==================== block 1
[config.mk]
export PLATFORM = sky130hd
export DESIGN_NAME = mem_store_unit
export DESIGN_NICKNAME = d
export VERILOG_FILES = /design/src/rtl/mem_store_pkg.sv /design/src/rtl/store_lane_merge.sv /design/src/rtl/mem_store_unit.sv
export SDC_FILE = /design/constraint.sdc
export NUM_CORES = 1
export LEC_CHECK = 0
export CAP_MARGIN = 15
export CORE_MARGIN = 2
export CORE_UTILIZATION = 46
export CTS_CLUSTER_SIZE = 25
export DETAILED_ROUTE_END_ITERATION = 8
export HOLD_SLACK_MARGIN = 0.1
export PLACE_DENSITY_LB_ADDON = 0.15
export SLEW_MARGIN = 20
export SYNTH_ARGS = -nofsm -noshare
export SYNTH_HDL_FRONTEND = slang
export SYNTH_SLANG_ARGS = --single-unit
[constraint.sdc]
create_clock -name clk -period 3.8 [get_ports clk]
set_clock_uncertainty 0.1 [all_clocks]
set_input_delay 0.76 -clock clk [delete_from_list [all_inputs] [get_ports clk]]
set_output_delay 0.76 -clock clk [all_outputs]
set_load 0.01 [all_outputs]
[src/rtl/mem_store_pkg.sv]
// Shared encodings for the store path: size codes, FSM states and lane helpers.
// Used by both the store unit and the controller so size codes stay consistent.
package mem_store_pkg;

   localparam int WORD_W = 32;
   localparam int BYTE_W = 8;
   localparam int HALF_W = 16;

   localparam logic [1:0] SZ_WORD = 2'd0;
   localparam logic [1:0] SZ_BYTE = 2'd1;
   localparam logic [1:0] SZ_HALF = 2'd2;

   typedef enum logic [2:0] {
      ST_IDLE    = 3'd0,
      ST_READ    = 3'd1,
      ST_CAPTURE = 3'd2,
      ST_WRITE   = 3'd3,
      ST_DONE    = 3'd4
   } state_t;

   // Size code 3 is reserved and behaves as a word store.
   function automatic logic is_subword(input logic [1:0] sz);
      return (sz == SZ_BYTE) || (sz == SZ_HALF);
   endfunction

   function automatic logic is_misaligned(input logic [1:0] sz, input logic [1:0] lo);
      if (sz == SZ_HALF) return lo[0];
      if (sz == SZ_BYTE) return 1'b0;
      return lo != 2'b00;
   endfunction

endpackage

[src/rtl/store_lane_merge.sv]
// Combinational lane merge: drops a byte or half of store data into a read word.
// Little-endian lanes; word and reserved sizes pass the store data through.
module store_lane_merge
   import mem_store_pkg::*;
(
   input  logic [WORD_W-1:0] rdata,
   input  logic [WORD_W-1:0] wdata,
   input  logic [1:0]        size,
   input  logic [1:0]        addr_lo,
   output logic [WORD_W-1:0] merged
);

   always_comb begin
      merged = rdata;
      case (size)
         SZ_BYTE: merged[{addr_lo, 3'b000} +: BYTE_W] = wdata[BYTE_W-1:0];
         SZ_HALF: merged[{addr_lo[1], 4'b0000} +: HALF_W] = wdata[HALF_W-1:0];
         default: merged = wdata;
      endcase
   end

endmodule

[src/rtl/mem_store_unit.sv]
// Store-path responder: word stores write directly, byte/half stores read-modify-write.
// Optional macro STORE_ALIGN_CHECK_EN rejects misaligned stores with an err pulse.
module mem_store_unit
   import mem_store_pkg::*;
#(
   parameter int ADDR_W   = 32,
   parameter int DATA_W   = 32,
   parameter int READ_LAT = 1
) (
   input  logic              clk,
   input  logic              rst,
   input  logic              req,
   input  logic [1:0]        size,
   input  logic [ADDR_W-1:0] addr,
   input  logic [DATA_W-1:0] wdata,
   output logic              busy,
   output logic              done,
   output logic              err,
   output logic [ADDR_W-1:0] mem_addr,
   output logic              mem_wr,
   output logic [DATA_W-1:0] mem_wdata,
   input  logic [DATA_W-1:0] mem_rdata
);

   localparam int CNT_W = (READ_LAT > 1) ? $clog2(READ_LAT) : 1;

   state_t             state, state_nx;
   logic [CNT_W-1:0]   cnt, cnt_nx;
   logic [ADDR_W-1:0]  addr_q;
   logic [1:0]         size_q;
   logic [DATA_W-1:0]  wdata_q;
   logic [DATA_W-1:0]  rdata_q;
   logic [DATA_W-1:0]  merged;

`ifdef STORE_ALIGN_CHECK_EN
   logic err_q, err_nx;
`endif

   always_ff @(posedge clk) begin
      if (rst) begin
         state   <= ST_IDLE;
         cnt     <= '0;
         addr_q  <= '0;
         size_q  <= SZ_WORD;
         wdata_q <= '0;
         rdata_q <= '0;
`ifdef STORE_ALIGN_CHECK_EN
         err_q   <= 1'b0;
`endif
      end else begin
         state <= state_nx;
         cnt   <= cnt_nx;
         if (state == ST_IDLE && req) begin
            addr_q  <= addr;
            size_q  <= size;
            wdata_q <= wdata;
         end
         if (state == ST_CAPTURE)
            rdata_q <= mem_rdata;
`ifdef STORE_ALIGN_CHECK_EN
         err_q <= err_nx;
`endif
      end
   end

   // The counter runs READ_LAT cycles in READ so CAPTURE lines up with valid read data.
   always_comb begin
      state_nx = state;
      cnt_nx   = cnt;
`ifdef STORE_ALIGN_CHECK_EN
      err_nx   = 1'b0;
`endif
      case (state)
         ST_IDLE: begin
            if (req) begin
`ifdef STORE_ALIGN_CHECK_EN
               if (is_misaligned(size, addr[1:0])) begin
                  state_nx = ST_DONE;
                  err_nx   = 1'b1;
               end else
`endif
               if (is_subword(size)) begin
                  state_nx = ST_READ;
                  cnt_nx   = CNT_W'(READ_LAT - 1);
               end else begin
                  state_nx = ST_WRITE;
               end
            end
         end
         ST_READ: begin
            if (cnt == '0)
               state_nx = ST_CAPTURE;
            else
               cnt_nx = cnt - CNT_W'(1);
         end
         ST_CAPTURE: state_nx = ST_WRITE;
         ST_WRITE:   state_nx = ST_DONE;
         ST_DONE:    state_nx = ST_IDLE;
         default:    state_nx = ST_IDLE;
      endcase
   end

   store_lane_merge u_merge (
      .rdata   (rdata_q),
      .wdata   (wdata_q),
      .size    (size_q),
      .addr_lo (addr_q[1:0]),
      .merged  (merged)
   );

   always_comb begin
      busy      = (state != ST_IDLE);
      done      = (state == ST_DONE);
      mem_wr    = (state == ST_WRITE);
      mem_addr  = '0;
      mem_wdata = '0;
      if (state == ST_READ || state == ST_CAPTURE || state == ST_WRITE)
         mem_addr = {addr_q[ADDR_W-1:2], 2'b00};
      if (state == ST_WRITE)
         mem_wdata = merged;
`ifdef STORE_ALIGN_CHECK_EN
      err = err_q;
`else
      err = 1'b0;
`endif
   end

endmodule

==================== block 2
[src/rtl/uart_tx_sched.sv]
// Round-robin scheduler that shares one uart_tx core among NREQ requesters.
// A granted requester keeps the transmitter until it drops req or sends MAX_BURST bytes.
module uart_tx_sched #(
    parameter int NREQ      = 4,
    parameter int MAX_BURST = 16,
    parameter int CNT_W     = 8
) (
    input  logic                clk,
    input  logic                reset,
    input  logic [NREQ-1:0]     req,
    input  logic [NREQ-1:0]     wr,
    input  logic [NREQ*8-1:0]   wr_data,
    output logic [NREQ-1:0]     gnt,
    output logic [NREQ-1:0]     ack,
    output logic [2:0]          owner_id,
    output logic                busy,
    output logic                tx_start,
    output logic [7:0]          tx_data,
    input  logic                tx_busy
);

    localparam int IDX_W = (NREQ > 1) ? $clog2(NREQ) : 1;

    typedef enum logic [1:0] {
        IDLE  = 2'd0,
        OWN   = 2'd1,
        START = 2'd2,
        WAIT  = 2'd3
    } state_e;

    function automatic logic [NREQ-1:0] onehot(input logic [IDX_W-1:0] idx);
        logic [NREQ-1:0] v;
        v      = '0;
        v[idx] = 1'b1;
        return v;
    endfunction

    state_e                 state_q,      state_d;
    logic                   wait_first_q, wait_first_d;
    logic [NREQ-1:0]        gnt_q,        gnt_d;
    logic [NREQ-1:0]        ack_q,        ack_d;
    logic [IDX_W-1:0]       owner_q,      owner_d;
    logic                   busy_q,       busy_d;
    logic                   tx_start_q,   tx_start_d;
    logic [7:0]             tx_data_q,    tx_data_d;
    logic [CNT_W-1:0]       burst_cnt_q,  burst_cnt_d;
    logic [IDX_W-1:0]       last_owner_q, last_owner_d;

    logic [7:0]             wr_bytes [NREQ];
    logic [IDX_W-1:0]       winner;
    logic                   winner_vld;
    logic [IDX_W-1:0]       cand;
    int                     pos;
    logic                   burst_done;
    logic                   release_own;
    logic                   accept;

    always_comb begin
        for (int i = 0; i < NREQ; i++) begin
            wr_bytes[i] = wr_data[i*8 +: 8];
        end
    end

    // Search starts just after the previous owner so it becomes lowest priority.
    always_comb begin
        winner     = '0;
        winner_vld = 1'b0;
        cand       = '0;
        pos        = 0;
        for (int k = 1; k <= NREQ; k++) begin
            pos = int'(last_owner_q) + k;
            if (pos >= NREQ) begin
                pos = pos - NREQ;
            end
            cand = IDX_W'(pos);
            if (!winner_vld && req[cand]) begin
                winner_vld = 1'b1;
                winner     = cand;
            end
        end
    end

    assign burst_done  = (burst_cnt_q == CNT_W'(MAX_BURST));
    assign release_own = (state_q == OWN) && (!req[owner_q] || burst_done);
    assign accept      = (state_q == OWN) && !release_own && wr[owner_q] && !tx_busy;

    // NOTE: sequential state uses non-blocking assignments only; the async reset
    // clears every flop so outputs drop the instant reset rises.
    always_ff @(posedge clk or posedge reset) begin
        if (reset) begin
            state_q      <= IDLE;
            wait_first_q <= 1'b0;
            gnt_q        <= '0;
            ack_q        <= '0;
            owner_q      <= '0;
            busy_q       <= 1'b0;
            tx_start_q   <= 1'b0;
            tx_data_q    <= 8'h00;
            burst_cnt_q  <= '0;
            last_owner_q <= IDX_W'(NREQ - 1);
        end else begin
            state_q      <= state_d;
            wait_first_q <= wait_first_d;
            gnt_q        <= gnt_d;
            ack_q        <= ack_d;
            owner_q      <= owner_d;
            busy_q       <= busy_d;
            tx_start_q   <= tx_start_d;
            tx_data_q    <= tx_data_d;
            burst_cnt_q  <= burst_cnt_d;
            last_owner_q <= last_owner_d;
        end
    end

    // NOTE: every combinational output gets a default first so no latch is inferred.
    always_comb begin
        state_d      = state_q;
        wait_first_d = (state_q == START);
        unique case (state_q)
            IDLE: begin
                if (winner_vld) begin
                    state_d = OWN;
                end
            end
            OWN: begin
                if (release_own) begin
                    state_d = IDLE;
                end else if (accept) begin
                    state_d = START;
                end
            end
            START: begin
                state_d = WAIT;
            end
            WAIT: begin
                // tx_busy may still be low in the first WAIT cycle, so it is ignored there.
                if (!wait_first_q && !tx_busy) begin
                    state_d = OWN;
                end
            end
            default: begin
                state_d = IDLE;
            end
        endcase
    end

    always_comb begin
        gnt_d        = gnt_q;
        ack_d        = '0;
        owner_d      = owner_q;
        busy_d       = busy_q;
        tx_start_d   = 1'b0;
        tx_data_d    = tx_data_q;
        burst_cnt_d  = burst_cnt_q;
        last_owner_d = last_owner_q;
        if (state_q == IDLE && winner_vld) begin
            gnt_d       = onehot(winner);
            owner_d     = winner;
            busy_d      = 1'b1;
            burst_cnt_d = '0;
        end
        if (release_own) begin
            gnt_d        = '0;
            busy_d       = 1'b0;
            last_owner_d = owner_q;
        end
        if (accept) begin
            tx_data_d   = wr_bytes[owner_q];
            tx_start_d  = 1'b1;
            ack_d       = onehot(owner_q);
            burst_cnt_d = burst_cnt_q + CNT_W'(1);
        end
    end

    assign gnt      = gnt_q;
    assign ack      = ack_q;
    assign owner_id = 3'(owner_q);
    assign busy     = busy_q;
    assign tx_start = tx_start_q;
    assign tx_data  = tx_data_q;

endmodule

[config.mk]
export PLATFORM = sky130hd
export DESIGN_NAME = uart_tx_sched
export DESIGN_NICKNAME = d
export VERILOG_FILES = /design/src/rtl/uart_tx_sched.sv
export SDC_FILE = /design/constraint.sdc
export NUM_CORES = 1
export LEC_CHECK = 0
export ABC_CLOCK_PERIOD_IN_PS = 6700
export CORE_ASPECT_RATIO = 0.75
export CORE_MARGIN = 2
export CORE_UTILIZATION = 44
export DETAILED_ROUTE_END_ITERATION = 10
export PLACE_DENSITY = 0.74
export SLEW_MARGIN = 20
export SYNTH_ARGS = -nofsm -noshare
export SYNTH_HDL_FRONTEND = slang
export SYNTH_SLANG_ARGS = --single-unit
[constraint.sdc]
create_clock -name clk -period 6.7 [get_ports clk]
set_input_delay 1.675 -clock clk [delete_from_list [all_inputs] [get_ports clk]]
set_output_delay 1.675 -clock clk [all_outputs]
set_load 0.01 [all_outputs]

==> notes/layouts.md <==
Pictures saved along the way, in no particular order.

Gate families picked out.
Bar = 20 um.
Plate I
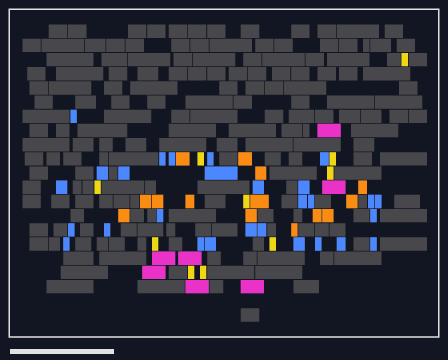
Plate II
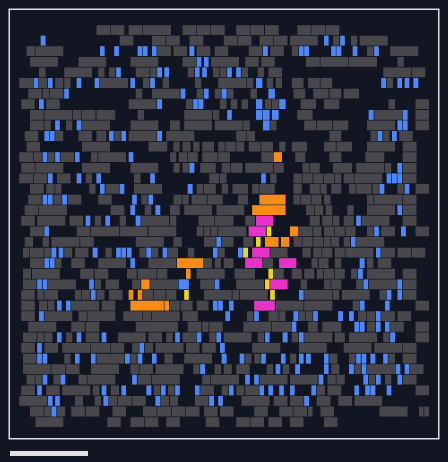
- Plate I = block 2
- Plate II = block 1

==> block_1/clock_wires.png <==
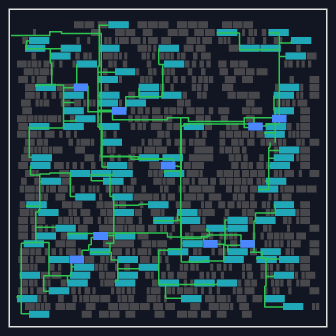
flip-flops -> cyan  # count 101
clock-net drivers -> blue  # count 9
clock wires -> green  # length 1190 um
routed clock nets = 10
flops lie = widely spread

==> results.tsv, block 1 <==
metric	value	unit
status	finished, final reports clean	
avgViaCountPerCell	5.515	
top_cells_by_count	nand2_1 (212), a21oi_1 (122), dfxtp_1 (101)	
worst_slack	0.1885	ns
post-route-util	0.6431	
numCtsBuffers	9	
end_kind	output pin	
wl_met3	1363	um
required	2.94	ns
dr.pass1.iters	5	
mux_share	0.03495	
p_seq_frac	0.489	
yosys_cells	693	
most_common_cell	nand2_1	
grt_pass1_wl	23990	um
grtUsageTotal	0.2539	
synth-xor-area-share	0.001699	
path_max_fanout	8	
die_area	12070	um2
critPathKind	flip-flop to output pin	
drtAntennaViolNets	0	
leakage	2.453	nW
critPathLaunch	addr_q[0]	
synth-edff-count	0	
postCtsSetupBuffers	0	
seq_cell_count	101	
hold_class	flip-flop to flip-flop	
synth-main-ff-cell	dfxtp_1	
die_w	109.9	um
clkbuf_count	9	
critical_path_arrival	2.75	ns
htree_levels	3	
hp-start	addr_q[12]	
crit_slowest_cell	clkdlybuf4s50_1	
r2r_cells	4	
dr_wl_met2	7035	um
sequentialPower	1.21	mW
ys_types	39	
globalRoute.busiestLayer	met2	
cap_violations	0	
gr-usage-met2	0.3970	
power.internal	1.714	mW
lay_top_count	nand2_1	
ys_sh_aoi	0.2434	
yosysWarnings	0	
yosysSeqAreaShare	0.3922	
fin_area	7002	um2
logic_gates	520	
r2r-start	state[1]	
cts.clk_slew.worst_paths	0.10	ns
==> block_2/congestion_map.png <==
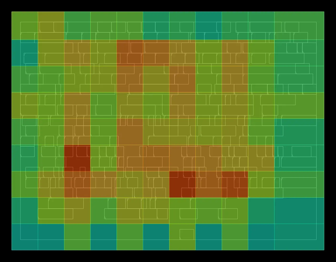
GR Util met2: 0.2957
Tot GR Track Use: 0.2046
M3 GR Usage: 0.06069

==> results.tsv, block 2 <==
metric	value	unit
hold_depth	1	
ys_types	49	
num-fill-cells	361	
synth-edff-count	0	
n_antenna_cell	0	
syn_nets	225	
layout.non_clock_buffers	64	
vdd_drop_max	0.2025	mV
largest_cell_class	multi-input combinational cells	
whs_endpoint	busy	
avgViaCountPerCell	5.546	
inverters_excl_clock	10	
hp-start	busy	
status	finished, final reports clean	
logic_area	1087	um2
top_layer	met4	
numCtsBuffers	5	
seqCellArea	828.3	um2
worst_slack	3.038	ns
core_region_area	4441	um2
final_cells	293	
simple_gate_share	0.1462	
nWellTaps	57	
grtUsageMet1	0.2892	
synthesis.area	2011	um2
die_area	5132	um2
grt_overflow	0	
path_depth	6	
antenna_found_initial	0	
tightestPinTransition	0.7952	ns
die_w	82.06	um
fin_crit_sh	0.5465	
cts_tree	done	
pre_cts_ws	2.759	ns
pwr-share-comb	0.500	
post-route-util	0.6176	
crit_slowest_cell	clkdlybuf4s50_1	
grt_pass1_wl	7817	um
drive_above_1_share	0.1695	
final_nets	285	
routedWlPerCell	16.17	um
p_seq_frac	0.351	
critical_path_arrival	3.84	ns
clock-sinks	33	
globalRoute.busiestLayer	met2	
dr_wl_met2	2195	um
critPathLaunch	req[3]	
root_buffer	clkbuf_8	
die_y	62.55	um
fin_skew	0.002850	ns
r2r-start	owner_q[0]	
finalWirelength	4738	um
r2r-end	tx_data[7]	

==================== block 3
==> block_3/clock_wires.png <==
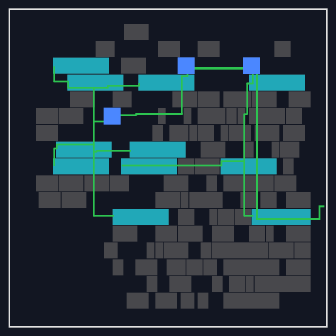

===== config.mk =====
export PLATFORM = sky130hd
export DESIGN_NAME = zjh_194_seq
export DESIGN_NICKNAME = d
export VERILOG_FILES = /design/src/rtl/zjh_194_seq.sv
export SDC_FILE = /design/constraint.sdc
export NUM_CORES = 1
export LEC_CHECK = 0
export CAP_MARGIN = 20
export CELL_PAD_IN_SITES_DETAIL_PLACEMENT = 0
export CELL_PAD_IN_SITES_GLOBAL_PLACEMENT = 1
export CORE_MARGIN = 2
export CORE_UTILIZATION = 30
export DETAILED_ROUTE_END_ITERATION = 10
export PLACE_DENSITY = 0.86
export SETUP_SLACK_MARGIN = 0.1
export SYNTH_ARGS = -nofsm -noshare
export SYNTH_HDL_FRONTEND = slang
export SYNTH_SLANG_ARGS = --single-unit

===== constraint.sdc =====
create_clock -name Clk -period 1.7 [get_ports Clk]
set_input_delay 0.34 -clock Clk [delete_from_list [all_inputs] [get_ports Clk]]
set_output_delay 0.34 -clock Clk [all_outputs]
set_load 0.005 [all_outputs]

===== src/rtl/zjh_194_seq.sv =====
// zjh_194_seq: command sequencer driving a 74194-style universal shift register.
// Optional abort input enabled by defining ZJH_194_SEQ_ABORT_EN.
`default_nettype none

module zjh_194_seq (
  input  logic       Clk,
  input  logic       MR_N,
`ifdef ZJH_194_SEQ_ABORT_EN
  input  logic       Abort,
`endif
  input  logic       Cmd_Valid,
  output logic       Cmd_Ready,
  input  logic [1:0] Cmd_Op,
  input  logic [2:0] Cmd_Cnt,
  input  logic [3:0] Cmd_Data,
  input  logic       Ser_In,
  input  logic [3:0] Reg_Q,
  output logic [1:0] Reg_S,
  output logic [1:0] Reg_D,
  output logic [3:0] Reg_In,
  output logic       Busy,
  output logic       Done
);

  typedef enum logic [1:0] {
    S_IDLE  = 2'd0,
    S_LOAD  = 2'd1,
    S_SHIFT = 2'd2,
    S_DONE  = 2'd3
  } state_t;

  localparam logic [1:0] OP_LOAD  = 2'b00;
  localparam logic [1:0] OP_RIGHT = 2'b01;
  localparam logic [1:0] OP_LEFT  = 2'b10;
  localparam logic [1:0] OP_ROT   = 2'b11;

  state_t     r_state;
  state_t     w_next;
  logic [1:0] r_op;
  logic [2:0] r_cnt;
  logic [3:0] r_data;
  logic       w_xfer;
  logic       w_abort;
  logic       w_unused_q;

  // Only the last stage is needed, to close the loop for rotate.
  assign w_unused_q = ^Reg_Q[2:0];

`ifdef ZJH_194_SEQ_ABORT_EN
  assign w_abort = Abort;
`else
  assign w_abort = 1'b0;
`endif

  assign w_xfer = Cmd_Valid && (r_state == S_IDLE);

  always_ff @(posedge Clk or negedge MR_N) begin
    if (!MR_N) begin
      r_state <= S_IDLE;
      r_op    <= 2'b00;
      r_cnt   <= 3'd0;
      r_data  <= 4'd0;
    end else begin
      r_state <= w_next;
      if (w_xfer) begin
        r_op   <= Cmd_Op;
        r_cnt  <= Cmd_Cnt;
        r_data <= Cmd_Data;
      end else if (r_state == S_SHIFT) begin
        r_cnt <= r_cnt - 3'd1;
      end
    end
  end

  always_comb begin
    w_next    = r_state;
    Cmd_Ready = 1'b0;
    Busy      = 1'b1;
    Done      = 1'b0;
    Reg_S     = 2'b00;
    Reg_D     = 2'b00;
    Reg_In    = 4'b0000;
    case (r_state)
      S_IDLE: begin
        Cmd_Ready = 1'b1;
        Busy      = 1'b0;
        if (w_xfer) begin
          w_next = (Cmd_Op == OP_LOAD) ? S_LOAD : S_SHIFT;
        end
      end
      S_LOAD: begin
        Reg_S  = 2'b11;
        Reg_In = r_data;
        w_next = S_DONE;
      end
      S_SHIFT: begin
        // The shift in the current cycle still happens even when aborting.
        case (r_op)
          OP_RIGHT: begin
            Reg_S = 2'b01;
            Reg_D = {1'b0, Ser_In};
          end
          OP_LEFT: begin
            Reg_S = 2'b10;
            Reg_D = {Ser_In, 1'b0};
          end
          OP_ROT: begin
            Reg_S = 2'b01;
            Reg_D = {1'b0, Reg_Q[3]};
          end
          default: begin
            Reg_S = 2'b00;
          end
        endcase
        if (r_cnt == 3'd0 || w_abort) begin
          w_next = S_DONE;
        end
      end
      S_DONE: begin
        Done   = 1'b1;
        w_next = S_IDLE;
      end
      default: begin
        w_next = S_IDLE;
      end
    endcase
  end

endmodule

`default_nettype wire


==================== block 4
<file path="src/rtl/mc_core.sv">
// mc_core: small multi-cycle 16-bit-instruction core with a FETCH/EXEC/MEM/HALT FSM
// and independent instruction/data request-acknowledge ports.
module mc_core #(
  parameter int DATA_W = 8,
  parameter int PC_W   = 8,
  parameter int NREG   = 16
) (
  input  logic              clk,
  input  logic              rst,
  output logic              imem_req,
  output logic [PC_W-1:0]   imem_addr,
  input  logic              imem_ack,
  input  logic [15:0]       imem_data,
  output logic              dmem_req,
  output logic              dmem_we,
  output logic [DATA_W-1:0] dmem_addr,
  output logic [DATA_W-1:0] dmem_wdata,
  input  logic              dmem_ack,
  input  logic [DATA_W-1:0] dmem_rdata,
  output logic              halted,
  output logic [PC_W-1:0]   dbg_pc
);

  localparam int IDX_W = (NREG > 2) ? $clog2(NREG) : 1;

  localparam logic [3:0] OP_NOP = 4'h0;
  localparam logic [3:0] OP_ADD = 4'h1;
  localparam logic [3:0] OP_SUB = 4'h2;
  localparam logic [3:0] OP_AND = 4'h3;
  localparam logic [3:0] OP_OR  = 4'h4;
  localparam logic [3:0] OP_XOR = 4'h5;
  localparam logic [3:0] OP_SHL = 4'h6;
  localparam logic [3:0] OP_SHR = 4'h7;
  localparam logic [3:0] OP_LDI = 4'h8;
  localparam logic [3:0] OP_LD  = 4'h9;
  localparam logic [3:0] OP_ST  = 4'hA;
  localparam logic [3:0] OP_JMP = 4'hB;
  localparam logic [3:0] OP_JZ  = 4'hC;
  localparam logic [3:0] OP_JNZ = 4'hD;
  localparam logic [3:0] OP_JAL = 4'hE;
  localparam logic [3:0] OP_HLT = 4'hF;

  typedef enum logic [1:0] {
    S_FETCH = 2'd0,
    S_EXEC  = 2'd1,
    S_MEM   = 2'd2,
    S_HALT  = 2'd3
  } state_t;

  state_t            r_state;
  state_t            w_nextState;
  logic [PC_W-1:0]   r_pc;
  logic [PC_W-1:0]   w_pcNext;
  logic [PC_W-1:0]   w_pcPlus1;
  logic              r_z;
  logic              w_zNext;
  logic [15:0]       r_ir;
  logic [DATA_W-1:0] r_regs [NREG];

  logic [3:0]        w_op;
  logic [IDX_W-1:0]  w_rd;
  logic [IDX_W-1:0]  w_rs0;
  logic [IDX_W-1:0]  w_rs1;
  logic [7:0]        w_imm;
  logic [DATA_W-1:0] w_rs0Val;
  logic [DATA_W-1:0] w_rs1Val;
  logic [DATA_W-1:0] w_aluRes;
  logic              w_rdWe;
  logic [DATA_W-1:0] w_rdData;

  // Only the low index bits of each register field select a register.
  assign w_op      = r_ir[15:12];
  assign w_rd      = r_ir[8 +: IDX_W];
  assign w_rs0     = r_ir[4 +: IDX_W];
  assign w_rs1     = r_ir[0 +: IDX_W];
  assign w_imm     = r_ir[7:0];
  assign w_rs0Val  = r_regs[w_rs0];
  assign w_rs1Val  = r_regs[w_rs1];
  assign w_pcPlus1 = r_pc + PC_W'(1);

  always_comb begin
    w_aluRes = '0;
    case (w_op)
      OP_ADD:  w_aluRes = w_rs0Val + w_rs1Val;
      OP_SUB:  w_aluRes = w_rs0Val - w_rs1Val;
      OP_AND:  w_aluRes = w_rs0Val & w_rs1Val;
      OP_OR:   w_aluRes = w_rs0Val | w_rs1Val;
      OP_XOR:  w_aluRes = w_rs0Val ^ w_rs1Val;
      OP_SHL:  w_aluRes = {w_rs0Val[DATA_W-2:0], 1'b0};
      OP_SHR:  w_aluRes = {1'b0, w_rs0Val[DATA_W-1:1]};
      default: w_aluRes = '0;
    endcase
  end

  always_comb begin
    w_nextState = r_state;
    w_pcNext    = r_pc;
    w_zNext     = r_z;
    w_rdWe      = 1'b0;
    w_rdData    = w_aluRes;
    case (r_state)
      S_FETCH: begin
        if (imem_ack) begin
          w_nextState = S_EXEC;
        end
      end
      S_EXEC: begin
        w_nextState = S_FETCH;
        w_pcNext    = w_pcPlus1;
        case (w_op)
          OP_NOP: begin
          end
          OP_ADD, OP_SUB, OP_AND, OP_OR, OP_XOR, OP_SHL, OP_SHR: begin
            w_rdWe  = 1'b1;
            w_zNext = (w_aluRes == '0);
          end
          OP_LDI: begin
            w_rdWe   = 1'b1;
            w_rdData = DATA_W'(w_imm);
          end
          OP_LD, OP_ST: begin
            w_nextState = S_MEM;
            w_pcNext    = r_pc;
          end
          OP_JMP: w_pcNext = PC_W'(w_imm);
          OP_JZ:  w_pcNext = r_z ? PC_W'(w_imm) : w_pcPlus1;
          OP_JNZ: w_pcNext = r_z ? w_pcPlus1 : PC_W'(w_imm);
          // Target comes from the pre-write rs0 value, so rd==rs0 links safely.
          OP_JAL: begin
            w_rdWe   = 1'b1;
            w_rdData = DATA_W'(w_pcPlus1);
            w_pcNext = w_rs0Val[PC_W-1:0];
          end
          OP_HLT: begin
            w_nextState = S_HALT;
            w_pcNext    = r_pc;
          end
          default: begin
          end
        endcase
      end
      S_MEM: begin
        if (dmem_ack) begin
          w_nextState = S_FETCH;
          w_pcNext    = w_pcPlus1;
          if (w_op == OP_LD) begin
            w_rdWe   = 1'b1;
            w_rdData = dmem_rdata;
          end
        end
      end
      S_HALT: begin
        w_nextState = S_HALT;
      end
      default: w_nextState = S_FETCH;
    endcase
  end

  always_ff @(posedge clk) begin
    if (rst) begin
      r_state <= S_FETCH;
      r_pc    <= '0;
      r_z     <= 1'b0;
      r_ir    <= '0;
      for (int i = 0; i < NREG; i++) begin
        r_regs[i] <= '0;
      end
    end else begin
      r_state <= w_nextState;
      r_pc    <= w_pcNext;
      r_z     <= w_zNext;
      if (r_state == S_FETCH && imem_ack) begin
        r_ir <= imem_data;
      end
      if (w_rdWe) begin
        r_regs[w_rd] <= w_rdData;
      end
    end
  end

  // Requests are decoded purely from state, so the two ports can never overlap.
  assign imem_req   = (r_state == S_FETCH);
  assign imem_addr  = r_pc;
  assign dmem_req   = (r_state == S_MEM);
  assign dmem_we    = (r_state == S_MEM) && (w_op == OP_ST);
  assign dmem_addr  = w_rs0Val;
  assign dmem_wdata = w_rs1Val;
  assign halted     = (r_state == S_HALT);
  assign dbg_pc     = r_pc;

endmodule

</file>
<file path="config.mk">
export PLATFORM = sky130hd
export DESIGN_NAME = mc_core
export DESIGN_NICKNAME = d
export VERILOG_FILES = /design/src/rtl/mc_core.sv
export SDC_FILE = /design/constraint.sdc
export NUM_CORES = 1
export LEC_CHECK = 0
export ABC_AREA = 1
export ABC_CLOCK_PERIOD_IN_PS = 4400
export CAP_MARGIN = 20
export CORE_MARGIN = 5
export CORE_UTILIZATION = 46
export DETAILED_ROUTE_END_ITERATION = 10
export GPL_TIMING_DRIVEN = 0
export PLACE_DENSITY = 0.62
export RECOVER_POWER = 50
export SLEW_MARGIN = 5
export SYNTH_ARGS = -nofsm -noshare
export SYNTH_HDL_FRONTEND = slang
export SYNTH_SLANG_ARGS = --single-unit
export TNS_END_PERCENT = 1
</file>
<file path="constraint.sdc">
create_clock -name clk -period 4.4 [get_ports clk]
set_clock_uncertainty 0.05 [all_clocks]
set_input_delay 1.1 -clock clk [delete_from_list [all_inputs] [get_ports clk]]
set_output_delay 1.1 -clock clk [all_outputs]
set_load 0.02 [all_outputs]
</file>
==================== block 5
### src/rtl/cache_bus_arbiter.sv
// Burst-level arbiter sharing one refill/writeback bus between NREQ cache masters.
// Define CACHE_BUS_ARB_RR_EN for round-robin arbitration; otherwise fixed priority (index 0 highest).
module cache_bus_arbiter #(
  parameter int NREQ   = 2,
  parameter int ADDR_W = 32,
  parameter int DATA_W = 32,
  parameter int LEN_W  = 8
) (
  input  logic                   clk,
  input  logic                   rst_n,
  input  logic [NREQ-1:0]        m_req_valid_i,
  output logic [NREQ-1:0]        m_req_ready_o,
  input  logic [NREQ-1:0]        m_req_write_i,
  input  logic [NREQ*ADDR_W-1:0] m_req_addr_i,
  input  logic [NREQ*LEN_W-1:0]  m_req_len_i,
  input  logic [NREQ*DATA_W-1:0] m_wdata_i,
  input  logic [NREQ-1:0]        m_wvalid_i,
  output logic [NREQ-1:0]        m_wready_o,
  output logic [DATA_W-1:0]      m_rdata_o,
  output logic [NREQ-1:0]        m_rvalid_o,
  output logic                   m_rlast_o,
  output logic [NREQ-1:0]        bus_busy_o,
  output logic                   bus_req_valid_o,
  input  logic                   bus_req_ready_i,
  output logic                   bus_req_write_o,
  output logic [ADDR_W-1:0]      bus_req_addr_o,
  output logic [LEN_W-1:0]       bus_req_len_o,
  output logic [DATA_W-1:0]      bus_wdata_o,
  output logic                   bus_wvalid_o,
  output logic                   bus_wlast_o,
  input  logic                   bus_wready_i,
  input  logic [DATA_W-1:0]      bus_rdata_i,
  input  logic                   bus_rvalid_i,
  input  logic                   bus_rlast_i
);

  localparam int GW = (NREQ > 1) ? $clog2(NREQ) : 1;

  typedef enum logic [1:0] {S_IDLE, S_ADDR, S_WDATA, S_RDATA} state_t;

  state_t            state_q;
  logic [GW-1:0]     grant_q;
  logic [LEN_W-1:0]  len_q;
  logic [LEN_W-1:0]  beat_cnt_q;
`ifdef CACHE_BUS_ARB_RR_EN
  logic [GW-1:0]     rr_ptr_q;
`endif

  logic              win_valid;
  logic [GW-1:0]     win_idx;
  logic              cur_write;
  logic [ADDR_W-1:0] cur_addr;
  logic [LEN_W-1:0]  cur_len;
  logic [DATA_W-1:0] cur_wdata;
  logic              req_hs;
  logic              w_hs;
  logic              wlast;
  logic              burst_done;

  assign cur_write = m_req_write_i[grant_q];
  assign cur_addr  = m_req_addr_i[int'(grant_q)*ADDR_W +: ADDR_W];
  assign cur_len   = m_req_len_i[int'(grant_q)*LEN_W +: LEN_W];
  assign cur_wdata = m_wdata_i[int'(grant_q)*DATA_W +: DATA_W];

  assign req_hs     = (state_q == S_ADDR) && m_req_valid_i[grant_q] && bus_req_ready_i;
  assign w_hs       = (state_q == S_WDATA) && m_wvalid_i[grant_q] && bus_wready_i;
  assign wlast      = (beat_cnt_q == len_q);
  assign burst_done = (w_hs && wlast) ||
                      ((state_q == S_RDATA) && bus_rvalid_i && bus_rlast_i);

  // Descending scan so the last hit is the candidate closest to the search start.
  always_comb begin
    win_valid = 1'b0;
    win_idx   = '0;
`ifdef CACHE_BUS_ARB_RR_EN
    for (int off = NREQ - 1; off >= 0; off--) begin
      if (m_req_valid_i[(int'(rr_ptr_q) + off) % NREQ]) begin
        win_valid = 1'b1;
        win_idx   = GW'((int'(rr_ptr_q) + off) % NREQ);
      end
    end
`else
    for (int i = NREQ - 1; i >= 0; i--) begin
      if (m_req_valid_i[i]) begin
        win_valid = 1'b1;
        win_idx   = GW'(i);
      end
    end
`endif
  end

  always_ff @(posedge clk) begin
    if (!rst_n) begin
      state_q    <= S_IDLE;
      grant_q    <= '0;
      len_q      <= '0;
      beat_cnt_q <= '0;
`ifdef CACHE_BUS_ARB_RR_EN
      rr_ptr_q   <= '0;
`endif
    end else begin
      case (state_q)
        S_IDLE: begin
          if (win_valid) begin
            grant_q <= win_idx;
            state_q <= S_ADDR;
          end
        end
        S_ADDR: begin
          if (req_hs) begin
            len_q      <= cur_len;
            beat_cnt_q <= '0;
            state_q    <= cur_write ? S_WDATA : S_RDATA;
          end
        end
        S_WDATA: begin
          if (w_hs) beat_cnt_q <= beat_cnt_q + 1'b1;
        end
        default: ;
      endcase
      if (burst_done) begin
        state_q  <= S_IDLE;
`ifdef CACHE_BUS_ARB_RR_EN
        rr_ptr_q <= (grant_q == GW'(NREQ - 1)) ? '0 : grant_q + 1'b1;
`endif
      end
    end
  end

  // Routing is gated by state so nothing leaks to or from a non-granted master.
  always_comb begin
    m_req_ready_o   = '0;
    m_wready_o      = '0;
    m_rdata_o       = '0;
    m_rvalid_o      = '0;
    m_rlast_o       = 1'b0;
    bus_req_valid_o = 1'b0;
    bus_req_write_o = 1'b0;
    bus_req_addr_o  = '0;
    bus_req_len_o   = '0;
    bus_wdata_o     = '0;
    bus_wvalid_o    = 1'b0;
    bus_wlast_o     = 1'b0;
    case (state_q)
      S_ADDR: begin
        bus_req_valid_o        = m_req_valid_i[grant_q];
        bus_req_write_o        = cur_write;
        bus_req_addr_o         = cur_addr;
        bus_req_len_o          = cur_len;
        m_req_ready_o[grant_q] = bus_req_ready_i;
      end
      S_WDATA: begin
        bus_wdata_o         = cur_wdata;
        bus_wvalid_o        = m_wvalid_i[grant_q];
        bus_wlast_o         = wlast;
        m_wready_o[grant_q] = bus_wready_i;
      end
      S_RDATA: begin
        m_rdata_o           = bus_rdata_i;
        m_rvalid_o[grant_q] = bus_rvalid_i;
        m_rlast_o           = bus_rlast_i;
      end
      default: ;
    endcase
  end

  always_comb begin
    bus_busy_o = '0;
    for (int i = 0; i < NREQ; i++) begin
      bus_busy_o[i] = (state_q != S_IDLE) && (grant_q != GW'(i));
    end
  end

endmodule

### config.mk
export PLATFORM = sky130hd
export DESIGN_NAME = cache_bus_arbiter
export DESIGN_NICKNAME = d
export VERILOG_FILES = /design/src/rtl/cache_bus_arbiter.sv
export SDC_FILE = /design/constraint.sdc
export NUM_CORES = 1
export LEC_CHECK = 0
export CAP_MARGIN = 40
export CORE_AREA = 2 2 120 122
export DETAILED_ROUTE_END_ITERATION = 7
export DIE_AREA = 0 0 122 124
export GPL_ROUTABILITY_DRIVEN = 0
export PLACE_DENSITY = 0.6
export SETUP_SLACK_MARGIN = 0.05
export SLEW_MARGIN = 20
export SYNTH_ARGS = -nofsm -noshare
export SYNTH_HDL_FRONTEND = slang
export SYNTH_SLANG_ARGS = --single-unit
### constraint.sdc
create_clock -name clk -period 2.45 [get_ports clk]
set_clock_uncertainty 0.15 [all_clocks]
set_input_delay 0.735 -clock clk [delete_from_list [all_inputs] [get_ports clk]]
set_output_delay 0.735 -clock clk [all_outputs]
set_load 0.01 [all_outputs]
==================== block 6
[config.mk]
export PLATFORM = sky130hd
export DESIGN_NAME = uart_tx_drain
export DESIGN_NICKNAME = d
export VERILOG_FILES = /design/src/rtl/uart_pkg.sv /design/src/rtl/uart_baud_counter.sv /design/src/rtl/uart_tx_drain.sv
export SDC_FILE = /design/constraint.sdc
export NUM_CORES = 1
export LEC_CHECK = 0
export CAP_MARGIN = 15
export CELL_PAD_IN_SITES_DETAIL_PLACEMENT = 0
export CELL_PAD_IN_SITES_GLOBAL_PLACEMENT = 1
export CORE_ASPECT_RATIO = 1.5
export CORE_MARGIN = 2
export CORE_UTILIZATION = 44
export DETAILED_ROUTE_END_ITERATION = 10
export GPL_TIMING_DRIVEN = 0
export PLACE_DENSITY_LB_ADDON = 0.25
export SLEW_MARGIN = 20
export SYNTH_ARGS = -nofsm -noshare
export SYNTH_HDL_FRONTEND = slang
export SYNTH_SLANG_ARGS = --single-unit
[constraint.sdc]
create_clock -name clk -period 3.5 [get_ports clk]
set_clock_uncertainty 0.15 [all_clocks]
set_input_delay 0.35 -clock clk [delete_from_list [all_inputs] [get_ports clk]]
set_output_delay 0.35 -clock clk [all_outputs]
set_load 0.02 [all_outputs]
[src/rtl/uart_pkg.sv]
// Shared UART definitions: transmitter state encoding, line idle level and
// parameter sanity helper used by the transmitter and the planned receiver.
package uart_pkg;

  typedef enum logic [2:0] {
    IDLE   = 3'd0,
    FETCH  = 3'd1,
    LOAD   = 3'd2,
    START  = 3'd3,
    DATA   = 3'd4,
    PARITY = 3'd5,
    STOP   = 3'd6
  } tx_state_e;

  localparam logic TX_IDLE_LEVEL = 1'b1;

  // The baud counter needs at least one bit of width.
  function automatic bit clks_per_bit_ok(input int unsigned clks_per_bit);
    return clks_per_bit >= 2;
  endfunction

endpackage

[src/rtl/uart_baud_counter.sv]
// Bit-period counter: counts 0..CLKS_PER_BIT-1 and flags the last cycle of
// each bit with tick; clear restarts the period from 0.
module uart_baud_counter #(
  parameter int unsigned CLKS_PER_BIT = 16
) (
  input  logic clk,
  input  logic rst_n,
  input  logic clear,
  output logic tick
);

  localparam int unsigned CW = $clog2(CLKS_PER_BIT);
  localparam logic [CW-1:0] LAST = CW'(CLKS_PER_BIT - 1);

  logic [CW-1:0] cnt_q, cnt_d;

  assign tick = (cnt_q == LAST);

  always_comb begin
    cnt_d = cnt_q + 1'b1;
    if (clear || tick) begin
      cnt_d = '0;
    end
  end

  always_ff @(posedge clk or negedge rst_n) begin
    if (!rst_n) begin
      cnt_q <= '0;
    end else begin
      cnt_q <= cnt_d;
    end
  end

endmodule

[src/rtl/uart_tx_drain.sv]
// Pops bytes from a registered-output FIFO and serialises each one onto a
// UART line (start, LSB-first data, optional even parity, stop bits).
module uart_tx_drain
  import uart_pkg::*;
#(
  parameter int unsigned DATA_WIDTH   = 8,
  parameter int unsigned CLKS_PER_BIT = 16,
  parameter int unsigned STOP_BITS    = 1,
  parameter int unsigned PARITY_EN    = 0
) (
  input  logic                  clk,
  input  logic                  rst_n,
  input  logic                  enable,
  input  logic                  fifo_empty,
  input  logic [DATA_WIDTH-1:0] fifo_rdata,
  output logic                  fifo_rd,
  output logic                  tx,
  output logic                  busy,
  output logic                  frame_done
);

  localparam int unsigned BW = $clog2(DATA_WIDTH) + 1;
  localparam logic [BW-1:0] LAST_DATA = BW'(DATA_WIDTH - 1);
  localparam logic [BW-1:0] LAST_STOP = BW'(STOP_BITS - 1);

  if (!clks_per_bit_ok(CLKS_PER_BIT)) begin : g_cpb_check
    $error("uart_tx_drain: CLKS_PER_BIT must be >= 2");
  end

  tx_state_e             state_q, state_d;
  logic [DATA_WIDTH-1:0] shift_q, shift_d;
  logic                  parity_q, parity_d;
  logic [BW-1:0]         bit_idx_q, bit_idx_d;
  logic                  tx_q, tx_d;
  logic                  busy_q, busy_d;
  logic                  done_q, done_d;
  logic                  tick;
  logic                  baud_clear;

  // Every state change restarts the bit period so each state owns whole bits.
  assign baud_clear = (state_d != state_q);

  uart_baud_counter #(
    .CLKS_PER_BIT(CLKS_PER_BIT)
  ) u_baud (
    .clk  (clk),
    .rst_n(rst_n),
    .clear(baud_clear),
    .tick (tick)
  );

  always_comb begin
    state_d   = state_q;
    shift_d   = shift_q;
    parity_d  = parity_q;
    bit_idx_d = bit_idx_q;
    done_d    = 1'b0;
    unique case (state_q)
      IDLE: begin
        if (enable && !fifo_empty) state_d = FETCH;
      end
      FETCH: state_d = LOAD;
      LOAD: begin
        shift_d   = fifo_rdata;
        parity_d  = (PARITY_EN != 0) ? ^fifo_rdata : 1'b0;
        bit_idx_d = '0;
        state_d   = START;
      end
      START: begin
        if (tick) state_d = DATA;
      end
      DATA: begin
        if (tick) begin
          shift_d = shift_q >> 1;
          if (bit_idx_q == LAST_DATA) begin
            bit_idx_d = '0;
            state_d   = (PARITY_EN != 0) ? PARITY : STOP;
          end else begin
            bit_idx_d = bit_idx_q + 1'b1;
          end
        end
      end
      PARITY: begin
        if (tick) state_d = STOP;
      end
      STOP: begin
        if (tick) begin
          if (bit_idx_q == LAST_STOP) begin
            bit_idx_d = '0;
            done_d    = 1'b1;
            state_d   = IDLE;
          end else begin
            bit_idx_d = bit_idx_q + 1'b1;
          end
        end
      end
      default: state_d = IDLE;
    endcase
  end

  // Line level is decoded from the next state so tx stays aligned with state_q.
  always_comb begin
    busy_d = (state_d != IDLE);
    case (state_d)
      START:   tx_d = ~TX_IDLE_LEVEL;
      DATA:    tx_d = shift_d[0];
      PARITY:  tx_d = parity_d;
      default: tx_d = TX_IDLE_LEVEL;
    endcase
  end

  always_ff @(posedge clk or negedge rst_n) begin
    if (!rst_n) begin
      state_q   <= IDLE;
      shift_q   <= '0;
      parity_q  <= 1'b0;
      bit_idx_q <= '0;
      tx_q      <= TX_IDLE_LEVEL;
      busy_q    <= 1'b0;
      done_q    <= 1'b0;
    end else begin
      state_q   <= state_d;
      shift_q   <= shift_d;
      parity_q  <= parity_d;
      bit_idx_q <= bit_idx_d;
      tx_q      <= tx_d;
      busy_q    <= busy_d;
      done_q    <= done_d;
    end
  end

  assign fifo_rd    = (state_q == FETCH);
  assign tx         = tx_q;
  assign busy       = busy_q;
  assign frame_done = done_q;

endmodule

==> block_6/m3.png <==
Cells faint in the background.
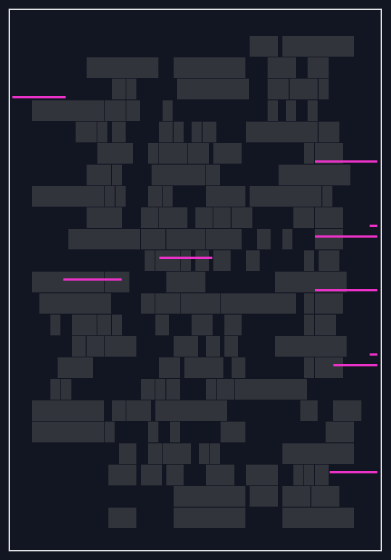
main direction = horizontal
share of all routed wire = 2.1%
nets with wire on the layer = 9
wire length on this layer = 55.2 um
longest straight run = 7.60 um

==> results.tsv, block 6 <==
metric	value	unit
status	finished, final reports clean	
clkbuf_count	4	
fp_util	0.4612	
syn2layout_area_growth	20.18	%
cp-endpoint	fifo_rd	
comb_area_share	0.3845	
dr.pass1.iters	4	
ys_types	39	
clk_latency	0.26	ns
routedWlPerCell	14.14	um
clock-sinks	23	
p_switching	0.09753	mW
buffer_area_frac	0.1449	
logic_area	564.3	um2
report.final.slew_viol_count	0	
syn_inst	125	
sequentialPower	0.273	mW
seqCellArea	576.8	um2
regMostFlops	shift_q	
drtAntennaViolNets	0	
synthTopLogicFamily	simple AND/OR/NAND/NOR gates	
yosys.area.top_type_share	0.4508	
hp-start	u_baud.cnt_q[0]	
ios	16	
required	3.00	ns
synth-main-ff-cell	dfrtp_1	
top_cells_by_count	dfrtp_1 (22), nand2_1 (21), nor2_1 (8)	
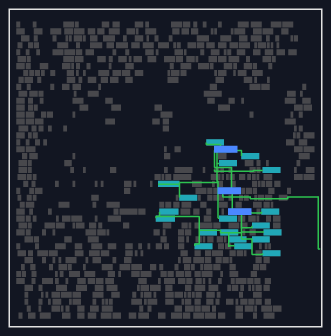
(block_5/clock_wires.png)
flip-flops -> cyan  # count 19
clock wires -> green  # length 297 um
clock-net drivers -> blue  # count 3
routed clock nets = 4

==> results.tsv, block 5 <==
metric	value	unit
yosysSeqAreaShare	0.1644	
crit_slowest_cell	clkdlybuf4s50_1	
p_seq_frac	0.212	
nWellTaps	180	
most_common_cell	nor2_1	
synth-main-ff-cell	dfxtp_1	
dr_wl_met2	7619	um
cts_tree	done	
antenna_found_initial	3	
p_switching	0.5157	mW
pwr-share-comb	0.565	
fp_util	0.1686	
final_cells	856	
clk-power	0.352	mW
largest_cell_class	buffers	
m1WireLength	4983	um
numSynthFlops	19	
syn_inst	324	
dr.pass1.iters	4	
seq_cell_count	19	
status	finished, final reports clean	
postCtsSetupBuffers	19	
n_antenna_cell	2	
cts.clk_slew.worst_paths	0.06	ns
hp-start	len_q[0]	
clockBufferDepth	2	
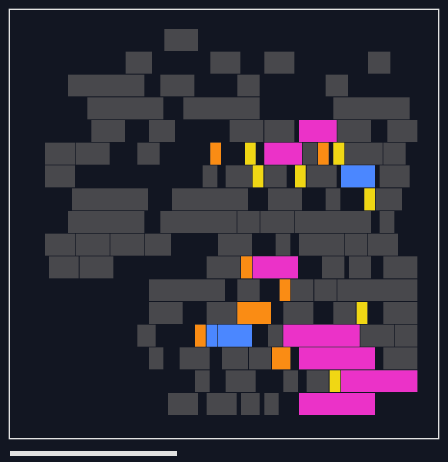
(block_3/gates.png)
Bar = 20 um.
nand cells -> blue  # cells 3, most used nand2_4
nor cells -> orange  # cells 7, most used nor2_1
inv cells -> yellow  # cells 7, most used inv_2
fa/ha/maj cells -> magenta  # cells 7, most used ha_4

==> block_3/congestion_map.png <==
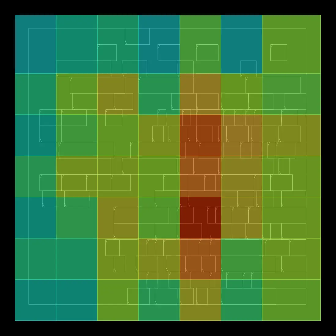
Global Route met1 Usage: 0.1218
M3 GR Usage: 0.04971
GR Util met2: 0.2446
Tot GR Track Use: 0.1347

Notes on block_3/clock_wires.png above:
clock wires -> green  # length 188 um
clock-net drivers -> blue  # count 3
flip-flops -> cyan  # count 11
routed clock nets = 4

==> results.tsv, block 3 <==
metric	value	unit
critical_path_arrival	1.40	ns
clock_cell_area_share	0.02326	
die_y	51.19	um
comb-power	1.48	mW
cts.repair.resized	57	
syn_nets	85	
cts.clk_slew.worst_paths	0.08	ns
final_cells	135	
fin_crit	1.737	ns
final-hold-violation-count	0	
report.final.slew_viol_count	0	
slowest_delay	0.45	ns
critPathKind	flip-flop to output pin	
cts_hold_buf	0	
clock-sinks	11	
swShare	0.3509	
wl_met3	93	um
top_cells_by_count	dfrtp_1 (11), mux2_2 (8), ha_1 (7)	
cp-endpoint	Reg_S[1]	
critPathTopFamily	flip-flops	
synth-edff-count	0	
regMostFlops	r_data	
die_area	2620	um2
status	complete, but fails checks	
syn2layout_area_growth	77.15	%
drtAntennaViolNets	0	
p_per_area	1844	nW/um2
critPathLaunch	r_state[1]	
comb_area_share	0.3710	
finalSetupViolCount	1	
top_layer	met4	
rsz0062_at_grt	true	
synthTopLogicFamily	multiplexers	
mux_share	0.2172	
cap_violations	0	
pwr-share-comb	0.680	
power.internal	1.417	mW
port_buffers	24	
path_max_fanout	3	
seqCellArea	276.5	um2
largest_cell_class	multi-input combinational cells	
ys_sh_aoi	0.05993	
worst_slack	-0.03650	ns
vias	584	
failed_checks	setup timing	
yosysWarnings	0	
pre_cts_ws	-0.1449	ns
path_cells	ha_4, nand2_4, nor2_4, buf_6, o21a_1, buf_2	
clockBufferDepth	2	
==> block_4/sizing.png <==
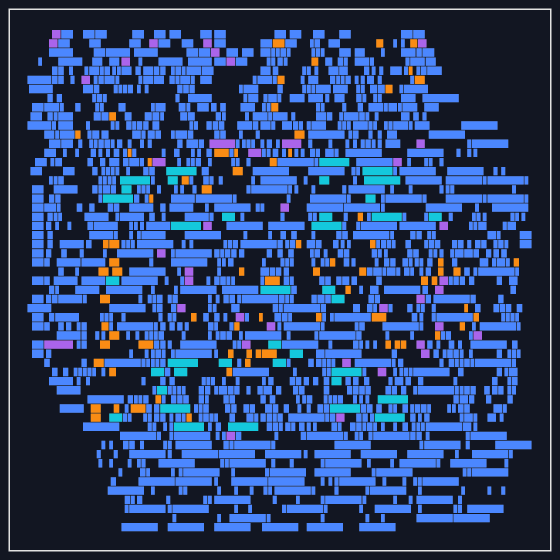
x6 and larger -> cyan  # cells 37, share 2.5%
x1 and smaller -> blue  # cells 1318, share 90%
x3 and x4 -> purple  # cells 38, share 2.6%
x2 -> orange  # cells 73, share 5.0%

==> results.tsv, block 4 <==
metric	value	unit
largest_cell_class	multi-input combinational cells	
grtUsageTotal	0.2716	
r2r_cells	18	
cp-endpoint	r_regs[2][1]	
m1WireLength	14970	um
worst-path-buf-inv	5	
yosys.area.top_type_share	0.3669	
vdd_drop_max	0.2685	mV
slowest_delay	0.50	ns
clockBufferDepth	2	
drive_above_1_share	0.1010	
drc	0	
numCtsBuffers	17	
core_region_area	22500	um2
cts.clk_slew.worst_paths	0.07	ns
status	finished, final reports clean	
logic_gates	940	
die_w	160.9	um
clk-power	1.48	mW
routedWlPerCell	20.22	um
final_nets	1511	
drtAntennaViolNets	0	
gp_congestion	0.9476	
fmax	235.4	MHz
maxSlewHeadroom	0.2916	
worst_slack	0.1512	ns
die_y	160.9	um
clockPowerShare	0.308	
tightestPinTransition	1.055	ns
synth-xor-area-share	0.01087	
top_layer	met4	
end_kind	flip-flop	
dr_wl_met2	16180	um
whs_endpoint	r_ir[9]	
ys_types	47	
hold_class	flip-flop to flip-flop	
grt_overflow	0	
finalWirelength	35400	um
cap_violations	0	
leakage	4.940	nW
p_per_area	397.5	nW/um2
synth-main-ff-cell	edfxtp_1	
grt_max_degree	17	

==================== block 7
==> block_7/sizing.png <==
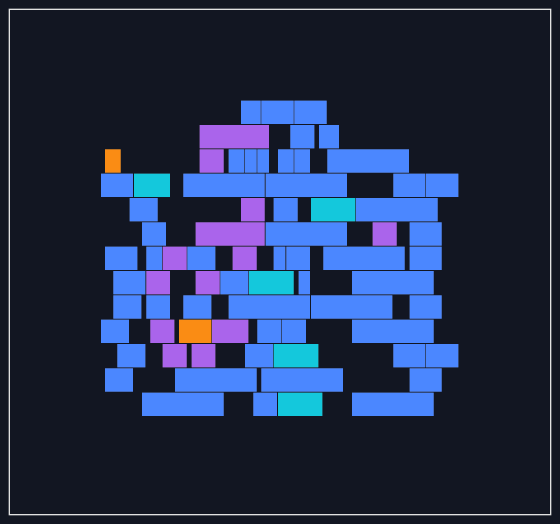

[config.mk]
export PLATFORM = sky130hd
export DESIGN_NAME = aq_cp0_fflags_arb
export DESIGN_NICKNAME = d
export VERILOG_FILES = /design/src/rtl/aq_cp0_fflags_arb.sv
export SDC_FILE = /design/constraint.sdc
export NUM_CORES = 1
export LEC_CHECK = 0
export CORE_ASPECT_RATIO = 0.9
export CORE_MARGIN = 10
export CORE_UTILIZATION = 38
export CTS_BUF_LIST = sky130_fd_sc_hd__clkbuf_8 sky130_fd_sc_hd__clkbuf_16
export DETAILED_ROUTE_END_ITERATION = 12
export HOLD_SLACK_MARGIN = 0.1
export PLACE_DENSITY_LB_ADDON = 0.25
export SYNTH_ARGS = -nofsm -noshare
export SYNTH_HDL_FRONTEND = slang
export SYNTH_SLANG_ARGS = --single-unit
export TNS_END_PERCENT = 50
[constraint.sdc]
create_clock -name forever_cpuclk -period 2.05 [get_ports forever_cpuclk]
set_input_delay 0.41 -clock forever_cpuclk [delete_from_list [all_inputs] [get_ports forever_cpuclk]]
set_output_delay 0.41 -clock forever_cpuclk [all_outputs]
set_load 0.02 [all_outputs]
[src/rtl/aq_cp0_fflags_arb.sv]
// Accrued fflags arbiter: merges FPU/VPU retire flags into CSR update pulses behind the FS-dirty handshake.
// Define AQ_FFLAGS_ARB_VPU_EN to let the VPU retire port contribute flags; otherwise only the FPU does.
module aq_cp0_fflags_arb (
   input  logic       forever_cpuclk,
   input  logic       cpurst_b,
   input  logic       fpu_fflags_vld,
   input  logic [4:0] fpu_fflags,
   input  logic       vpu_fflags_vld,
   input  logic [4:0] vpu_fflags,
   input  logic       fs_is_dirty,
   input  logic       fs_dirty_ack,
   input  logic       iui_fcsr_acc_req,
   output logic [4:0] arb_cp0_fflags,
   output logic       arb_cp0_fflags_updt,
   output logic       arb_fs_dirty_req,
   output logic       arb_iui_fcsr_acc_gnt,
   output logic       arb_fs_dirty_upd_gate
);

   typedef enum logic [1:0] {
      IDLE       = 2'd0,
      DIRTY_WAIT = 2'd1,
      UPDT       = 2'd2
   } state_t;

   state_t     state_reg;
   logic [4:0] pend_reg;
   logic [4:0] fflags_reg;
   logic       updt_reg;
   logic       dirty_req_reg;
   logic [4:0] fpu_in;
   logic [4:0] vpu_in;
   logic [4:0] in_flags;
   logic [4:0] pend_acc;

   assign fpu_in = fpu_fflags_vld ? fpu_fflags : 5'd0;

`ifdef AQ_FFLAGS_ARB_VPU_EN
   assign vpu_in = vpu_fflags_vld ? vpu_fflags : 5'd0;
`else
   // Ports stay so both builds instantiate identically; their values are dropped here.
   logic unused_vpu;
   assign unused_vpu = vpu_fflags_vld ^ (^vpu_fflags);
   assign vpu_in     = 5'd0;
`endif

   assign in_flags = fpu_in | vpu_in;

   // Flags arriving in the UPDT cycle are not in this strobe; they start the next round.
   assign pend_acc = ((state_reg == UPDT) ? 5'd0 : pend_reg) | in_flags;

   always_ff @(posedge forever_cpuclk or negedge cpurst_b) begin
      if (!cpurst_b) begin
         state_reg     <= IDLE;
         pend_reg      <= 5'd0;
         fflags_reg    <= 5'd0;
         updt_reg      <= 1'b0;
         dirty_req_reg <= 1'b0;
      end else begin
         pend_reg      <= pend_acc;
         fflags_reg    <= 5'd0;
         updt_reg      <= 1'b0;
         dirty_req_reg <= 1'b0;
         case (state_reg)
            IDLE: begin
               if (pend_reg != 5'd0) begin
                  if (fs_is_dirty) begin
                     state_reg  <= UPDT;
                     updt_reg   <= 1'b1;
                     fflags_reg <= pend_acc;
                  end else begin
                     state_reg     <= DIRTY_WAIT;
                     dirty_req_reg <= 1'b1;
                  end
               end
            end
            DIRTY_WAIT: begin
               if (fs_dirty_ack) begin
                  state_reg  <= UPDT;
                  updt_reg   <= 1'b1;
                  fflags_reg <= pend_acc;
               end else begin
                  dirty_req_reg <= 1'b1;
               end
            end
            UPDT: begin
               state_reg <= IDLE;
            end
            default: begin
               state_reg <= IDLE;
            end
         endcase
      end
   end

   assign arb_cp0_fflags      = fflags_reg;
   assign arb_cp0_fflags_updt = updt_reg;
   assign arb_fs_dirty_req    = dirty_req_reg;

   // Combinational outputs are forced low while reset is held so every output reads 0 in reset.
   assign arb_iui_fcsr_acc_gnt  = cpurst_b & iui_fcsr_acc_req & (state_reg == IDLE)
                                & (pend_reg == 5'd0) & (in_flags == 5'd0);
   assign arb_fs_dirty_upd_gate = cpurst_b & ((state_reg != IDLE) | (pend_reg != 5'd0)
                                | (in_flags != 5'd0));

endmodule
==================== block 8
## src/rtl/cpu_types_pkg.sv

```systemverilog
// Shared types for the MEM/WB latch: load-size encoding and capture FSM states.
package cpu_types_pkg;

    typedef enum logic [1:0] {
        LD_BYTE = 2'd0,
        LD_HALF = 2'd1,
        LD_WORD = 2'd2
    } ld_size_t;

    typedef enum logic [1:0] {
        IDLE = 2'd0,
        WAIT = 2'd1,
        HELD = 2'd2
    } memlatch_state_t;

endpackage

```

## src/rtl/load_extract.sv

```systemverilog
// Combinational sub-word lane select with sign/zero extension (little-endian lanes).
module load_extract
    import cpu_types_pkg::*;
#(
    parameter int WORD_W = 32,
    localparam int OFF_W = $clog2(WORD_W / 8)
) (
    input  logic [WORD_W-1:0] ld_val,
    input  logic [1:0]        ld_size,
    input  logic              ld_sign,
    input  logic [OFF_W-1:0]  ld_off,
    output logic [WORD_W-1:0] ext
);

    localparam int LANES  = WORD_W / 8;
    localparam int HALVES = WORD_W / 16;

    logic [7:0]       byte_v;
    logic [15:0]      half_v;
    logic [OFF_W-1:0] half_idx;

    // Halfword index drops the byte-within-half bit.
    assign half_idx = ld_off >> 1;

    always_comb begin
        byte_v = '0;
        half_v = '0;
        for (int i = 0; i < LANES; i++) begin
            if (int'(ld_off) == i) byte_v = ld_val[8*i +: 8];
        end
        for (int i = 0; i < HALVES; i++) begin
            if (int'(half_idx) == i) half_v = ld_val[16*i +: 16];
        end
        case (ld_size)
            LD_BYTE: ext = {{(WORD_W-8){ld_sign & byte_v[7]}}, byte_v};
            LD_HALF: ext = {{(WORD_W-16){ld_sign & half_v[15]}}, half_v};
            default: ext = ld_val;
        endcase
    end

endmodule

```

## src/rtl/mem_wb_latch_p.sv

```systemverilog
// MEM/WB pipeline register with a D-cache load capture FSM and optional sub-word extraction.
//
//  state | meaning
//  IDLE  | no captured load data; a hit with en bypasses straight to the stage
//  WAIT  | load stalled, data not yet returned by the dcache
//  HELD  | load data captured in cap_q, waiting for the stage to advance
module mem_wb_latch_p
    import cpu_types_pkg::*;
#(
    parameter int WORD_W         = 32,
    parameter int REG_ADDR_W     = 5,
    parameter int JADDR_W        = 26,
    parameter int ENABLE_SUBWORD = 1,
    localparam int OFF_W         = $clog2(WORD_W / 8)
) (
    input  logic                  CLK,
    input  logic                  RST,
    input  logic                  en,
    input  logic                  flush,
    input  logic                  mem_read,
    input  logic                  dhit,
    input  logic [WORD_W-1:0]     dload,
    input  logic [1:0]            ld_size,
    input  logic                  ld_sign,
    input  logic [OFF_W-1:0]      ld_off,
    input  logic [WORD_W-1:0]     pc_plus_4,
    input  logic [WORD_W-1:0]     portout,
    input  logic                  regWEN,
    input  logic                  halt,
    input  logic                  Jump,
    input  logic                  JAL,
    input  logic                  MemtoReg,
    input  logic [REG_ADDR_W-1:0] wsel,
    input  logic [JADDR_W-1:0]    jaddr,
    output logic [WORD_W-1:0]     out_pc_plus_4,
    output logic [WORD_W-1:0]     out_portout,
    output logic                  out_regWEN,
    output logic                  out_halt,
    output logic                  out_Jump,
    output logic                  out_JAL,
    output logic                  out_MemtoReg,
    output logic [REG_ADDR_W-1:0] out_wsel,
    output logic [JADDR_W-1:0]    out_jaddr,
    output logic [WORD_W-1:0]     out_dload,
    output logic                  ld_pending,
    output logic                  ld_err
);

    memlatch_state_t   state, state_n;
    logic [WORD_W-1:0] cap_q, cap_n;
    logic [WORD_W-1:0] ld_val, ext;
    logic              err_n;

    // Same-cycle hit wins over captured data so a hit with en costs no latency.
    assign ld_val     = dhit ? dload : ((state == HELD) ? cap_q : '0);
    assign ld_pending = mem_read & (state != HELD) & ~dhit;

    generate
        if (ENABLE_SUBWORD != 0) begin : g_sub
            load_extract #(.WORD_W(WORD_W)) u_extract (
                .ld_val  (ld_val),
                .ld_size (ld_size),
                .ld_sign (ld_sign),
                .ld_off  (ld_off),
                .ext     (ext)
            );
        end else begin : g_nosub
            logic unused_sub;
            assign ext        = ld_val;
            assign unused_sub = ^{ld_size, ld_sign, ld_off};
        end
    endgenerate

    always_comb begin
        state_n = state;
        cap_n   = cap_q;
        err_n   = ld_err;
        case (state)
            IDLE: begin
                if (mem_read && !en) begin
                    if (dhit) begin
                        state_n = HELD;
                        cap_n   = dload;
                    end else begin
                        state_n = WAIT;
                    end
                end
            end
            WAIT: begin
                if (en) begin
                    state_n = IDLE;
                end else if (dhit) begin
                    state_n = HELD;
                    cap_n   = dload;
                end
            end
            HELD: begin
                if (en) state_n = IDLE;
            end
            default: state_n = IDLE;
        endcase
        // Advancing past a load that never got its data is a hazard-unit bug; flag it.
        if (en && !dhit && ((state == WAIT) || (state == IDLE && mem_read))) err_n = 1'b1;
    end

    always_ff @(posedge CLK) begin
        if (RST) begin
            state         <= IDLE;
            cap_q         <= '0;
            ld_err        <= 1'b0;
            out_pc_plus_4 <= '0;
            out_portout   <= '0;
            out_regWEN    <= 1'b0;
            out_halt      <= 1'b0;
            out_Jump      <= 1'b0;
            out_JAL       <= 1'b0;
            out_MemtoReg  <= 1'b0;
            out_wsel      <= '0;
            out_jaddr     <= '0;
            out_dload     <= '0;
        end else if (flush) begin
            state         <= IDLE;
            cap_q         <= '0;
            out_pc_plus_4 <= '0;
            out_portout   <= '0;
            out_regWEN    <= 1'b0;
            out_halt      <= 1'b0;
            out_Jump      <= 1'b0;
            out_JAL       <= 1'b0;
            out_MemtoReg  <= 1'b0;
            out_wsel      <= '0;
            out_jaddr     <= '0;
            out_dload     <= '0;
        end else begin
            state  <= state_n;
            cap_q  <= cap_n;
            ld_err <= err_n;
            if (en) begin
                out_pc_plus_4 <= pc_plus_4;
                out_portout   <= portout;
                out_regWEN    <= regWEN;
                out_halt      <= halt;
                out_Jump      <= Jump;
                out_JAL       <= JAL;
                out_MemtoReg  <= MemtoReg;
                out_wsel      <= wsel;
                out_jaddr     <= jaddr;
                out_dload     <= MemtoReg ? ext : '0;
            end
        end
    end

endmodule

```

## config.mk

```make
export PLATFORM = sky130hd
export DESIGN_NAME = mem_wb_latch_p
export DESIGN_NICKNAME = d
export VERILOG_FILES = /design/src/rtl/cpu_types_pkg.sv /design/src/rtl/load_extract.sv /design/src/rtl/mem_wb_latch_p.sv
export SDC_FILE = /design/constraint.sdc
export NUM_CORES = 1
export LEC_CHECK = 0
export CORE_UTILIZATION = 40
export CTS_CLUSTER_SIZE = 25
export DETAILED_ROUTE_END_ITERATION = 7
export GPL_ROUTABILITY_DRIVEN = 0
export PLACE_DENSITY_LB_ADDON = 0.15
export REMOVE_ABC_BUFFERS = 1
export SYNTH_ARGS = -nofsm -noshare
export SYNTH_HDL_FRONTEND = slang
export SYNTH_SLANG_ARGS = --single-unit
```

## constraint.sdc

```tcl
create_clock -name CLK -period 2.2 [get_ports CLK]
set_clock_uncertainty 0.05 [all_clocks]
set_input_delay 0.44 -clock CLK [delete_from_list [all_inputs] [get_ports CLK]]
set_output_delay 0.44 -clock CLK [all_outputs]
set_load 0.05 [all_outputs]
```

==================== block 9
--- config.mk ---
export PLATFORM = sky130hd
export DESIGN_NAME = src_mem_ctrl
export DESIGN_NICKNAME = d
export VERILOG_FILES = /design/src/rtl/src_mem_pkg.sv /design/src/rtl/src_mem_timer.sv /design/src/rtl/src_mem_ctrl.sv
export SDC_FILE = /design/constraint.sdc
export NUM_CORES = 1
export LEC_CHECK = 0
export CAP_MARGIN = 10
export CORE_AREA = 2 2 85 87
export DETAILED_ROUTE_END_ITERATION = 8
export DIE_AREA = 0 0 87 89
export HOLD_SLACK_MARGIN = 0.12
export PLACE_DENSITY = 0.93
export SETUP_SLACK_MARGIN = 0.3
export SYNTH_ARGS = -nofsm -noshare
export SYNTH_HDL_FRONTEND = slang
export SYNTH_SLANG_ARGS = --single-unit
export TNS_END_PERCENT = 5
--- constraint.sdc ---
create_clock -name clk -period 5.15 [get_ports clk]
set_input_delay 1.2875 -clock clk [delete_from_list [all_inputs] [get_ports clk]]
set_output_delay 1.2875 -clock clk [all_outputs]
set_load 0.01 [all_outputs]
--- src/rtl/src_mem_pkg.sv ---
`default_nettype none
// ============================================================================
// Module      : src_mem_pkg
// Description : Shared types and default sizes for the SRC memory controller.
// Revision    : 1.0 - initial release
// ============================================================================
package src_mem_pkg;

  localparam int c_DEFAULT_AW             = 16;
  localparam int c_DEFAULT_DW             = 32;
  localparam int c_DEFAULT_TIMEOUT_CYCLES = 15;

  typedef enum logic [1:0] {
    IDLE = 2'd0,
    REQ  = 2'd1,
    DONE = 2'd2
  } state_t;

endpackage
`default_nettype wire

--- src/rtl/src_mem_timer.sv ---
`default_nettype none
// ============================================================================
// Module      : src_mem_timer
// Description : REQ-phase watchdog; flags the cycle on which the wait expires.
// Revision    : 1.0 - initial release
// ============================================================================
module src_mem_timer
  import src_mem_pkg::*;
#(
  parameter int TIMEOUT_CYCLES = c_DEFAULT_TIMEOUT_CYCLES
) (
  input  logic clk,
  input  logic rst,
  input  logic i_clear,
  input  logic i_cnt_en,
  output logic o_expired
);

  localparam int              c_CW   = $clog2(TIMEOUT_CYCLES + 1);
  localparam logic [c_CW-1:0] c_LAST = c_CW'(TIMEOUT_CYCLES - 1);

  logic [c_CW-1:0] r_count;

  // Count holds the number of REQ cycles already completed, so expiry is
  // seen during the TIMEOUT_CYCLES-th REQ cycle.
  assign o_expired = i_cnt_en && (r_count == c_LAST);

  always_ff @(posedge clk or posedge rst) begin
    if (rst) begin
      r_count <= '0;
    end else if (i_clear) begin
      r_count <= '0;
    end else if (i_cnt_en && !o_expired) begin
      r_count <= r_count + c_CW'(1);
    end
  end

endmodule
`default_nettype wire

--- src/rtl/src_mem_ctrl.sv ---
`default_nettype none
// ============================================================================
// Module      : src_mem_ctrl
// Description : Registered MA/MD with a req/ack single-word memory handshake.
//               Optional REQ timeout enabled by SRC_MEM_TIMEOUT_EN.
// Revision    : 1.0 - initial release
// ============================================================================
module src_mem_ctrl
  import src_mem_pkg::*;
#(
  parameter int AW             = c_DEFAULT_AW,
  parameter int DW             = c_DEFAULT_DW,
  parameter int TIMEOUT_CYCLES = c_DEFAULT_TIMEOUT_CYCLES
) (
  input  logic          clk,
  input  logic          rst,
  input  logic [DW-1:0] cpu_din,
  output logic [DW-1:0] cpu_dout,
  output logic          cpu_oe,
  input  logic          ma_in,
  input  logic          md_in,
  input  logic          md_out,
  input  logic          start,
  input  logic          read,
  output logic          busy,
  output logic          done,
  output logic          err,
  output logic [AW-1:0] mem_addr,
  output logic [DW-1:0] mem_wdata,
  input  logic [DW-1:0] mem_rdata,
  output logic          mem_req,
  output logic          mem_we,
  input  logic          mem_ack
);

  state_t        r_state;
  state_t        w_state_nxt;
  logic [AW-1:0] r_ma;
  logic [DW-1:0] r_md;
  logic          r_dir;

  if (TIMEOUT_CYCLES < 1) begin : g_bad_timeout
    $error("TIMEOUT_CYCLES must be at least 1");
  end

`ifdef SRC_MEM_TIMEOUT_EN
  logic w_expired;
  logic w_timeout;
  logic r_err;

  src_mem_timer #(
    .TIMEOUT_CYCLES(TIMEOUT_CYCLES)
  ) u_timer (
    .clk       (clk),
    .rst       (rst),
    .i_clear   (r_state != REQ),
    .i_cnt_en  (r_state == REQ),
    .o_expired (w_expired)
  );

  // Registered so the pulse lines up with the DONE cycle.
  always_ff @(posedge clk or posedge rst) begin
    if (rst) begin
      r_err <= 1'b0;
    end else begin
      r_err <= w_timeout;
    end
  end

  assign err = r_err;
`else
  assign err = 1'b0;
`endif

  always_ff @(posedge clk or posedge rst) begin
    if (rst) begin
      r_state <= IDLE;
    end else begin
      r_state <= w_state_nxt;
    end
  end

  always_comb begin
    w_state_nxt = r_state;
`ifdef SRC_MEM_TIMEOUT_EN
    w_timeout   = 1'b0;
`endif
    case (r_state)
      IDLE: if (start) w_state_nxt = REQ;
      REQ: begin
        // An ack on the expiry cycle still completes normally.
        if (mem_ack) begin
          w_state_nxt = DONE;
        end
`ifdef SRC_MEM_TIMEOUT_EN
        else if (w_expired) begin
          w_state_nxt = DONE;
          w_timeout   = 1'b1;
        end
`endif
      end
      DONE:    w_state_nxt = IDLE;
      default: w_state_nxt = IDLE;
    endcase
  end

  // MA/MD only accept CPU loads in IDLE, so they are frozen for a transaction.
  always_ff @(posedge clk or posedge rst) begin
    if (rst) begin
      r_ma  <= '0;
      r_md  <= '0;
      r_dir <= 1'b0;
    end else begin
      case (r_state)
        IDLE: begin
          if (ma_in) r_ma  <= cpu_din[AW-1:0];
          if (md_in) r_md  <= cpu_din;
          if (start) r_dir <= read;
        end
        REQ: if (mem_ack && r_dir) r_md <= mem_rdata;
        default: ;
      endcase
    end
  end

  assign busy      = (r_state != IDLE);
  assign done      = (r_state == DONE);
  assign mem_req   = (r_state == REQ);
  assign mem_we    = mem_req && !r_dir;
  assign mem_addr  = r_ma;
  assign mem_wdata = r_md;
  assign cpu_dout  = r_md;
  assign cpu_oe    = md_out;

endmodule
`default_nettype wire
==> block_8/m3.png <==
Cells faint in the background.
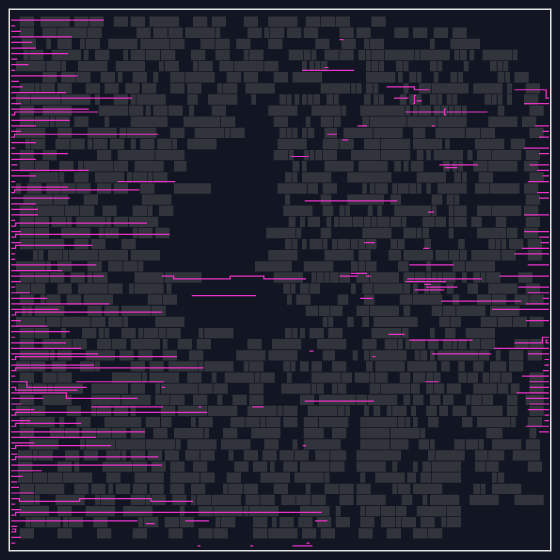
nets with wire on the layer = 173
wire length on this layer = 1850 um

==> block_8/sizing.png <==
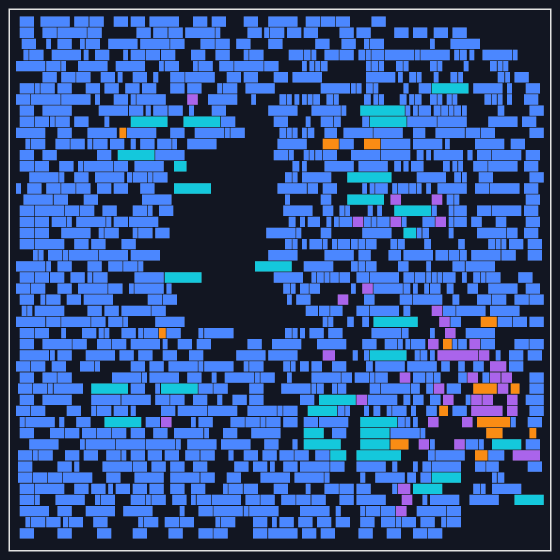
x6 and larger -> cyan  # cells 32, share 3.1%
x2 -> orange  # cells 14, share 1.4%
x3 and x4 -> purple  # cells 39, share 3.8%
x1 and smaller -> blue  # cells 944, share 92%

==> results.tsv, block 8 <==
metric	value	unit
yosys.area.top_type_share	0.4943	
clk_latency	0.42	ns
synth-xor-area-share	0	
drtAntennaViolNets	0	
logic_gates	513	
power-top-group	clock	
swShare	0.2528	
most_common_cell	dfxtp_1	
drtIter0Drc	322	
r2r_cells	6	
synthTopLogicFamily	simple AND/OR/NAND/NOR gates	
p_seq_frac	0.421	
seqCellArea	3343	um2
port_buffers	276	
globalRoute.busiestLayer	met2	
required	1.71	ns
dr.pass1.iters	5	
logic_area	3187	um2
grtUsageMet1	0.2662	
r2r_slack	0.11	ns
finalWirelength	20420	um
finalPower	7.464	mW
ios	277	
n_antenna_cell	0	
fp-row-count	47	
yosys-stat-area	6764	um2
hp-start	en	
simple_gate_share	0.1663	
p_per_area	706.4	nW/um2
clockBufferDepth	2	
critical_path_arrival	1.63	ns
grt_max_degree	101	
synthesis.area	6764	um2
sequentialPower	3.14	mW
power.internal	5.577	mW
largest_cell_class	sequential cells	
pwr-share-comb	0.156	
async_flop_share	0	
sh_seq_area	0.3164	
hpwl	14070	um
whs_endpoint	out_dload[15]	
m1WireLength	8405	um
tightestPinTransition	0.7696	ns
clkbuf_count	20	
crit_slowest_cell	clkdlybuf4s50_1	
comb_area_share	0.3016	
path_cells	clkdlybuf4s50_1	
critPathTopFamily	buffers and inverters	
gr-usage-met2	0.3865	
hold_depth	4	
final_cells	1249	
status	finished, final reports clean	
vias	6247	
drive_above_1_share	0.08260	
clock-sinks	167	
top_layer	met4	
die_area	17430	um2
numCtsBuffers	17	
cap_violations	0	
use_met3	0.09150	
vdd_drop_max	0.5500	mV
seq_cell_count	167	
cts.repair.resized	1	
ys_sh_aoi	0.1489	
postCtsSetupBuffers	2	
drc	0	
htree_levels	4	
cp-start-kind	flip-flop	
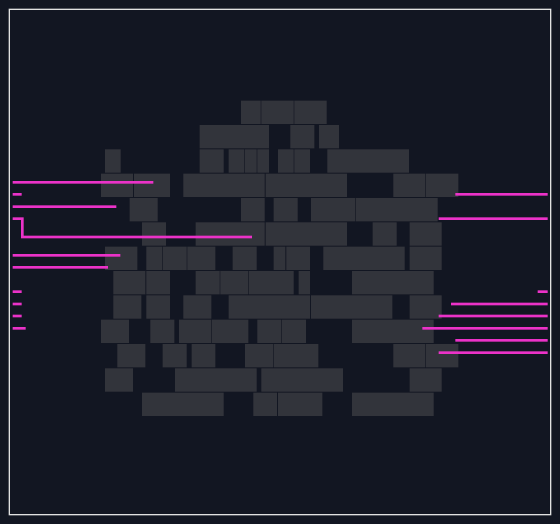
(block_7/m3.png)
Cells faint in the background.
share of all routed wire = 12%
nets with wire on the layer = 18

## Picture notes: block_7/sizing.png
x3 and x4 -> purple  # cells 13, share 18%
x1 and smaller -> blue  # cells 54, share 73%
x2 -> orange  # cells 2, share 2.7%
x6 and larger -> cyan  # cells 5, share 6.8%

==> results.tsv, block 7 <==
metric	value	unit
status	complete, but fails checks	
failed_checks	setup timing	
synth-xor-area-share	0	
ys_sh_aoi	0.2360	
worst_slack	-0.04416	ns
critPathKind	flip-flop to output pin	
ys_top_cells_by_area	dfrtp_1 (63%), a21boi_0 (8.1%), a22o_1 (6.3%)	
clockBufferDepth	2	
htree_levels	1	
hpwl	1012	um
antenna_found_initial	0	
syn2layout_area_growth	60.90	%
use_met3	0.04045	
largest_area_cell	dfrtp_1	
crit_slowest_cell	or4_4	
sh_seq_area	0.3911	
critical_path_arrival	1.68	ns
syn_inst	41	
top_layer	met3	
yosys_cells	41	
n_antenna_cell	0	
port_buffers	19	
dr.pass1.iters	3	
pre_cts_ws	-0.6611	ns
simple_gate_share	0.1348	
fin_skew	0.0007445	ns
m1WireLength	600	um
p_seq_frac	0.380	
finalSetupViolCount	1	
finalPower	1.282	mW
seqCellArea	350.3	um2
synth-edff-count	0	
critPathTopFamily	simple AND/OR/NAND/NOR gates	
cts.clk_slew.worst_paths	0.06	ns
ys_types	16	
routedWlPerCell	14.90	um
final-hold-violation-count	0	
path_max_fanout	2	
comb_area_share	0.2402	
fp-row-count	13	
worst-path-buf-inv	1	
numCtsBuffers	3	
r2r_cells	4	
p_switching	0.4325	mW
cts_hold_buf	0	
postCtsSetupBuffers	0	
logic_area	215.2	um2
clk_latency	0.24	ns
pwr-share-comb	0.414	
num-fill-cells	119	
report.final.slew_viol_count	0	
yosysWarnings	0	
fin_crit	2.094	ns
==> block_9/congestion_map.png <==
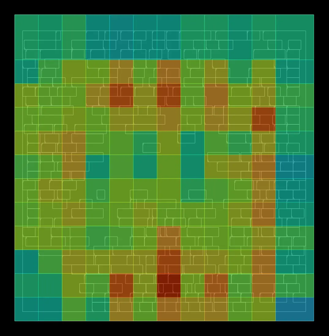
M3 GR Usage: 0.04986
most used routing layer: met2
Core Util, Final: 0.6138

==> results.tsv, block 9 <==
metric	value	unit
whs_endpoint	mem_addr[1]	
finalSetupViolCount	0	
finalWirelength	6610	um
power-top-group	combinational cells	
m1WireLength	2657	um
yosysSeqAreaShare	0.4718	
syn_avg_cell_area	14.31	um2
crit_slowest_cell	clkdlybuf4s50_1	
cts_hold_buf	0	
finalSetupTns	0	ns
p_per_area	467.2	nW/um2
maxSlewHeadroom	0.1983	
path_cells	nor2b_4, nor2b_1, clkdlybuf4s50_1	
status	finished, final reports clean	
lay_top_cells	clkdlybuf4s50_1 (154), mux2_2 (51), dfrtp_1 (51)	
yosysWarnings	0	
clk_latency	0.29	ns
sequentialPower	0.663	mW
grt_pass1_wl	9942	um
hp-start	mem_addr[1]	
layout.non_clock_buffers	155	
yosys_cells	189	
fmax	316.2	MHz
inverters_excl_clock	3	
first_global_vias	1944	
die_area	7743	um2
lay_top_count	clkdlybuf4s50_1	
largest_area_cell	dfrtp_1	
fin_crit_sh	0.6141	
cts_tree	done	
fp-row-count	30	
fin_area	4124	um2
whs	0.5095	ns
grt_max_degree	52	
synth-edff-count	0	
placed_area	4036	um2
hpwl	5006	um
clockBufferDepth	2	
leakage	1.727	nW
postCtsSetupBuffers	0	
routedWlPerCell	17.04	um
num-fill-cells	532	
htree_levels	2	
ys_top_cells_by_area	dfrtp_1 (47%), mux2_2 (21%), mux2_4 (17%)	
seq_cell_count	51	
pre_cts_ws	1.785	ns
final-hold-violation-count	0	
cap_violations	0	
swShare	0.3032	
fin_crit	3.163	ns
logic_gates	92	
finalPower	1.927	mW
cts.repair.resized	0	
sh_seq_area	0.3095	
root_buffer	clkbuf_8	
comb_area_share	0.2667	
p_switching	0.5842	mW

==================== block 10
==> block_10/congestion_map.png <==
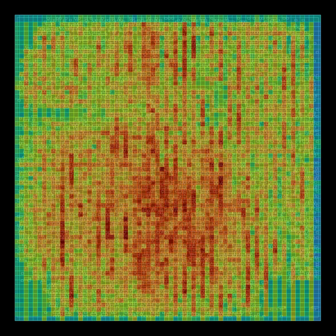

===== config.mk =====
export PLATFORM = sky130hd
export DESIGN_NAME = flow_table_matcher
export DESIGN_NICKNAME = d
export VERILOG_FILES = /design/src/rtl/flow_table_matcher.sv
export SDC_FILE = /design/constraint.sdc
export NUM_CORES = 2
export LEC_CHECK = 0
export CAP_MARGIN = 20
export CELL_PAD_IN_SITES_DETAIL_PLACEMENT = 0
export CELL_PAD_IN_SITES_GLOBAL_PLACEMENT = 2
export CORE_MARGIN = 3
export CORE_UTILIZATION = 40
export DETAILED_ROUTE_END_ITERATION = 10
export GPL_TIMING_DRIVEN = 0
export HOLD_SLACK_MARGIN = 0.12
export PLACE_DENSITY_LB_ADDON = 0.1
export SYNTH_ARGS = -nofsm -noshare
export SYNTH_HDL_FRONTEND = slang
export SYNTH_SLANG_ARGS = --single-unit

===== constraint.sdc =====
create_clock -name clk -period 5 [get_ports clk]
set_clock_uncertainty 0.2 [all_clocks]
set_input_delay 1.5 -clock clk [delete_from_list [all_inputs] [get_ports clk]]
set_output_delay 1.5 -clock clk [all_outputs]
set_load 0.05 [all_outputs]

===== src/rtl/flow_table_matcher.sv =====
// Masked flow lookup ahead of the OpenFlow action processor.
// Linear table walk, one entry per cycle, lowest index wins.
`timescale 1ns/1ps

`ifndef OF_ACTION_DATA_WIDTH
`define OF_ACTION_DATA_WIDTH 64
`endif
`ifndef OF_ACTION_CTRL_WIDTH
`define OF_ACTION_CTRL_WIDTH 8
`endif
`ifndef OF_DST_PORT_POS
`define OF_DST_PORT_POS 0
`endif

module flow_table_matcher #(
    parameter int KEY_WIDTH         = 64,
    parameter int ACTION_DATA_WIDTH = `OF_ACTION_DATA_WIDTH,
    parameter int ACTION_CTRL_WIDTH = `OF_ACTION_CTRL_WIDTH,
    parameter int NUM_ENTRIES       = 8,
    parameter logic [ACTION_CTRL_WIDTH-1:0] DEFAULT_ACTION_CTRL = '0,
    localparam int IDX_W            = $clog2(NUM_ENTRIES)
) (
    input  logic                         clk,
    input  logic                         reset,
    input  logic [KEY_WIDTH-1:0]         key_in,
    input  logic                         key_valid,
    output logic                         key_rdy,
    input  logic                         tbl_wr_en,
    input  logic [IDX_W-1:0]             tbl_wr_addr,
    input  logic [KEY_WIDTH-1:0]         tbl_wr_key,
    input  logic [KEY_WIDTH-1:0]         tbl_wr_mask,
    input  logic [ACTION_DATA_WIDTH-1:0] tbl_wr_action_data,
    input  logic [ACTION_CTRL_WIDTH-1:0] tbl_wr_action_ctrl,
    input  logic                         tbl_wr_entry_valid,
    output logic [ACTION_DATA_WIDTH-1:0] action_data_bus,
    output logic [ACTION_CTRL_WIDTH-1:0] action_ctrl_bus,
    output logic                         action_valid,
    input  logic                         action_rdy,
    output logic [31:0]                  hit_count,
    output logic [31:0]                  miss_count
);

    typedef enum logic [1:0] {
        IDLE   = 2'd0,
        SEARCH = 2'd1,
        EMIT   = 2'd2
    } state_t;

    state_t state;
    state_t state_next;

    logic [IDX_W-1:0] idx;
    logic [IDX_W-1:0] idx_next;
    logic             armed;

    logic [KEY_WIDTH-1:0] key_q;

    logic [KEY_WIDTH-1:0]         tbl_key  [NUM_ENTRIES];
    logic [KEY_WIDTH-1:0]         tbl_mask [NUM_ENTRIES];
    logic [ACTION_DATA_WIDTH-1:0] tbl_data [NUM_ENTRIES];
    logic [ACTION_CTRL_WIDTH-1:0] tbl_ctrl [NUM_ENTRIES];
    logic [NUM_ENTRIES-1:0]       tbl_valid;

    logic [ACTION_DATA_WIDTH-1:0] pend_data;
    logic [ACTION_CTRL_WIDTH-1:0] pend_ctrl;
    logic [ACTION_DATA_WIDTH-1:0] last_data;
    logic [ACTION_CTRL_WIDTH-1:0] last_ctrl;

    logic entry_hit;
    logic last_entry;
    logic load_key;
    logic take_hit;
    logic take_miss;
    logic fire;

    // Compare the current entry; table registers give pre-write contents.
    always_comb begin
        entry_hit  = tbl_valid[idx] &&
                     (((key_q ^ tbl_key[idx]) & tbl_mask[idx]) == '0);
        last_entry = (idx == IDX_W'(NUM_ENTRIES - 1));
    end

    // Next-state and strobe decode for the lookup FSM.
    always_comb begin
        state_next   = state;
        idx_next     = idx;
        load_key     = 1'b0;
        take_hit     = 1'b0;
        take_miss    = 1'b0;
        fire         = 1'b0;
        key_rdy      = 1'b0;
        action_valid = 1'b0;
        unique case (state)
            IDLE: begin
                key_rdy = armed;
                if (armed && key_valid) begin
                    load_key   = 1'b1;
                    idx_next   = '0;
                    state_next = SEARCH;
                end
            end
            SEARCH: begin
                if (entry_hit) begin
                    take_hit   = 1'b1;
                    state_next = EMIT;
                end else if (last_entry) begin
                    take_miss  = 1'b1;
                    state_next = EMIT;
                end else begin
                    idx_next = idx + IDX_W'(1);
                end
            end
            EMIT: begin
                if (action_rdy) begin
                    fire         = 1'b1;
                    action_valid = 1'b1;
                    state_next   = IDLE;
                end
            end
            default: begin
                state_next = IDLE;
            end
        endcase
    end

    // State, search index and post-reset arming of key_rdy.
    always_ff @(posedge clk or negedge reset) begin
        if (!reset) begin
            state <= IDLE;
            idx   <= '0;
            armed <= 1'b0;
        end else begin
            state <= state_next;
            idx   <= idx_next;
            armed <= 1'b1;
        end
    end

    // Table storage; writes land at the edge, in any FSM state.
    always_ff @(posedge clk or negedge reset) begin
        if (!reset) begin
            tbl_valid <= '0;
            for (int i = 0; i < NUM_ENTRIES; i++) begin
                tbl_key[i]  <= '0;
                tbl_mask[i] <= '0;
                tbl_data[i] <= '0;
                tbl_ctrl[i] <= '0;
            end
        end else if (tbl_wr_en) begin
            tbl_valid[tbl_wr_addr] <= tbl_wr_entry_valid;
            tbl_key[tbl_wr_addr]   <= tbl_wr_key;
            tbl_mask[tbl_wr_addr]  <= tbl_wr_mask;
            tbl_data[tbl_wr_addr]  <= tbl_wr_action_data;
            tbl_ctrl[tbl_wr_addr]  <= tbl_wr_action_ctrl;
        end
    end

    // Key capture, pending action, and last emitted action.
    always_ff @(posedge clk or negedge reset) begin
        if (!reset) begin
            key_q     <= '0;
            pend_data <= '0;
            pend_ctrl <= '0;
            last_data <= '0;
            last_ctrl <= '0;
        end else begin
            if (load_key) begin
                key_q <= key_in;
            end
            if (take_hit) begin
                pend_data <= tbl_data[idx];
                pend_ctrl <= tbl_ctrl[idx];
            end else if (take_miss) begin
                pend_data <= '0;
                pend_ctrl <= DEFAULT_ACTION_CTRL;
            end
            if (fire) begin
                last_data <= pend_data;
                last_ctrl <= pend_ctrl;
            end
        end
    end

    // Saturating hit/miss statistics.
    always_ff @(posedge clk or negedge reset) begin
        if (!reset) begin
            hit_count  <= '0;
            miss_count <= '0;
        end else begin
            if (take_hit && (hit_count != 32'hFFFF_FFFF)) begin
                hit_count <= hit_count + 32'd1;
            end
            if (take_miss && (miss_count != 32'hFFFF_FFFF)) begin
                miss_count <= miss_count + 32'd1;
            end
        end
    end

    // Pending action is shown while waiting, else the last one emitted.
    always_comb begin
        action_data_bus = last_data;
        action_ctrl_bus = last_ctrl;
        if (state == EMIT) begin
            action_data_bus = pend_data;
            action_ctrl_bus = pend_ctrl;
        end
    end

endmodule


==================== block 11
==> src/rtl/thermo_frame_decoder_if.sv <==
// -----------------------------------------------------------------------------
// thermo_frame_decoder_if
//   Bundles the serial input stream and the valid/ready result channel of
//   thermo_frame_decoder.
//
//   Signals:
//     ser_in, frame_sync      serial bit and frame-start marker (into decoder)
//     out_level/blank/err     registered decode result (out of decoder)
//     out_valid, out_ready    result handshake
//     overrun, sync_err       one-cycle event pulses (out of decoder)
//
//   Modports:
//     master  generator/consumer side (drives ser_in, frame_sync, out_ready)
//     slave   the decoder itself
// -----------------------------------------------------------------------------
interface thermo_frame_decoder_if #(
  parameter int LEVEL_W = 3
);
  logic               ser_in;
  logic               frame_sync;
  logic [LEVEL_W-1:0] out_level;
  logic               out_blank;
  logic               out_err;
  logic               out_valid;
  logic               out_ready;
  logic               overrun;
  logic               sync_err;

  modport master (
    output ser_in, frame_sync, out_ready,
    input  out_level, out_blank, out_err, out_valid, overrun, sync_err
  );

  modport slave (
    input  ser_in, frame_sync, out_ready,
    output out_level, out_blank, out_err, out_valid, overrun, sync_err
  );
endinterface

==> src/rtl/thermo_frame_decoder.sv <==
// -----------------------------------------------------------------------------
// thermo_frame_decoder
//   Re-frames a serial thermometer-coded stream (LSB first, FRAME_BITS bits per
//   frame), validates each frame and recovers its level. Results are held in a
//   single valid/ready output register.
//
//   Ports:
//     clock       rising-edge clock
//     clear_n     asynchronous active-low reset
//     bus         thermo_frame_decoder_if.slave (stream in, result out)
//     err_count   saturating count of erroneous frames (optional, see below)
//
//   Optional feature: define THERMO_FRAME_ERR_COUNT_EN to add err_count.
// -----------------------------------------------------------------------------
module thermo_frame_decoder #(
  parameter int FRAME_BITS = 8,
  parameter int LEVEL_W    = 3
) (
  input  logic       clock,
  input  logic       clear_n,
`ifdef THERMO_FRAME_ERR_COUNT_EN
  output logic [7:0] err_count,
`endif
  thermo_frame_decoder_if.slave bus
);

  localparam logic [0:0] HUNT  = 1'b0;
  localparam logic [0:0] SHIFT = 1'b1;

  localparam logic [LEVEL_W-1:0] LAST = LEVEL_W'(FRAME_BITS - 1);

  logic [0:0]            state;
  logic [LEVEL_W-1:0]    cnt;
  // Only the first FRAME_BITS-1 bits are stored; the final bit is taken
  // straight from ser_in on the completing edge.
  logic [FRAME_BITS-2:0] shreg;

  logic                  complete;
  logic [FRAME_BITS-1:0] frame;
  logic [LEVEL_W:0]      ones;
  logic [LEVEL_W:0]      ones_m1;
  logic [FRAME_BITS:0]   mask;
  logic [LEVEL_W-1:0]    dec_level;
  logic                  dec_blank;
  logic                  dec_err;

  // A frame_sync on the last bit is a resync, not a completion.
  assign complete = (state == SHIFT) && (cnt == LAST) && !bus.frame_sync;
  assign frame    = {bus.ser_in, shreg};

  // NOTE: every always_comb output gets a default first so no path can
  // leave it unassigned and infer a latch.
  always_comb begin
    ones = '0;
    for (int i = 0; i < FRAME_BITS; i++) begin
      ones = ones + {{LEVEL_W{1'b0}}, frame[i]};
    end
    ones_m1   = ones - {{LEVEL_W{1'b0}}, 1'b1};
    // Valid thermometer code with k ones is exactly (1<<k)-1.
    mask      = ({{FRAME_BITS{1'b0}}, 1'b1} << ones) - {{FRAME_BITS{1'b0}}, 1'b1};
    dec_blank = (ones == '0);
    dec_err   = !dec_blank && (mask != {1'b0, frame});
    dec_level = dec_blank ? '0 : ones_m1[LEVEL_W-1:0];
  end

  // NOTE: sequential state uses non-blocking assignments only, so every
  // register samples pre-edge values regardless of statement order.
  always_ff @(posedge clock or negedge clear_n) begin
    if (!clear_n) begin
      state         <= HUNT;
      cnt           <= '0;
      shreg         <= '0;
      bus.out_level <= '0;
      bus.out_blank <= 1'b0;
      bus.out_err   <= 1'b0;
      bus.out_valid <= 1'b0;
      bus.overrun   <= 1'b0;
      bus.sync_err  <= 1'b0;
    end else begin
      bus.overrun  <= 1'b0;
      bus.sync_err <= 1'b0;

      case (state)
        HUNT: begin
          if (bus.frame_sync) begin
            shreg <= {{(FRAME_BITS-2){1'b0}}, bus.ser_in};
            cnt   <= LEVEL_W'(1);
            state <= SHIFT;
          end
        end
        SHIFT: begin
          if (bus.frame_sync && (cnt != '0)) begin
            // Drop the partial frame and restart on this bit.
            shreg        <= {{(FRAME_BITS-2){1'b0}}, bus.ser_in};
            cnt          <= LEVEL_W'(1);
            bus.sync_err <= 1'b1;
          end else begin
            for (int i = 0; i < FRAME_BITS - 1; i++) begin
              if (cnt == LEVEL_W'(i)) shreg[i] <= bus.ser_in;
            end
            // Wraps to 0 after the last bit: contiguous frames free-run.
            cnt <= cnt + LEVEL_W'(1);
          end
        end
        default: state <= HUNT;
      endcase

      if (complete) begin
        bus.out_level <= dec_level;
        bus.out_blank <= dec_blank;
        bus.out_err   <= dec_err;
        bus.out_valid <= 1'b1;
        bus.overrun   <= bus.out_valid && !bus.out_ready;
      end else if (bus.out_valid && bus.out_ready) begin
        bus.out_valid <= 1'b0;
      end
    end
  end

`ifdef THERMO_FRAME_ERR_COUNT_EN
  always_ff @(posedge clock or negedge clear_n) begin
    if (!clear_n) begin
      err_count <= '0;
    end else if (complete && dec_err && (err_count != 8'hFF)) begin
      err_count <= err_count + 8'd1;
    end
  end
`endif

endmodule

==> src/flat_wrapper.sv <==
// flat-port wrapper written by rule: the top's interface ports become plain ports
module thermo_frame_decoder_flat 
#(
  parameter int FRAME_BITS = 8,
  parameter int LEVEL_W    = 3
)
  (clock, clear_n, bus_ser_in, bus_frame_sync, bus_out_ready, bus_out_level, bus_out_blank, bus_out_err, bus_out_valid, bus_overrun, bus_sync_err);
  thermo_frame_decoder_if #(.LEVEL_W(LEVEL_W)) bus_i ();
  input  logic clock;
  input  logic clear_n;
  input wire logic [$bits(bus_i.ser_in)-1:0] bus_ser_in;
  input wire logic [$bits(bus_i.frame_sync)-1:0] bus_frame_sync;
  input wire logic [$bits(bus_i.out_ready)-1:0] bus_out_ready;
  output wire logic [$bits(bus_i.out_level)-1:0] bus_out_level;
  output wire logic [$bits(bus_i.out_blank)-1:0] bus_out_blank;
  output wire logic [$bits(bus_i.out_err)-1:0] bus_out_err;
  output wire logic [$bits(bus_i.out_valid)-1:0] bus_out_valid;
  output wire logic [$bits(bus_i.overrun)-1:0] bus_overrun;
  output wire logic [$bits(bus_i.sync_err)-1:0] bus_sync_err;
  assign bus_i.ser_in = bus_ser_in;
  assign bus_i.frame_sync = bus_frame_sync;
  assign bus_i.out_ready = bus_out_ready;
  assign bus_out_level = bus_i.out_level;
  assign bus_out_blank = bus_i.out_blank;
  assign bus_out_err = bus_i.out_err;
  assign bus_out_valid = bus_i.out_valid;
  assign bus_overrun = bus_i.overrun;
  assign bus_sync_err = bus_i.sync_err;
  thermo_frame_decoder #(.FRAME_BITS(FRAME_BITS), .LEVEL_W(LEVEL_W)) u_core (.clock(clock), .clear_n(clear_n), .bus(bus_i));
endmodule
==> config.mk <==
export PLATFORM = sky130hd
export DESIGN_NAME = thermo_frame_decoder_flat
export DESIGN_NICKNAME = d
export VERILOG_FILES = /design/src/rtl/thermo_frame_decoder_if.sv /design/src/rtl/thermo_frame_decoder.sv /design/src/flat_wrapper.sv
export SDC_FILE = /design/constraint.sdc
export NUM_CORES = 1
export LEC_CHECK = 0
export ABC_AREA = 0
export CAP_MARGIN = 20
export CORE_ASPECT_RATIO = 1.2
export CORE_MARGIN = 5
export CORE_UTILIZATION = 51
export CTS_CLUSTER_DIAMETER = 100
export CTS_CLUSTER_SIZE = 8
export DETAILED_ROUTE_END_ITERATION = 10
export GPL_TIMING_DRIVEN = 0
export PLACE_DENSITY = 0.75
export SLEW_MARGIN = 20
export SYNTH_ARGS = -nofsm -noshare
export SYNTH_HDL_FRONTEND = slang
export SYNTH_SLANG_ARGS = --single-unit
==> constraint.sdc <==
create_clock -name clock -period 4.4 [get_ports clock]
set_input_delay 1.32 -clock clock [delete_from_list [all_inputs] [get_ports clock]]
set_output_delay 1.32 -clock clock [all_outputs]
set_load 0.02 [all_outputs]
==================== block 12
`src/rtl/mem_arb.sv`:
```
// N-channel arbiter sharing one memory port; fixed or round-robin grant, registered memory
// interface, configurable read latency and a one-cycle per-channel ack pulse.
module mem_arb #(
    parameter int unsigned NUM_CH     = 4,
    parameter int unsigned ADDR_W     = 32,
    parameter int unsigned DATA_W     = 32,
    parameter int unsigned MEM_RD_LAT = 1,
    parameter int unsigned PRIO_MODE  = 1
) (
    input  logic                     clk,
    input  logic                     rst,
    input  logic [NUM_CH-1:0]        ch_ce_i,
    input  logic [NUM_CH-1:0]        ch_we_i,
    input  logic [NUM_CH*ADDR_W-1:0] ch_addr_i,
    input  logic [NUM_CH*4-1:0]      ch_width_i,
    input  logic [NUM_CH*DATA_W-1:0] ch_data_i,
    output logic [NUM_CH-1:0]        ch_ack_o,
    output logic [DATA_W-1:0]        rdata_o,
    output logic                     busy_o,
    output logic                     mem_ce_o,
    output logic                     mem_we_o,
    output logic [ADDR_W-1:0]        mem_addr_o,
    output logic [3:0]               mem_width_o,
    output logic [DATA_W-1:0]        mem_data_o,
    input  logic [DATA_W-1:0]        mem_data_i
);

    localparam int unsigned IdxW = (NUM_CH > 1) ? $clog2(NUM_CH) : 1;
    localparam int unsigned CntW = 3;

    typedef enum logic [1:0] {StIdle, StIssue, StWait, StResp} state_e;

    state_e              state_q, state_d;
    logic [IdxW-1:0]     grant_q, grant_d;
    logic [IdxW-1:0]     last_q, last_d;
    logic [CntW-1:0]     cnt_q, cnt_d;
    logic                mem_ce_q, mem_ce_d;
    logic                mem_we_q, mem_we_d;
    logic [ADDR_W-1:0]   mem_addr_q, mem_addr_d;
    logic [3:0]          mem_width_q, mem_width_d;
    logic [DATA_W-1:0]   mem_data_q, mem_data_d;
    logic [NUM_CH-1:0]   ack_q, ack_d;
    logic [DATA_W-1:0]   rdata_q, rdata_d;
    logic                busy_q, busy_d;

    logic                sel_valid;
    logic [IdxW-1:0]     sel_idx;

    // Scan from the lowest priority to the highest so the last hit is the winner.
    always_comb begin
        sel_valid = |ch_ce_i;
        sel_idx   = '0;
        if (PRIO_MODE == 0) begin
            for (int i = int'(NUM_CH) - 1; i >= 0; i--) begin
                if (ch_ce_i[i]) sel_idx = IdxW'(i);
            end
        end else begin
            for (int i = int'(NUM_CH); i >= 1; i--) begin
                if (ch_ce_i[(int'(last_q) + i) % int'(NUM_CH)]) begin
                    sel_idx = IdxW'((int'(last_q) + i) % int'(NUM_CH));
                end
            end
        end
    end

    always_comb begin
        state_d     = state_q;
        grant_d     = grant_q;
        last_d      = last_q;
        cnt_d       = cnt_q;
        mem_ce_d    = mem_ce_q;
        mem_we_d    = mem_we_q;
        mem_addr_d  = mem_addr_q;
        mem_width_d = mem_width_q;
        mem_data_d  = mem_data_q;
        ack_d       = '0;
        rdata_d     = rdata_q;

        unique case (state_q)
            StIdle: begin
                if (sel_valid) begin
                    grant_d     = sel_idx;
                    last_d      = sel_idx;
                    cnt_d       = CntW'(MEM_RD_LAT);
                    mem_ce_d    = 1'b1;
                    mem_we_d    = ch_we_i[sel_idx];
                    mem_addr_d  = ch_addr_i[sel_idx*ADDR_W +: ADDR_W];
                    mem_width_d = ch_width_i[sel_idx*4 +: 4];
                    mem_data_d  = ch_data_i[sel_idx*DATA_W +: DATA_W];
                    state_d     = StIssue;
                end
            end
            StIssue: begin
                if (mem_we_q || (MEM_RD_LAT == 0)) begin
                    if (!mem_we_q) rdata_d = mem_data_i;
                    mem_ce_d = 1'b0;
                    mem_we_d = 1'b0;
                    ack_d    = NUM_CH'(1) << grant_q;
                    state_d  = StResp;
                end else begin
                    state_d = StWait;
                end
            end
            StWait: begin
                cnt_d = cnt_q - 1'b1;
                if (cnt_q == CntW'(1)) begin
                    rdata_d  = mem_data_i;
                    mem_ce_d = 1'b0;
                    mem_we_d = 1'b0;
                    ack_d    = NUM_CH'(1) << grant_q;
                    state_d  = StResp;
                end
            end
            StResp: begin
                state_d = StIdle;
            end
            default: begin
                state_d = StIdle;
            end
        endcase

        busy_d = (state_d != StIdle);
    end

    always_ff @(posedge clk or negedge rst) begin
        if (!rst) begin
            state_q     <= StIdle;
            grant_q     <= '0;
            last_q      <= IdxW'(NUM_CH - 1);
            cnt_q       <= '0;
            mem_ce_q    <= 1'b0;
            mem_we_q    <= 1'b0;
            mem_addr_q  <= '0;
            mem_width_q <= '0;
            mem_data_q  <= '0;
            ack_q       <= '0;
            rdata_q     <= '0;
            busy_q      <= 1'b0;
        end else begin
            state_q     <= state_d;
            grant_q     <= grant_d;
            last_q      <= last_d;
            cnt_q       <= cnt_d;
            mem_ce_q    <= mem_ce_d;
            mem_we_q    <= mem_we_d;
            mem_addr_q  <= mem_addr_d;
            mem_width_q <= mem_width_d;
            mem_data_q  <= mem_data_d;
            ack_q       <= ack_d;
            rdata_q     <= rdata_d;
            busy_q      <= busy_d;
        end
    end

    assign ch_ack_o    = ack_q;
    assign rdata_o     = rdata_q;
    assign busy_o      = busy_q;
    assign mem_ce_o    = mem_ce_q;
    assign mem_we_o    = mem_we_q;
    assign mem_addr_o  = mem_addr_q;
    assign mem_width_o = mem_width_q;
    assign mem_data_o  = mem_data_q;

endmodule

```
`config.mk`:
```
export PLATFORM = sky130hd
export DESIGN_NAME = mem_arb
export DESIGN_NICKNAME = d
export VERILOG_FILES = /design/src/rtl/mem_arb.sv
export SDC_FILE = /design/constraint.sdc
export NUM_CORES = 1
export LEC_CHECK = 0
export CORE_AREA = 2 2 162 164
export CTS_CLUSTER_SIZE = 30
export DETAILED_ROUTE_END_ITERATION = 10
export DIE_AREA = 0 0 164 166
export GPL_TIMING_DRIVEN = 1
export PLACE_DENSITY_LB_ADDON = 0.2
export SYNTH_ARGS = -nofsm -noshare
export SYNTH_HDL_FRONTEND = slang
export SYNTH_SLANG_ARGS = --single-unit
export TNS_END_PERCENT = 30
```
`constraint.sdc`:
```
create_clock -name clk -period 2.1 [get_ports clk]
set_clock_uncertainty 0.2 [all_clocks]
set_input_delay 0.525 -clock clk [delete_from_list [all_inputs] [get_ports clk]]
set_output_delay 0.525 -clock clk [all_outputs]
set_load 0.005 [all_outputs]
```
==================== block 13
**config.mk**
```make
export PLATFORM = sky130hd
export DESIGN_NAME = pc_fetch
export DESIGN_NICKNAME = d
export VERILOG_FILES = /design/src/rtl/cpu_pkg.sv /design/src/rtl/pc_fetch_cond_flags.sv /design/src/rtl/pc_fetch.sv
export SDC_FILE = /design/constraint.sdc
export NUM_CORES = 1
export LEC_CHECK = 0
export CORE_UTILIZATION = 35
export DETAILED_ROUTE_END_ITERATION = 7
export GPL_TIMING_DRIVEN = 0
export PLACE_DENSITY_LB_ADDON = 0.15
export SYNTH_ARGS = -nofsm -noshare
export SYNTH_HDL_FRONTEND = slang
export SYNTH_SLANG_ARGS = --single-unit
```
**constraint.sdc**
```tcl
create_clock -name clk -period 2.4 [get_ports clk]
set_input_delay 0.48 -clock clk [delete_from_list [all_inputs] [get_ports clk]]
set_output_delay 0.48 -clock clk [all_outputs]
set_load 0.02 [all_outputs]
```
**src/rtl/cpu_pkg.sv**
```systemverilog
// Shared CPU definitions: fetch widths, DONE opcode, branch conditions and
// fetch sequencer states.
package cpu_pkg;

  localparam int PC_W  = 9;
  localparam int OFF_W = 15;
  localparam int CNT_W = 16;

  localparam logic [4:0] OP_DONE = 5'b01110;

  typedef enum logic [1:0] {
    BR_ALWAYS = 2'b00,
    BR_EQ     = 2'b01,
    BR_LT     = 2'b10,
    BR_GT     = 2'b11
  } br_cond_t;

  typedef enum logic {
    IDLE = 1'b0,
    RUN  = 1'b1
  } fetch_state_t;

  // Sign-extension followed by truncation to PC_W is the same as adding the
  // low PC_W bits of the offset modulo 2^PC_W.
  function automatic logic [PC_W-1:0] pc_rel(input logic [PC_W-1:0]  pc,
                                             input logic [OFF_W-1:0] off);
    return pc + off[PC_W-1:0];
  endfunction

endpackage

```
**src/rtl/pc_fetch_cond_flags.sv**
```systemverilog
// Compare-flag register and branch condition evaluation. The condition is
// computed from the registered flags, so a same-cycle flag write is seen next cycle.
module cond_flags
  import cpu_pkg::*;
(
  input  logic     clk,
  input  logic     rst_n,
  input  logic     we_i,
  input  logic     eq_i,
  input  logic     lt_i,
  input  logic     gt_i,
  input  br_cond_t cond_i,
  output logic     cond_true_o
);

  logic eqQ, ltQ, gtQ;

  always_ff @(posedge clk or negedge rst_n) begin
    if (!rst_n) begin
      eqQ <= 1'b0;
      ltQ <= 1'b0;
      gtQ <= 1'b0;
    end else if (we_i) begin
      eqQ <= eq_i;
      ltQ <= lt_i;
      gtQ <= gt_i;
    end
  end

  always_comb begin
    cond_true_o = 1'b0;
    unique case (cond_i)
      BR_ALWAYS: cond_true_o = 1'b1;
      BR_EQ:     cond_true_o = eqQ;
      BR_LT:     cond_true_o = ltQ;
      BR_GT:     cond_true_o = gtQ;
      default:   cond_true_o = 1'b0;
    endcase
  end

endmodule

```
**src/rtl/pc_fetch.sv**
```systemverilog
// Program-counter / fetch sequencer: drives the instruction ROM address,
// resolves PC-relative branches and sequences start / run / done per kernel.
module pc_fetch
  import cpu_pkg::*;
(
  input  logic             clk,
  input  logic             rst_n,
  input  logic             start,
  input  logic [PC_W-1:0]  start_addr,
  input  logic             stall,
  input  logic             halt,
  input  logic             br_en,
  input  logic [1:0]       br_cond,
  input  logic [OFF_W-1:0] br_off,
  input  logic             flag_we,
  input  logic             flag_eq,
  input  logic             flag_lt,
  input  logic             flag_gt,
  output logic [PC_W-1:0]  iptr,
  output logic             busy,
  output logic             done,
  output logic [CNT_W-1:0] cycles
);

  fetch_state_t     state_q;
  logic [PC_W-1:0]  iptr_q;
  logic [PC_W-1:0]  iptr_d;
  logic             done_q;
  logic [CNT_W-1:0] cycles_q;
  logic [CNT_W-1:0] cycles_d;
  logic             advance;
  logic             condTrue;

  assign advance = (state_q == RUN) && !stall;

  cond_flags u_cond_flags (
    .clk         (clk),
    .rst_n       (rst_n),
    .we_i        (advance && flag_we),
    .eq_i        (flag_eq),
    .lt_i        (flag_lt),
    .gt_i        (flag_gt),
    .cond_i      (br_cond_t'(br_cond)),
    .cond_true_o (condTrue)
  );

  // Next fetch address for a non-stalled RUN cycle: halt > branch > increment.
  always_comb begin
    iptr_d = iptr_q + 1'b1;
    if (halt) begin
      iptr_d = '0;
    end else if (br_en && condTrue) begin
      iptr_d = pc_rel(iptr_q, br_off);
    end
  end

  assign cycles_d = (cycles_q == {CNT_W{1'b1}}) ? cycles_q : cycles_q + 1'b1;

  always_ff @(posedge clk or negedge rst_n) begin
    if (!rst_n) begin
      state_q  <= IDLE;
      iptr_q   <= '0;
      done_q   <= 1'b0;
      cycles_q <= '0;
    end else begin
      done_q <= 1'b0;
      unique case (state_q)
        IDLE: begin
          iptr_q <= '0;
          if (start) begin
            state_q  <= RUN;
            iptr_q   <= start_addr;
            cycles_q <= '0;
          end
        end
        RUN: begin
          // Stall cycles still count towards the kernel's run time.
          cycles_q <= cycles_d;
          if (!stall) begin
            iptr_q <= iptr_d;
            if (halt) begin
              state_q <= IDLE;
              done_q  <= 1'b1;
            end
          end
        end
        default: begin
          state_q <= IDLE;
          iptr_q  <= '0;
        end
      endcase
    end
  end

  assign iptr   = iptr_q;
  assign busy   = (state_q == RUN);
  assign done   = done_q;
  assign cycles = cycles_q;

endmodule

```
==> block_13/sizing.png <==
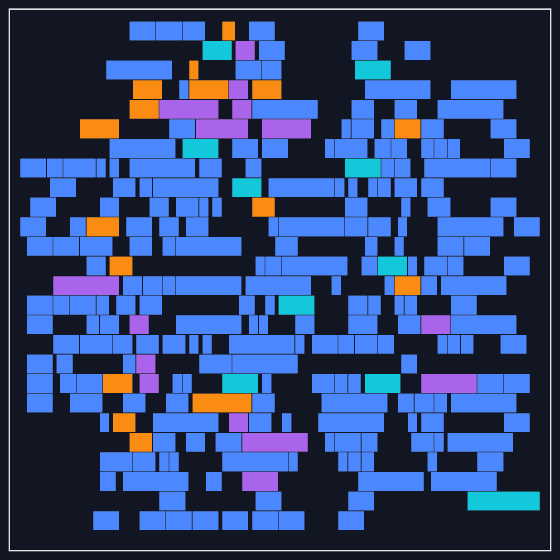
x6 and larger -> cyan  # cells 10, share 3.8%
x2 -> orange  # cells 16, share 6.1%
x1 and smaller -> blue  # cells 220, share 84%
x3 and x4 -> purple  # cells 15, share 5.7%

==> results.tsv, block 13 <==
metric	value	unit
status	complete, but fails checks	
failed_checks	setup timing	
critPathKind	primary input to flip-flop	
top_cells_by_count	dfrtp_1 (30), nor2_1 (20), nand2_1 (10)	
gp_congestion	0.8249	
slowest_delay	0.35	ns
yosysWarnings	0	
cts.clk_slew.worst_paths	0.06	ns
required	2.56	ns
final_cells	331	
lay_top_cells	clkdlybuf4s50_1 (53), dfrtp_1 (30), nor2_1 (20)	
warnings	35	
grt_overflow	0	
async_flop_share	1.000	
globalRoute.busiestLayer	met2	
ys_sh_aoi	0.1886	
nWellTaps	70	
synth-edff-count	0	
cts_tree	done	
logic_area	1162	um2
avgViaCountPerCell	5.133	
drtIter0Drc	65	
gr-usage-met2	0.3033	
path_depth	13	
seqCellArea	750.7	um2
routedWlPerCell	13.82	um
clkbuf_count	6	
sh_seq_area	0.2701	
fin_area	2779	um2
crit_slowest_cell	fa_2	
buffer_area_frac	0.2422	
final-hold-violation-count	0	
core_region_area	5107	um2
placed_area	2579	um2
grtUsageMet1	0.2359	
hpwl	3488	um
layout.non_clock_buffers	70	
path_max_fanout	8	
syn_inst	190	
seq_cell_count	30	
numCtsBuffers	5	
clock-sinks	30	
worst_slack	-0.1027	ns
adder_share	0.07114	
yosys.area.top_type_share	0.4027	
yosys_cells	190	
hold_depth	1	
finalSetupViolCount	3	
maxSlewHeadroom	0.5220	
ys_top_cells_by_area	dfrtp_1 (40%), ha_1 (6.0%), nor2_1 (4.0%)	
comb_area_share	0.4183	
inverters_excl_clock	6	
n_antenna_cell	0	
drtAntennaViolNets	0	
dr.pass1.iters	4	
clk_latency	0.28	ns
critical_path_arrival	2.66	ns
port_buffers	56	
cp-start-kind	primary input	
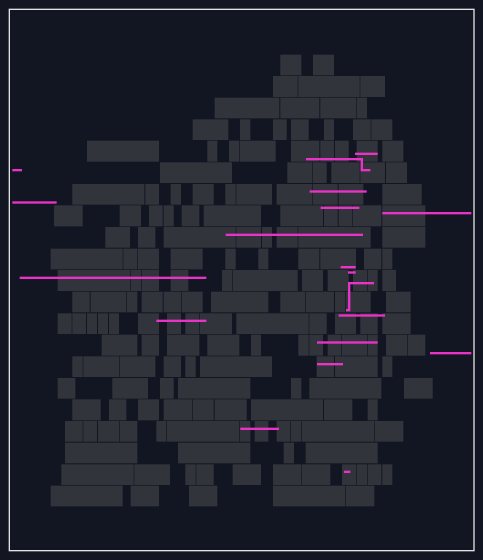
(block_11/m3.png)
Cells faint in the background.
main direction = horizontal
share of all routed wire = 3.8%

==> results.tsv, block 11 <==
metric	value	unit
cts_hold_buf	0	
hold_depth	2	
worst_slack	-0.4006	ns
report.final.slew_viol_count	0	
gp_congestion	0.8997	
failed_checks	setup timing	
htree_levels	1	
die_y	68.14	um
dr.pass1.iters	4	
path_depth	15	
adder_share	0.1429	
finalSetupViolCount	1	
end_kind	flip-flop	
fin_crit	4.801	ns
slowest_delay	0.49	ns
hold_class	flip-flop to flip-flop	
syn_avg_cell_area	9.450	um2
m1WireLength	1375	um
status	complete, but fails checks	
cp-start-kind	primary input	
async_flop_share	1.000	
cp-endpoint	u_core.bus.out_err	
dp_cells	198	
largest_area_cell	dfrtp_1	
routedWlPerCell	15.11	um
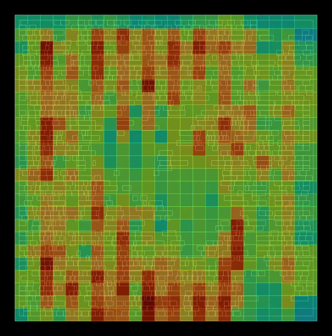
(block_12/congestion_map.png)
most used routing layer: met2
mean routed wirelength per cell: 20.48 um
Global Route met1 Usage: 0.2724

==> block_12/clock_wires.png <==
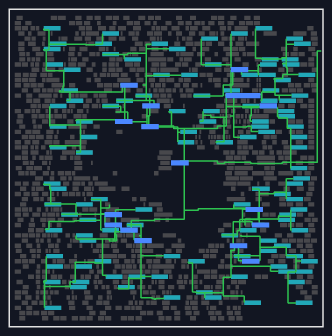
clock wires -> green  # length 2020 um
clock-net drivers -> blue  # count 17
flip-flops -> cyan  # count 116
routed clock nets = 18

==> results.tsv, block 12 <==
metric	value	unit
die_area	27220	um2
failed_checks	setup timing	
seq_cell_count	116	
finalSetupTns	-6.844	ns
clock-sinks	116	
ios	421	
finalSetupViolCount	69	
port_buffers	420	
buffer_area_frac	0.4056	
grt_max_degree	74	
core_region_area	25620	um2
path_depth	8	
r2r-end	mem_addr_o[29]	
seqCellArea	2905	um2
most_common_cell	and3_1	
clkbuf_count	18	
slowest_delay	0.58	ns
logic_gates	508	
grt_pass1_wl	45800	um
r2r_cells	8	
use_met3	0.05744	
numCtsBuffers	17	
cp-start-kind	flip-flop	
tightestPinTransition	0.4309	ns
largest_area_cell	dfrtp_1	
rsz0062_at_grt	true	
synth-main-ff-cell	dfrtp_1	
first_global_vias	7732	
yosys-stat-area	6746	um2
fp-row-count	59	
ys_top_cells_by_area	dfrtp_1 (42%), a211oi_1 (13%), and3_1 (13%)	
largest_cell_class	buffers	
r2r-start	last_q[1]	
finalWirelength	30910	um
whs_endpoint	ch_ack_o[1]	
critPathLaunch	last_q[1]	
top_layer	met4	
report.final.slew_viol_count	0	
avgViaCountPerCell	4.995	
ys_sh_aoi	0.1921	
synth-edff-count	0	
synthesis.area	6746	um2
status	complete, but fails checks	
yosys_cells	698	
critical_path_arrival	2.33	ns
fin_crit	2.236	ns
synthTopLogicFamily	simple AND/OR/NAND/NOR gates	
postCtsSetupBuffers	13	
cap_violations	0	
async_flop_share	1.000	
end_kind	flip-flop	
gr-usage-met2	0.3692	
die_w	164	um
wl_met3	2090	um
r2r_slack	-0.14	ns
worst_slack	-0.1357	ns
crit_slowest_cell	dfstp_2	
fin_crit_sh	1.065	
==> block_10/clock_wires.png <==
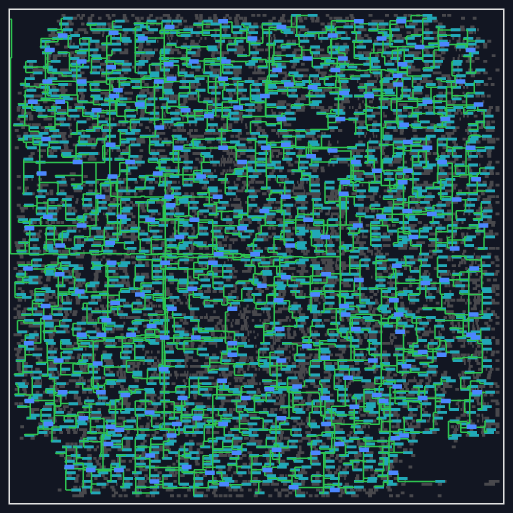
flip-flops -> cyan  # count 1886
clock wires -> green  # length 26.1 mm
clock-net drivers -> blue  # count 212
routed clock nets = 213

Notes on block_10/congestion_map.png above:
GR Util met2: 0.4255
Global Route met1 Usage: 0.4058
Tot GR Track Use: 0.2794
M3 GR Usage: 0.05060

==> results.tsv, block 10 <==
metric	value	unit
avgViaCountPerCell	5.622	
inverters_excl_clock	25	
fin_crit	4.972	ns
placed_area	94120	um2
logic_area	36260	um2
yosysSeqAreaShare	0.5572	
die_area	217300	um2
whs	0.2912	ns
postCtsSetupBuffers	20	
fp-row-count	168	
grt_overflow	0	
final_nets	6840	
status	finished, final reports clean	
lay_top_cells	dfrtp_1 (1885), mux2_2 (1854), clkdlybuf4s50_1 (368)	
layout.non_clock_buffers	929	
r2r-end	miss_count[1]	
reg_top3	tbl_data (512), tbl_key (512), tbl_mask (512)	
fin_crit_sh	0.9945	


==> notes/layouts.md <==
Pictures saved along the way, in no particular order.

Signal wires on met3.
Cells faint in the background.
panel A
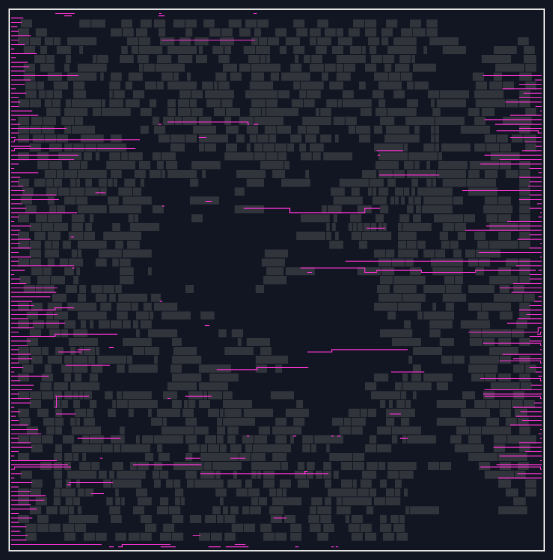
panel B
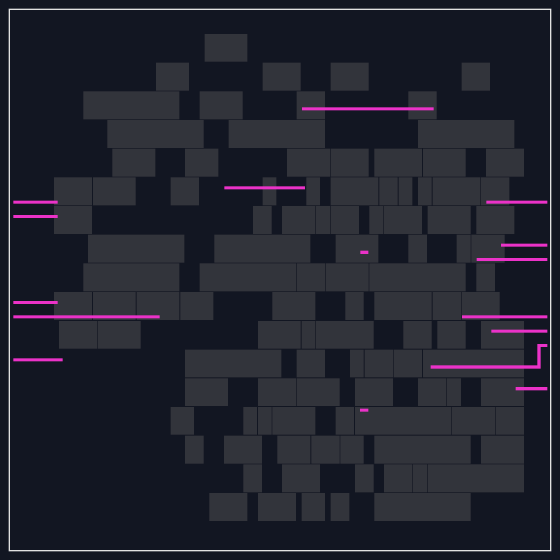
panel C
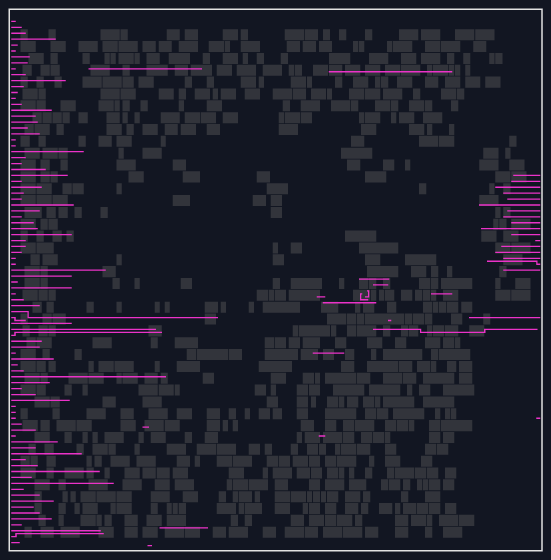
panel D
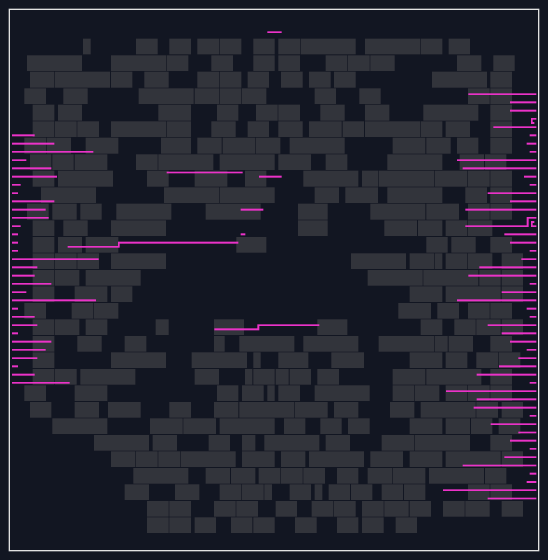
panel E
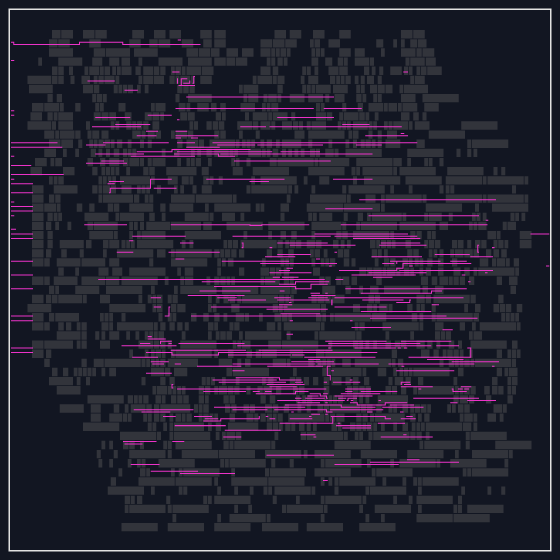
panel F
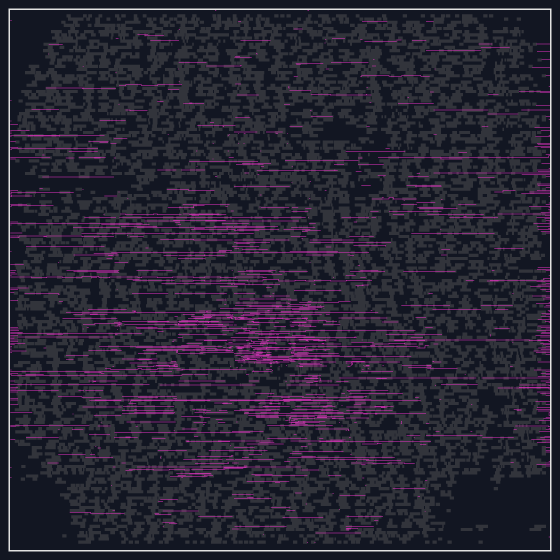
Panel C comes from block 5.
Panel B comes from block 3.
Panel E comes from block 4.
Panel F comes from block 10.
Panel A comes from block 12.
Panel D comes from block 9.

Key to panel C:
share of all routed wire = 7.0%
wire length on this layer = 960 um
longest straight run = 43.5 um
main direction = horizontal
nets with wire on the layer = 118


==> notes/layouts.md <==
Pictures saved along the way, in no particular order.

Cell sizes after repair.
shot_01.png
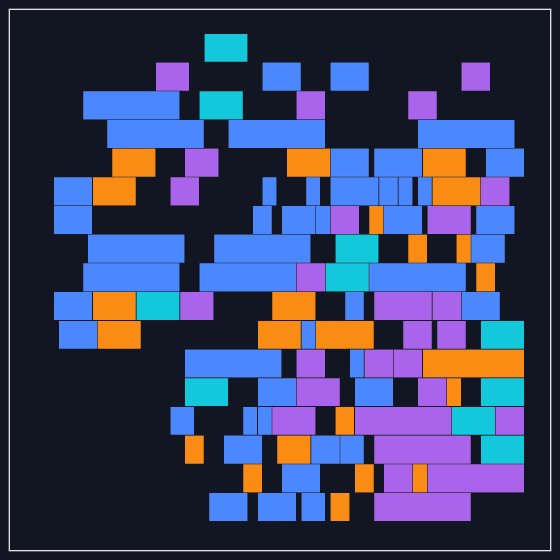
shot_02.png
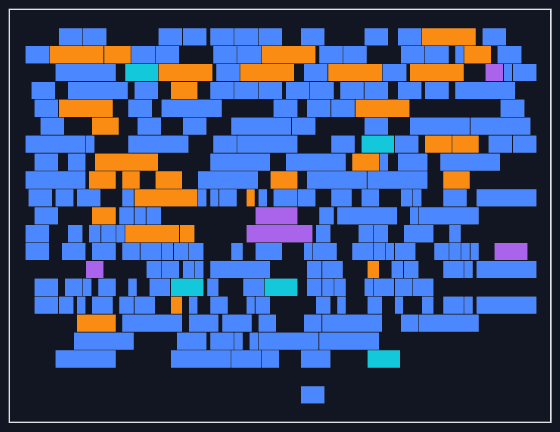
shot_03.png
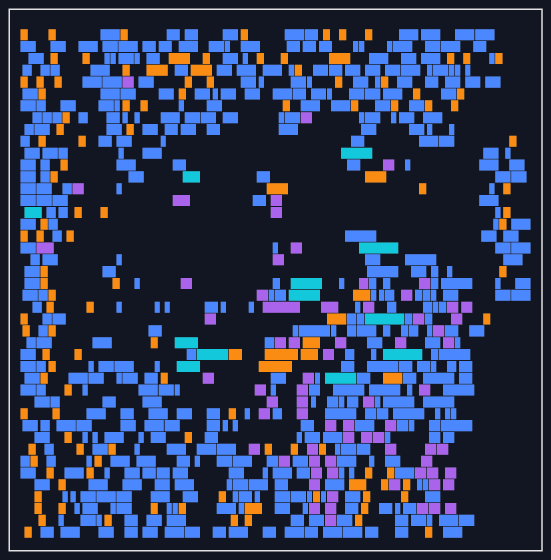
shot_04.png
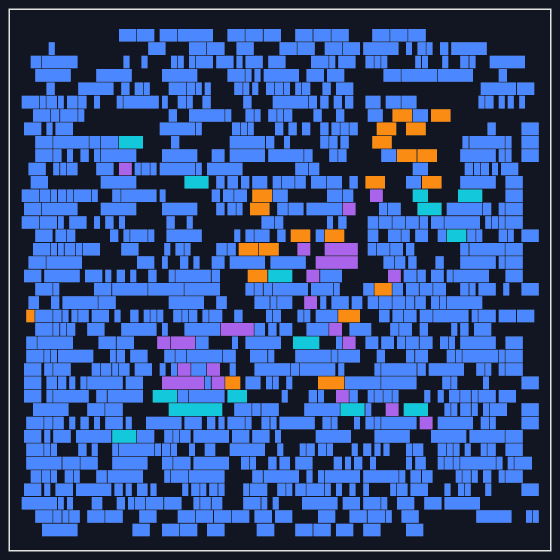
shot_05.png
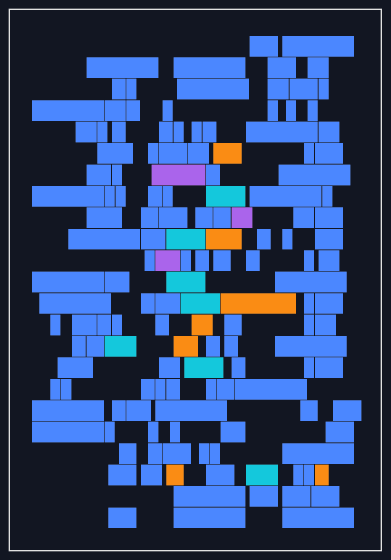
shot_06.png
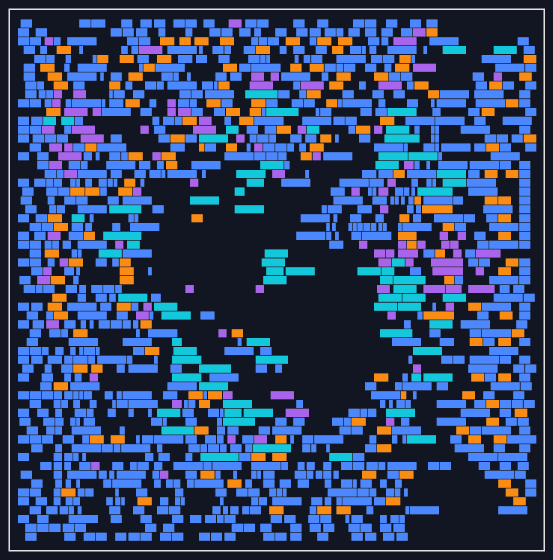
shot_02.png: block 2
shot_05.png: block 6
shot_06.png: block 12
shot_01.png: block 3
shot_04.png: block 1
shot_03.png: block 5

Key to shot_01.png:
x1 and smaller -> blue  # cells 47, share 44%
x6 and larger -> cyan  # cells 10, share 9.3%
x2 -> orange  # cells 23, share 21%
x3 and x4 -> purple  # cells 27, share 25%

No activity file was given, so power comes from the tool's default toggle rates.
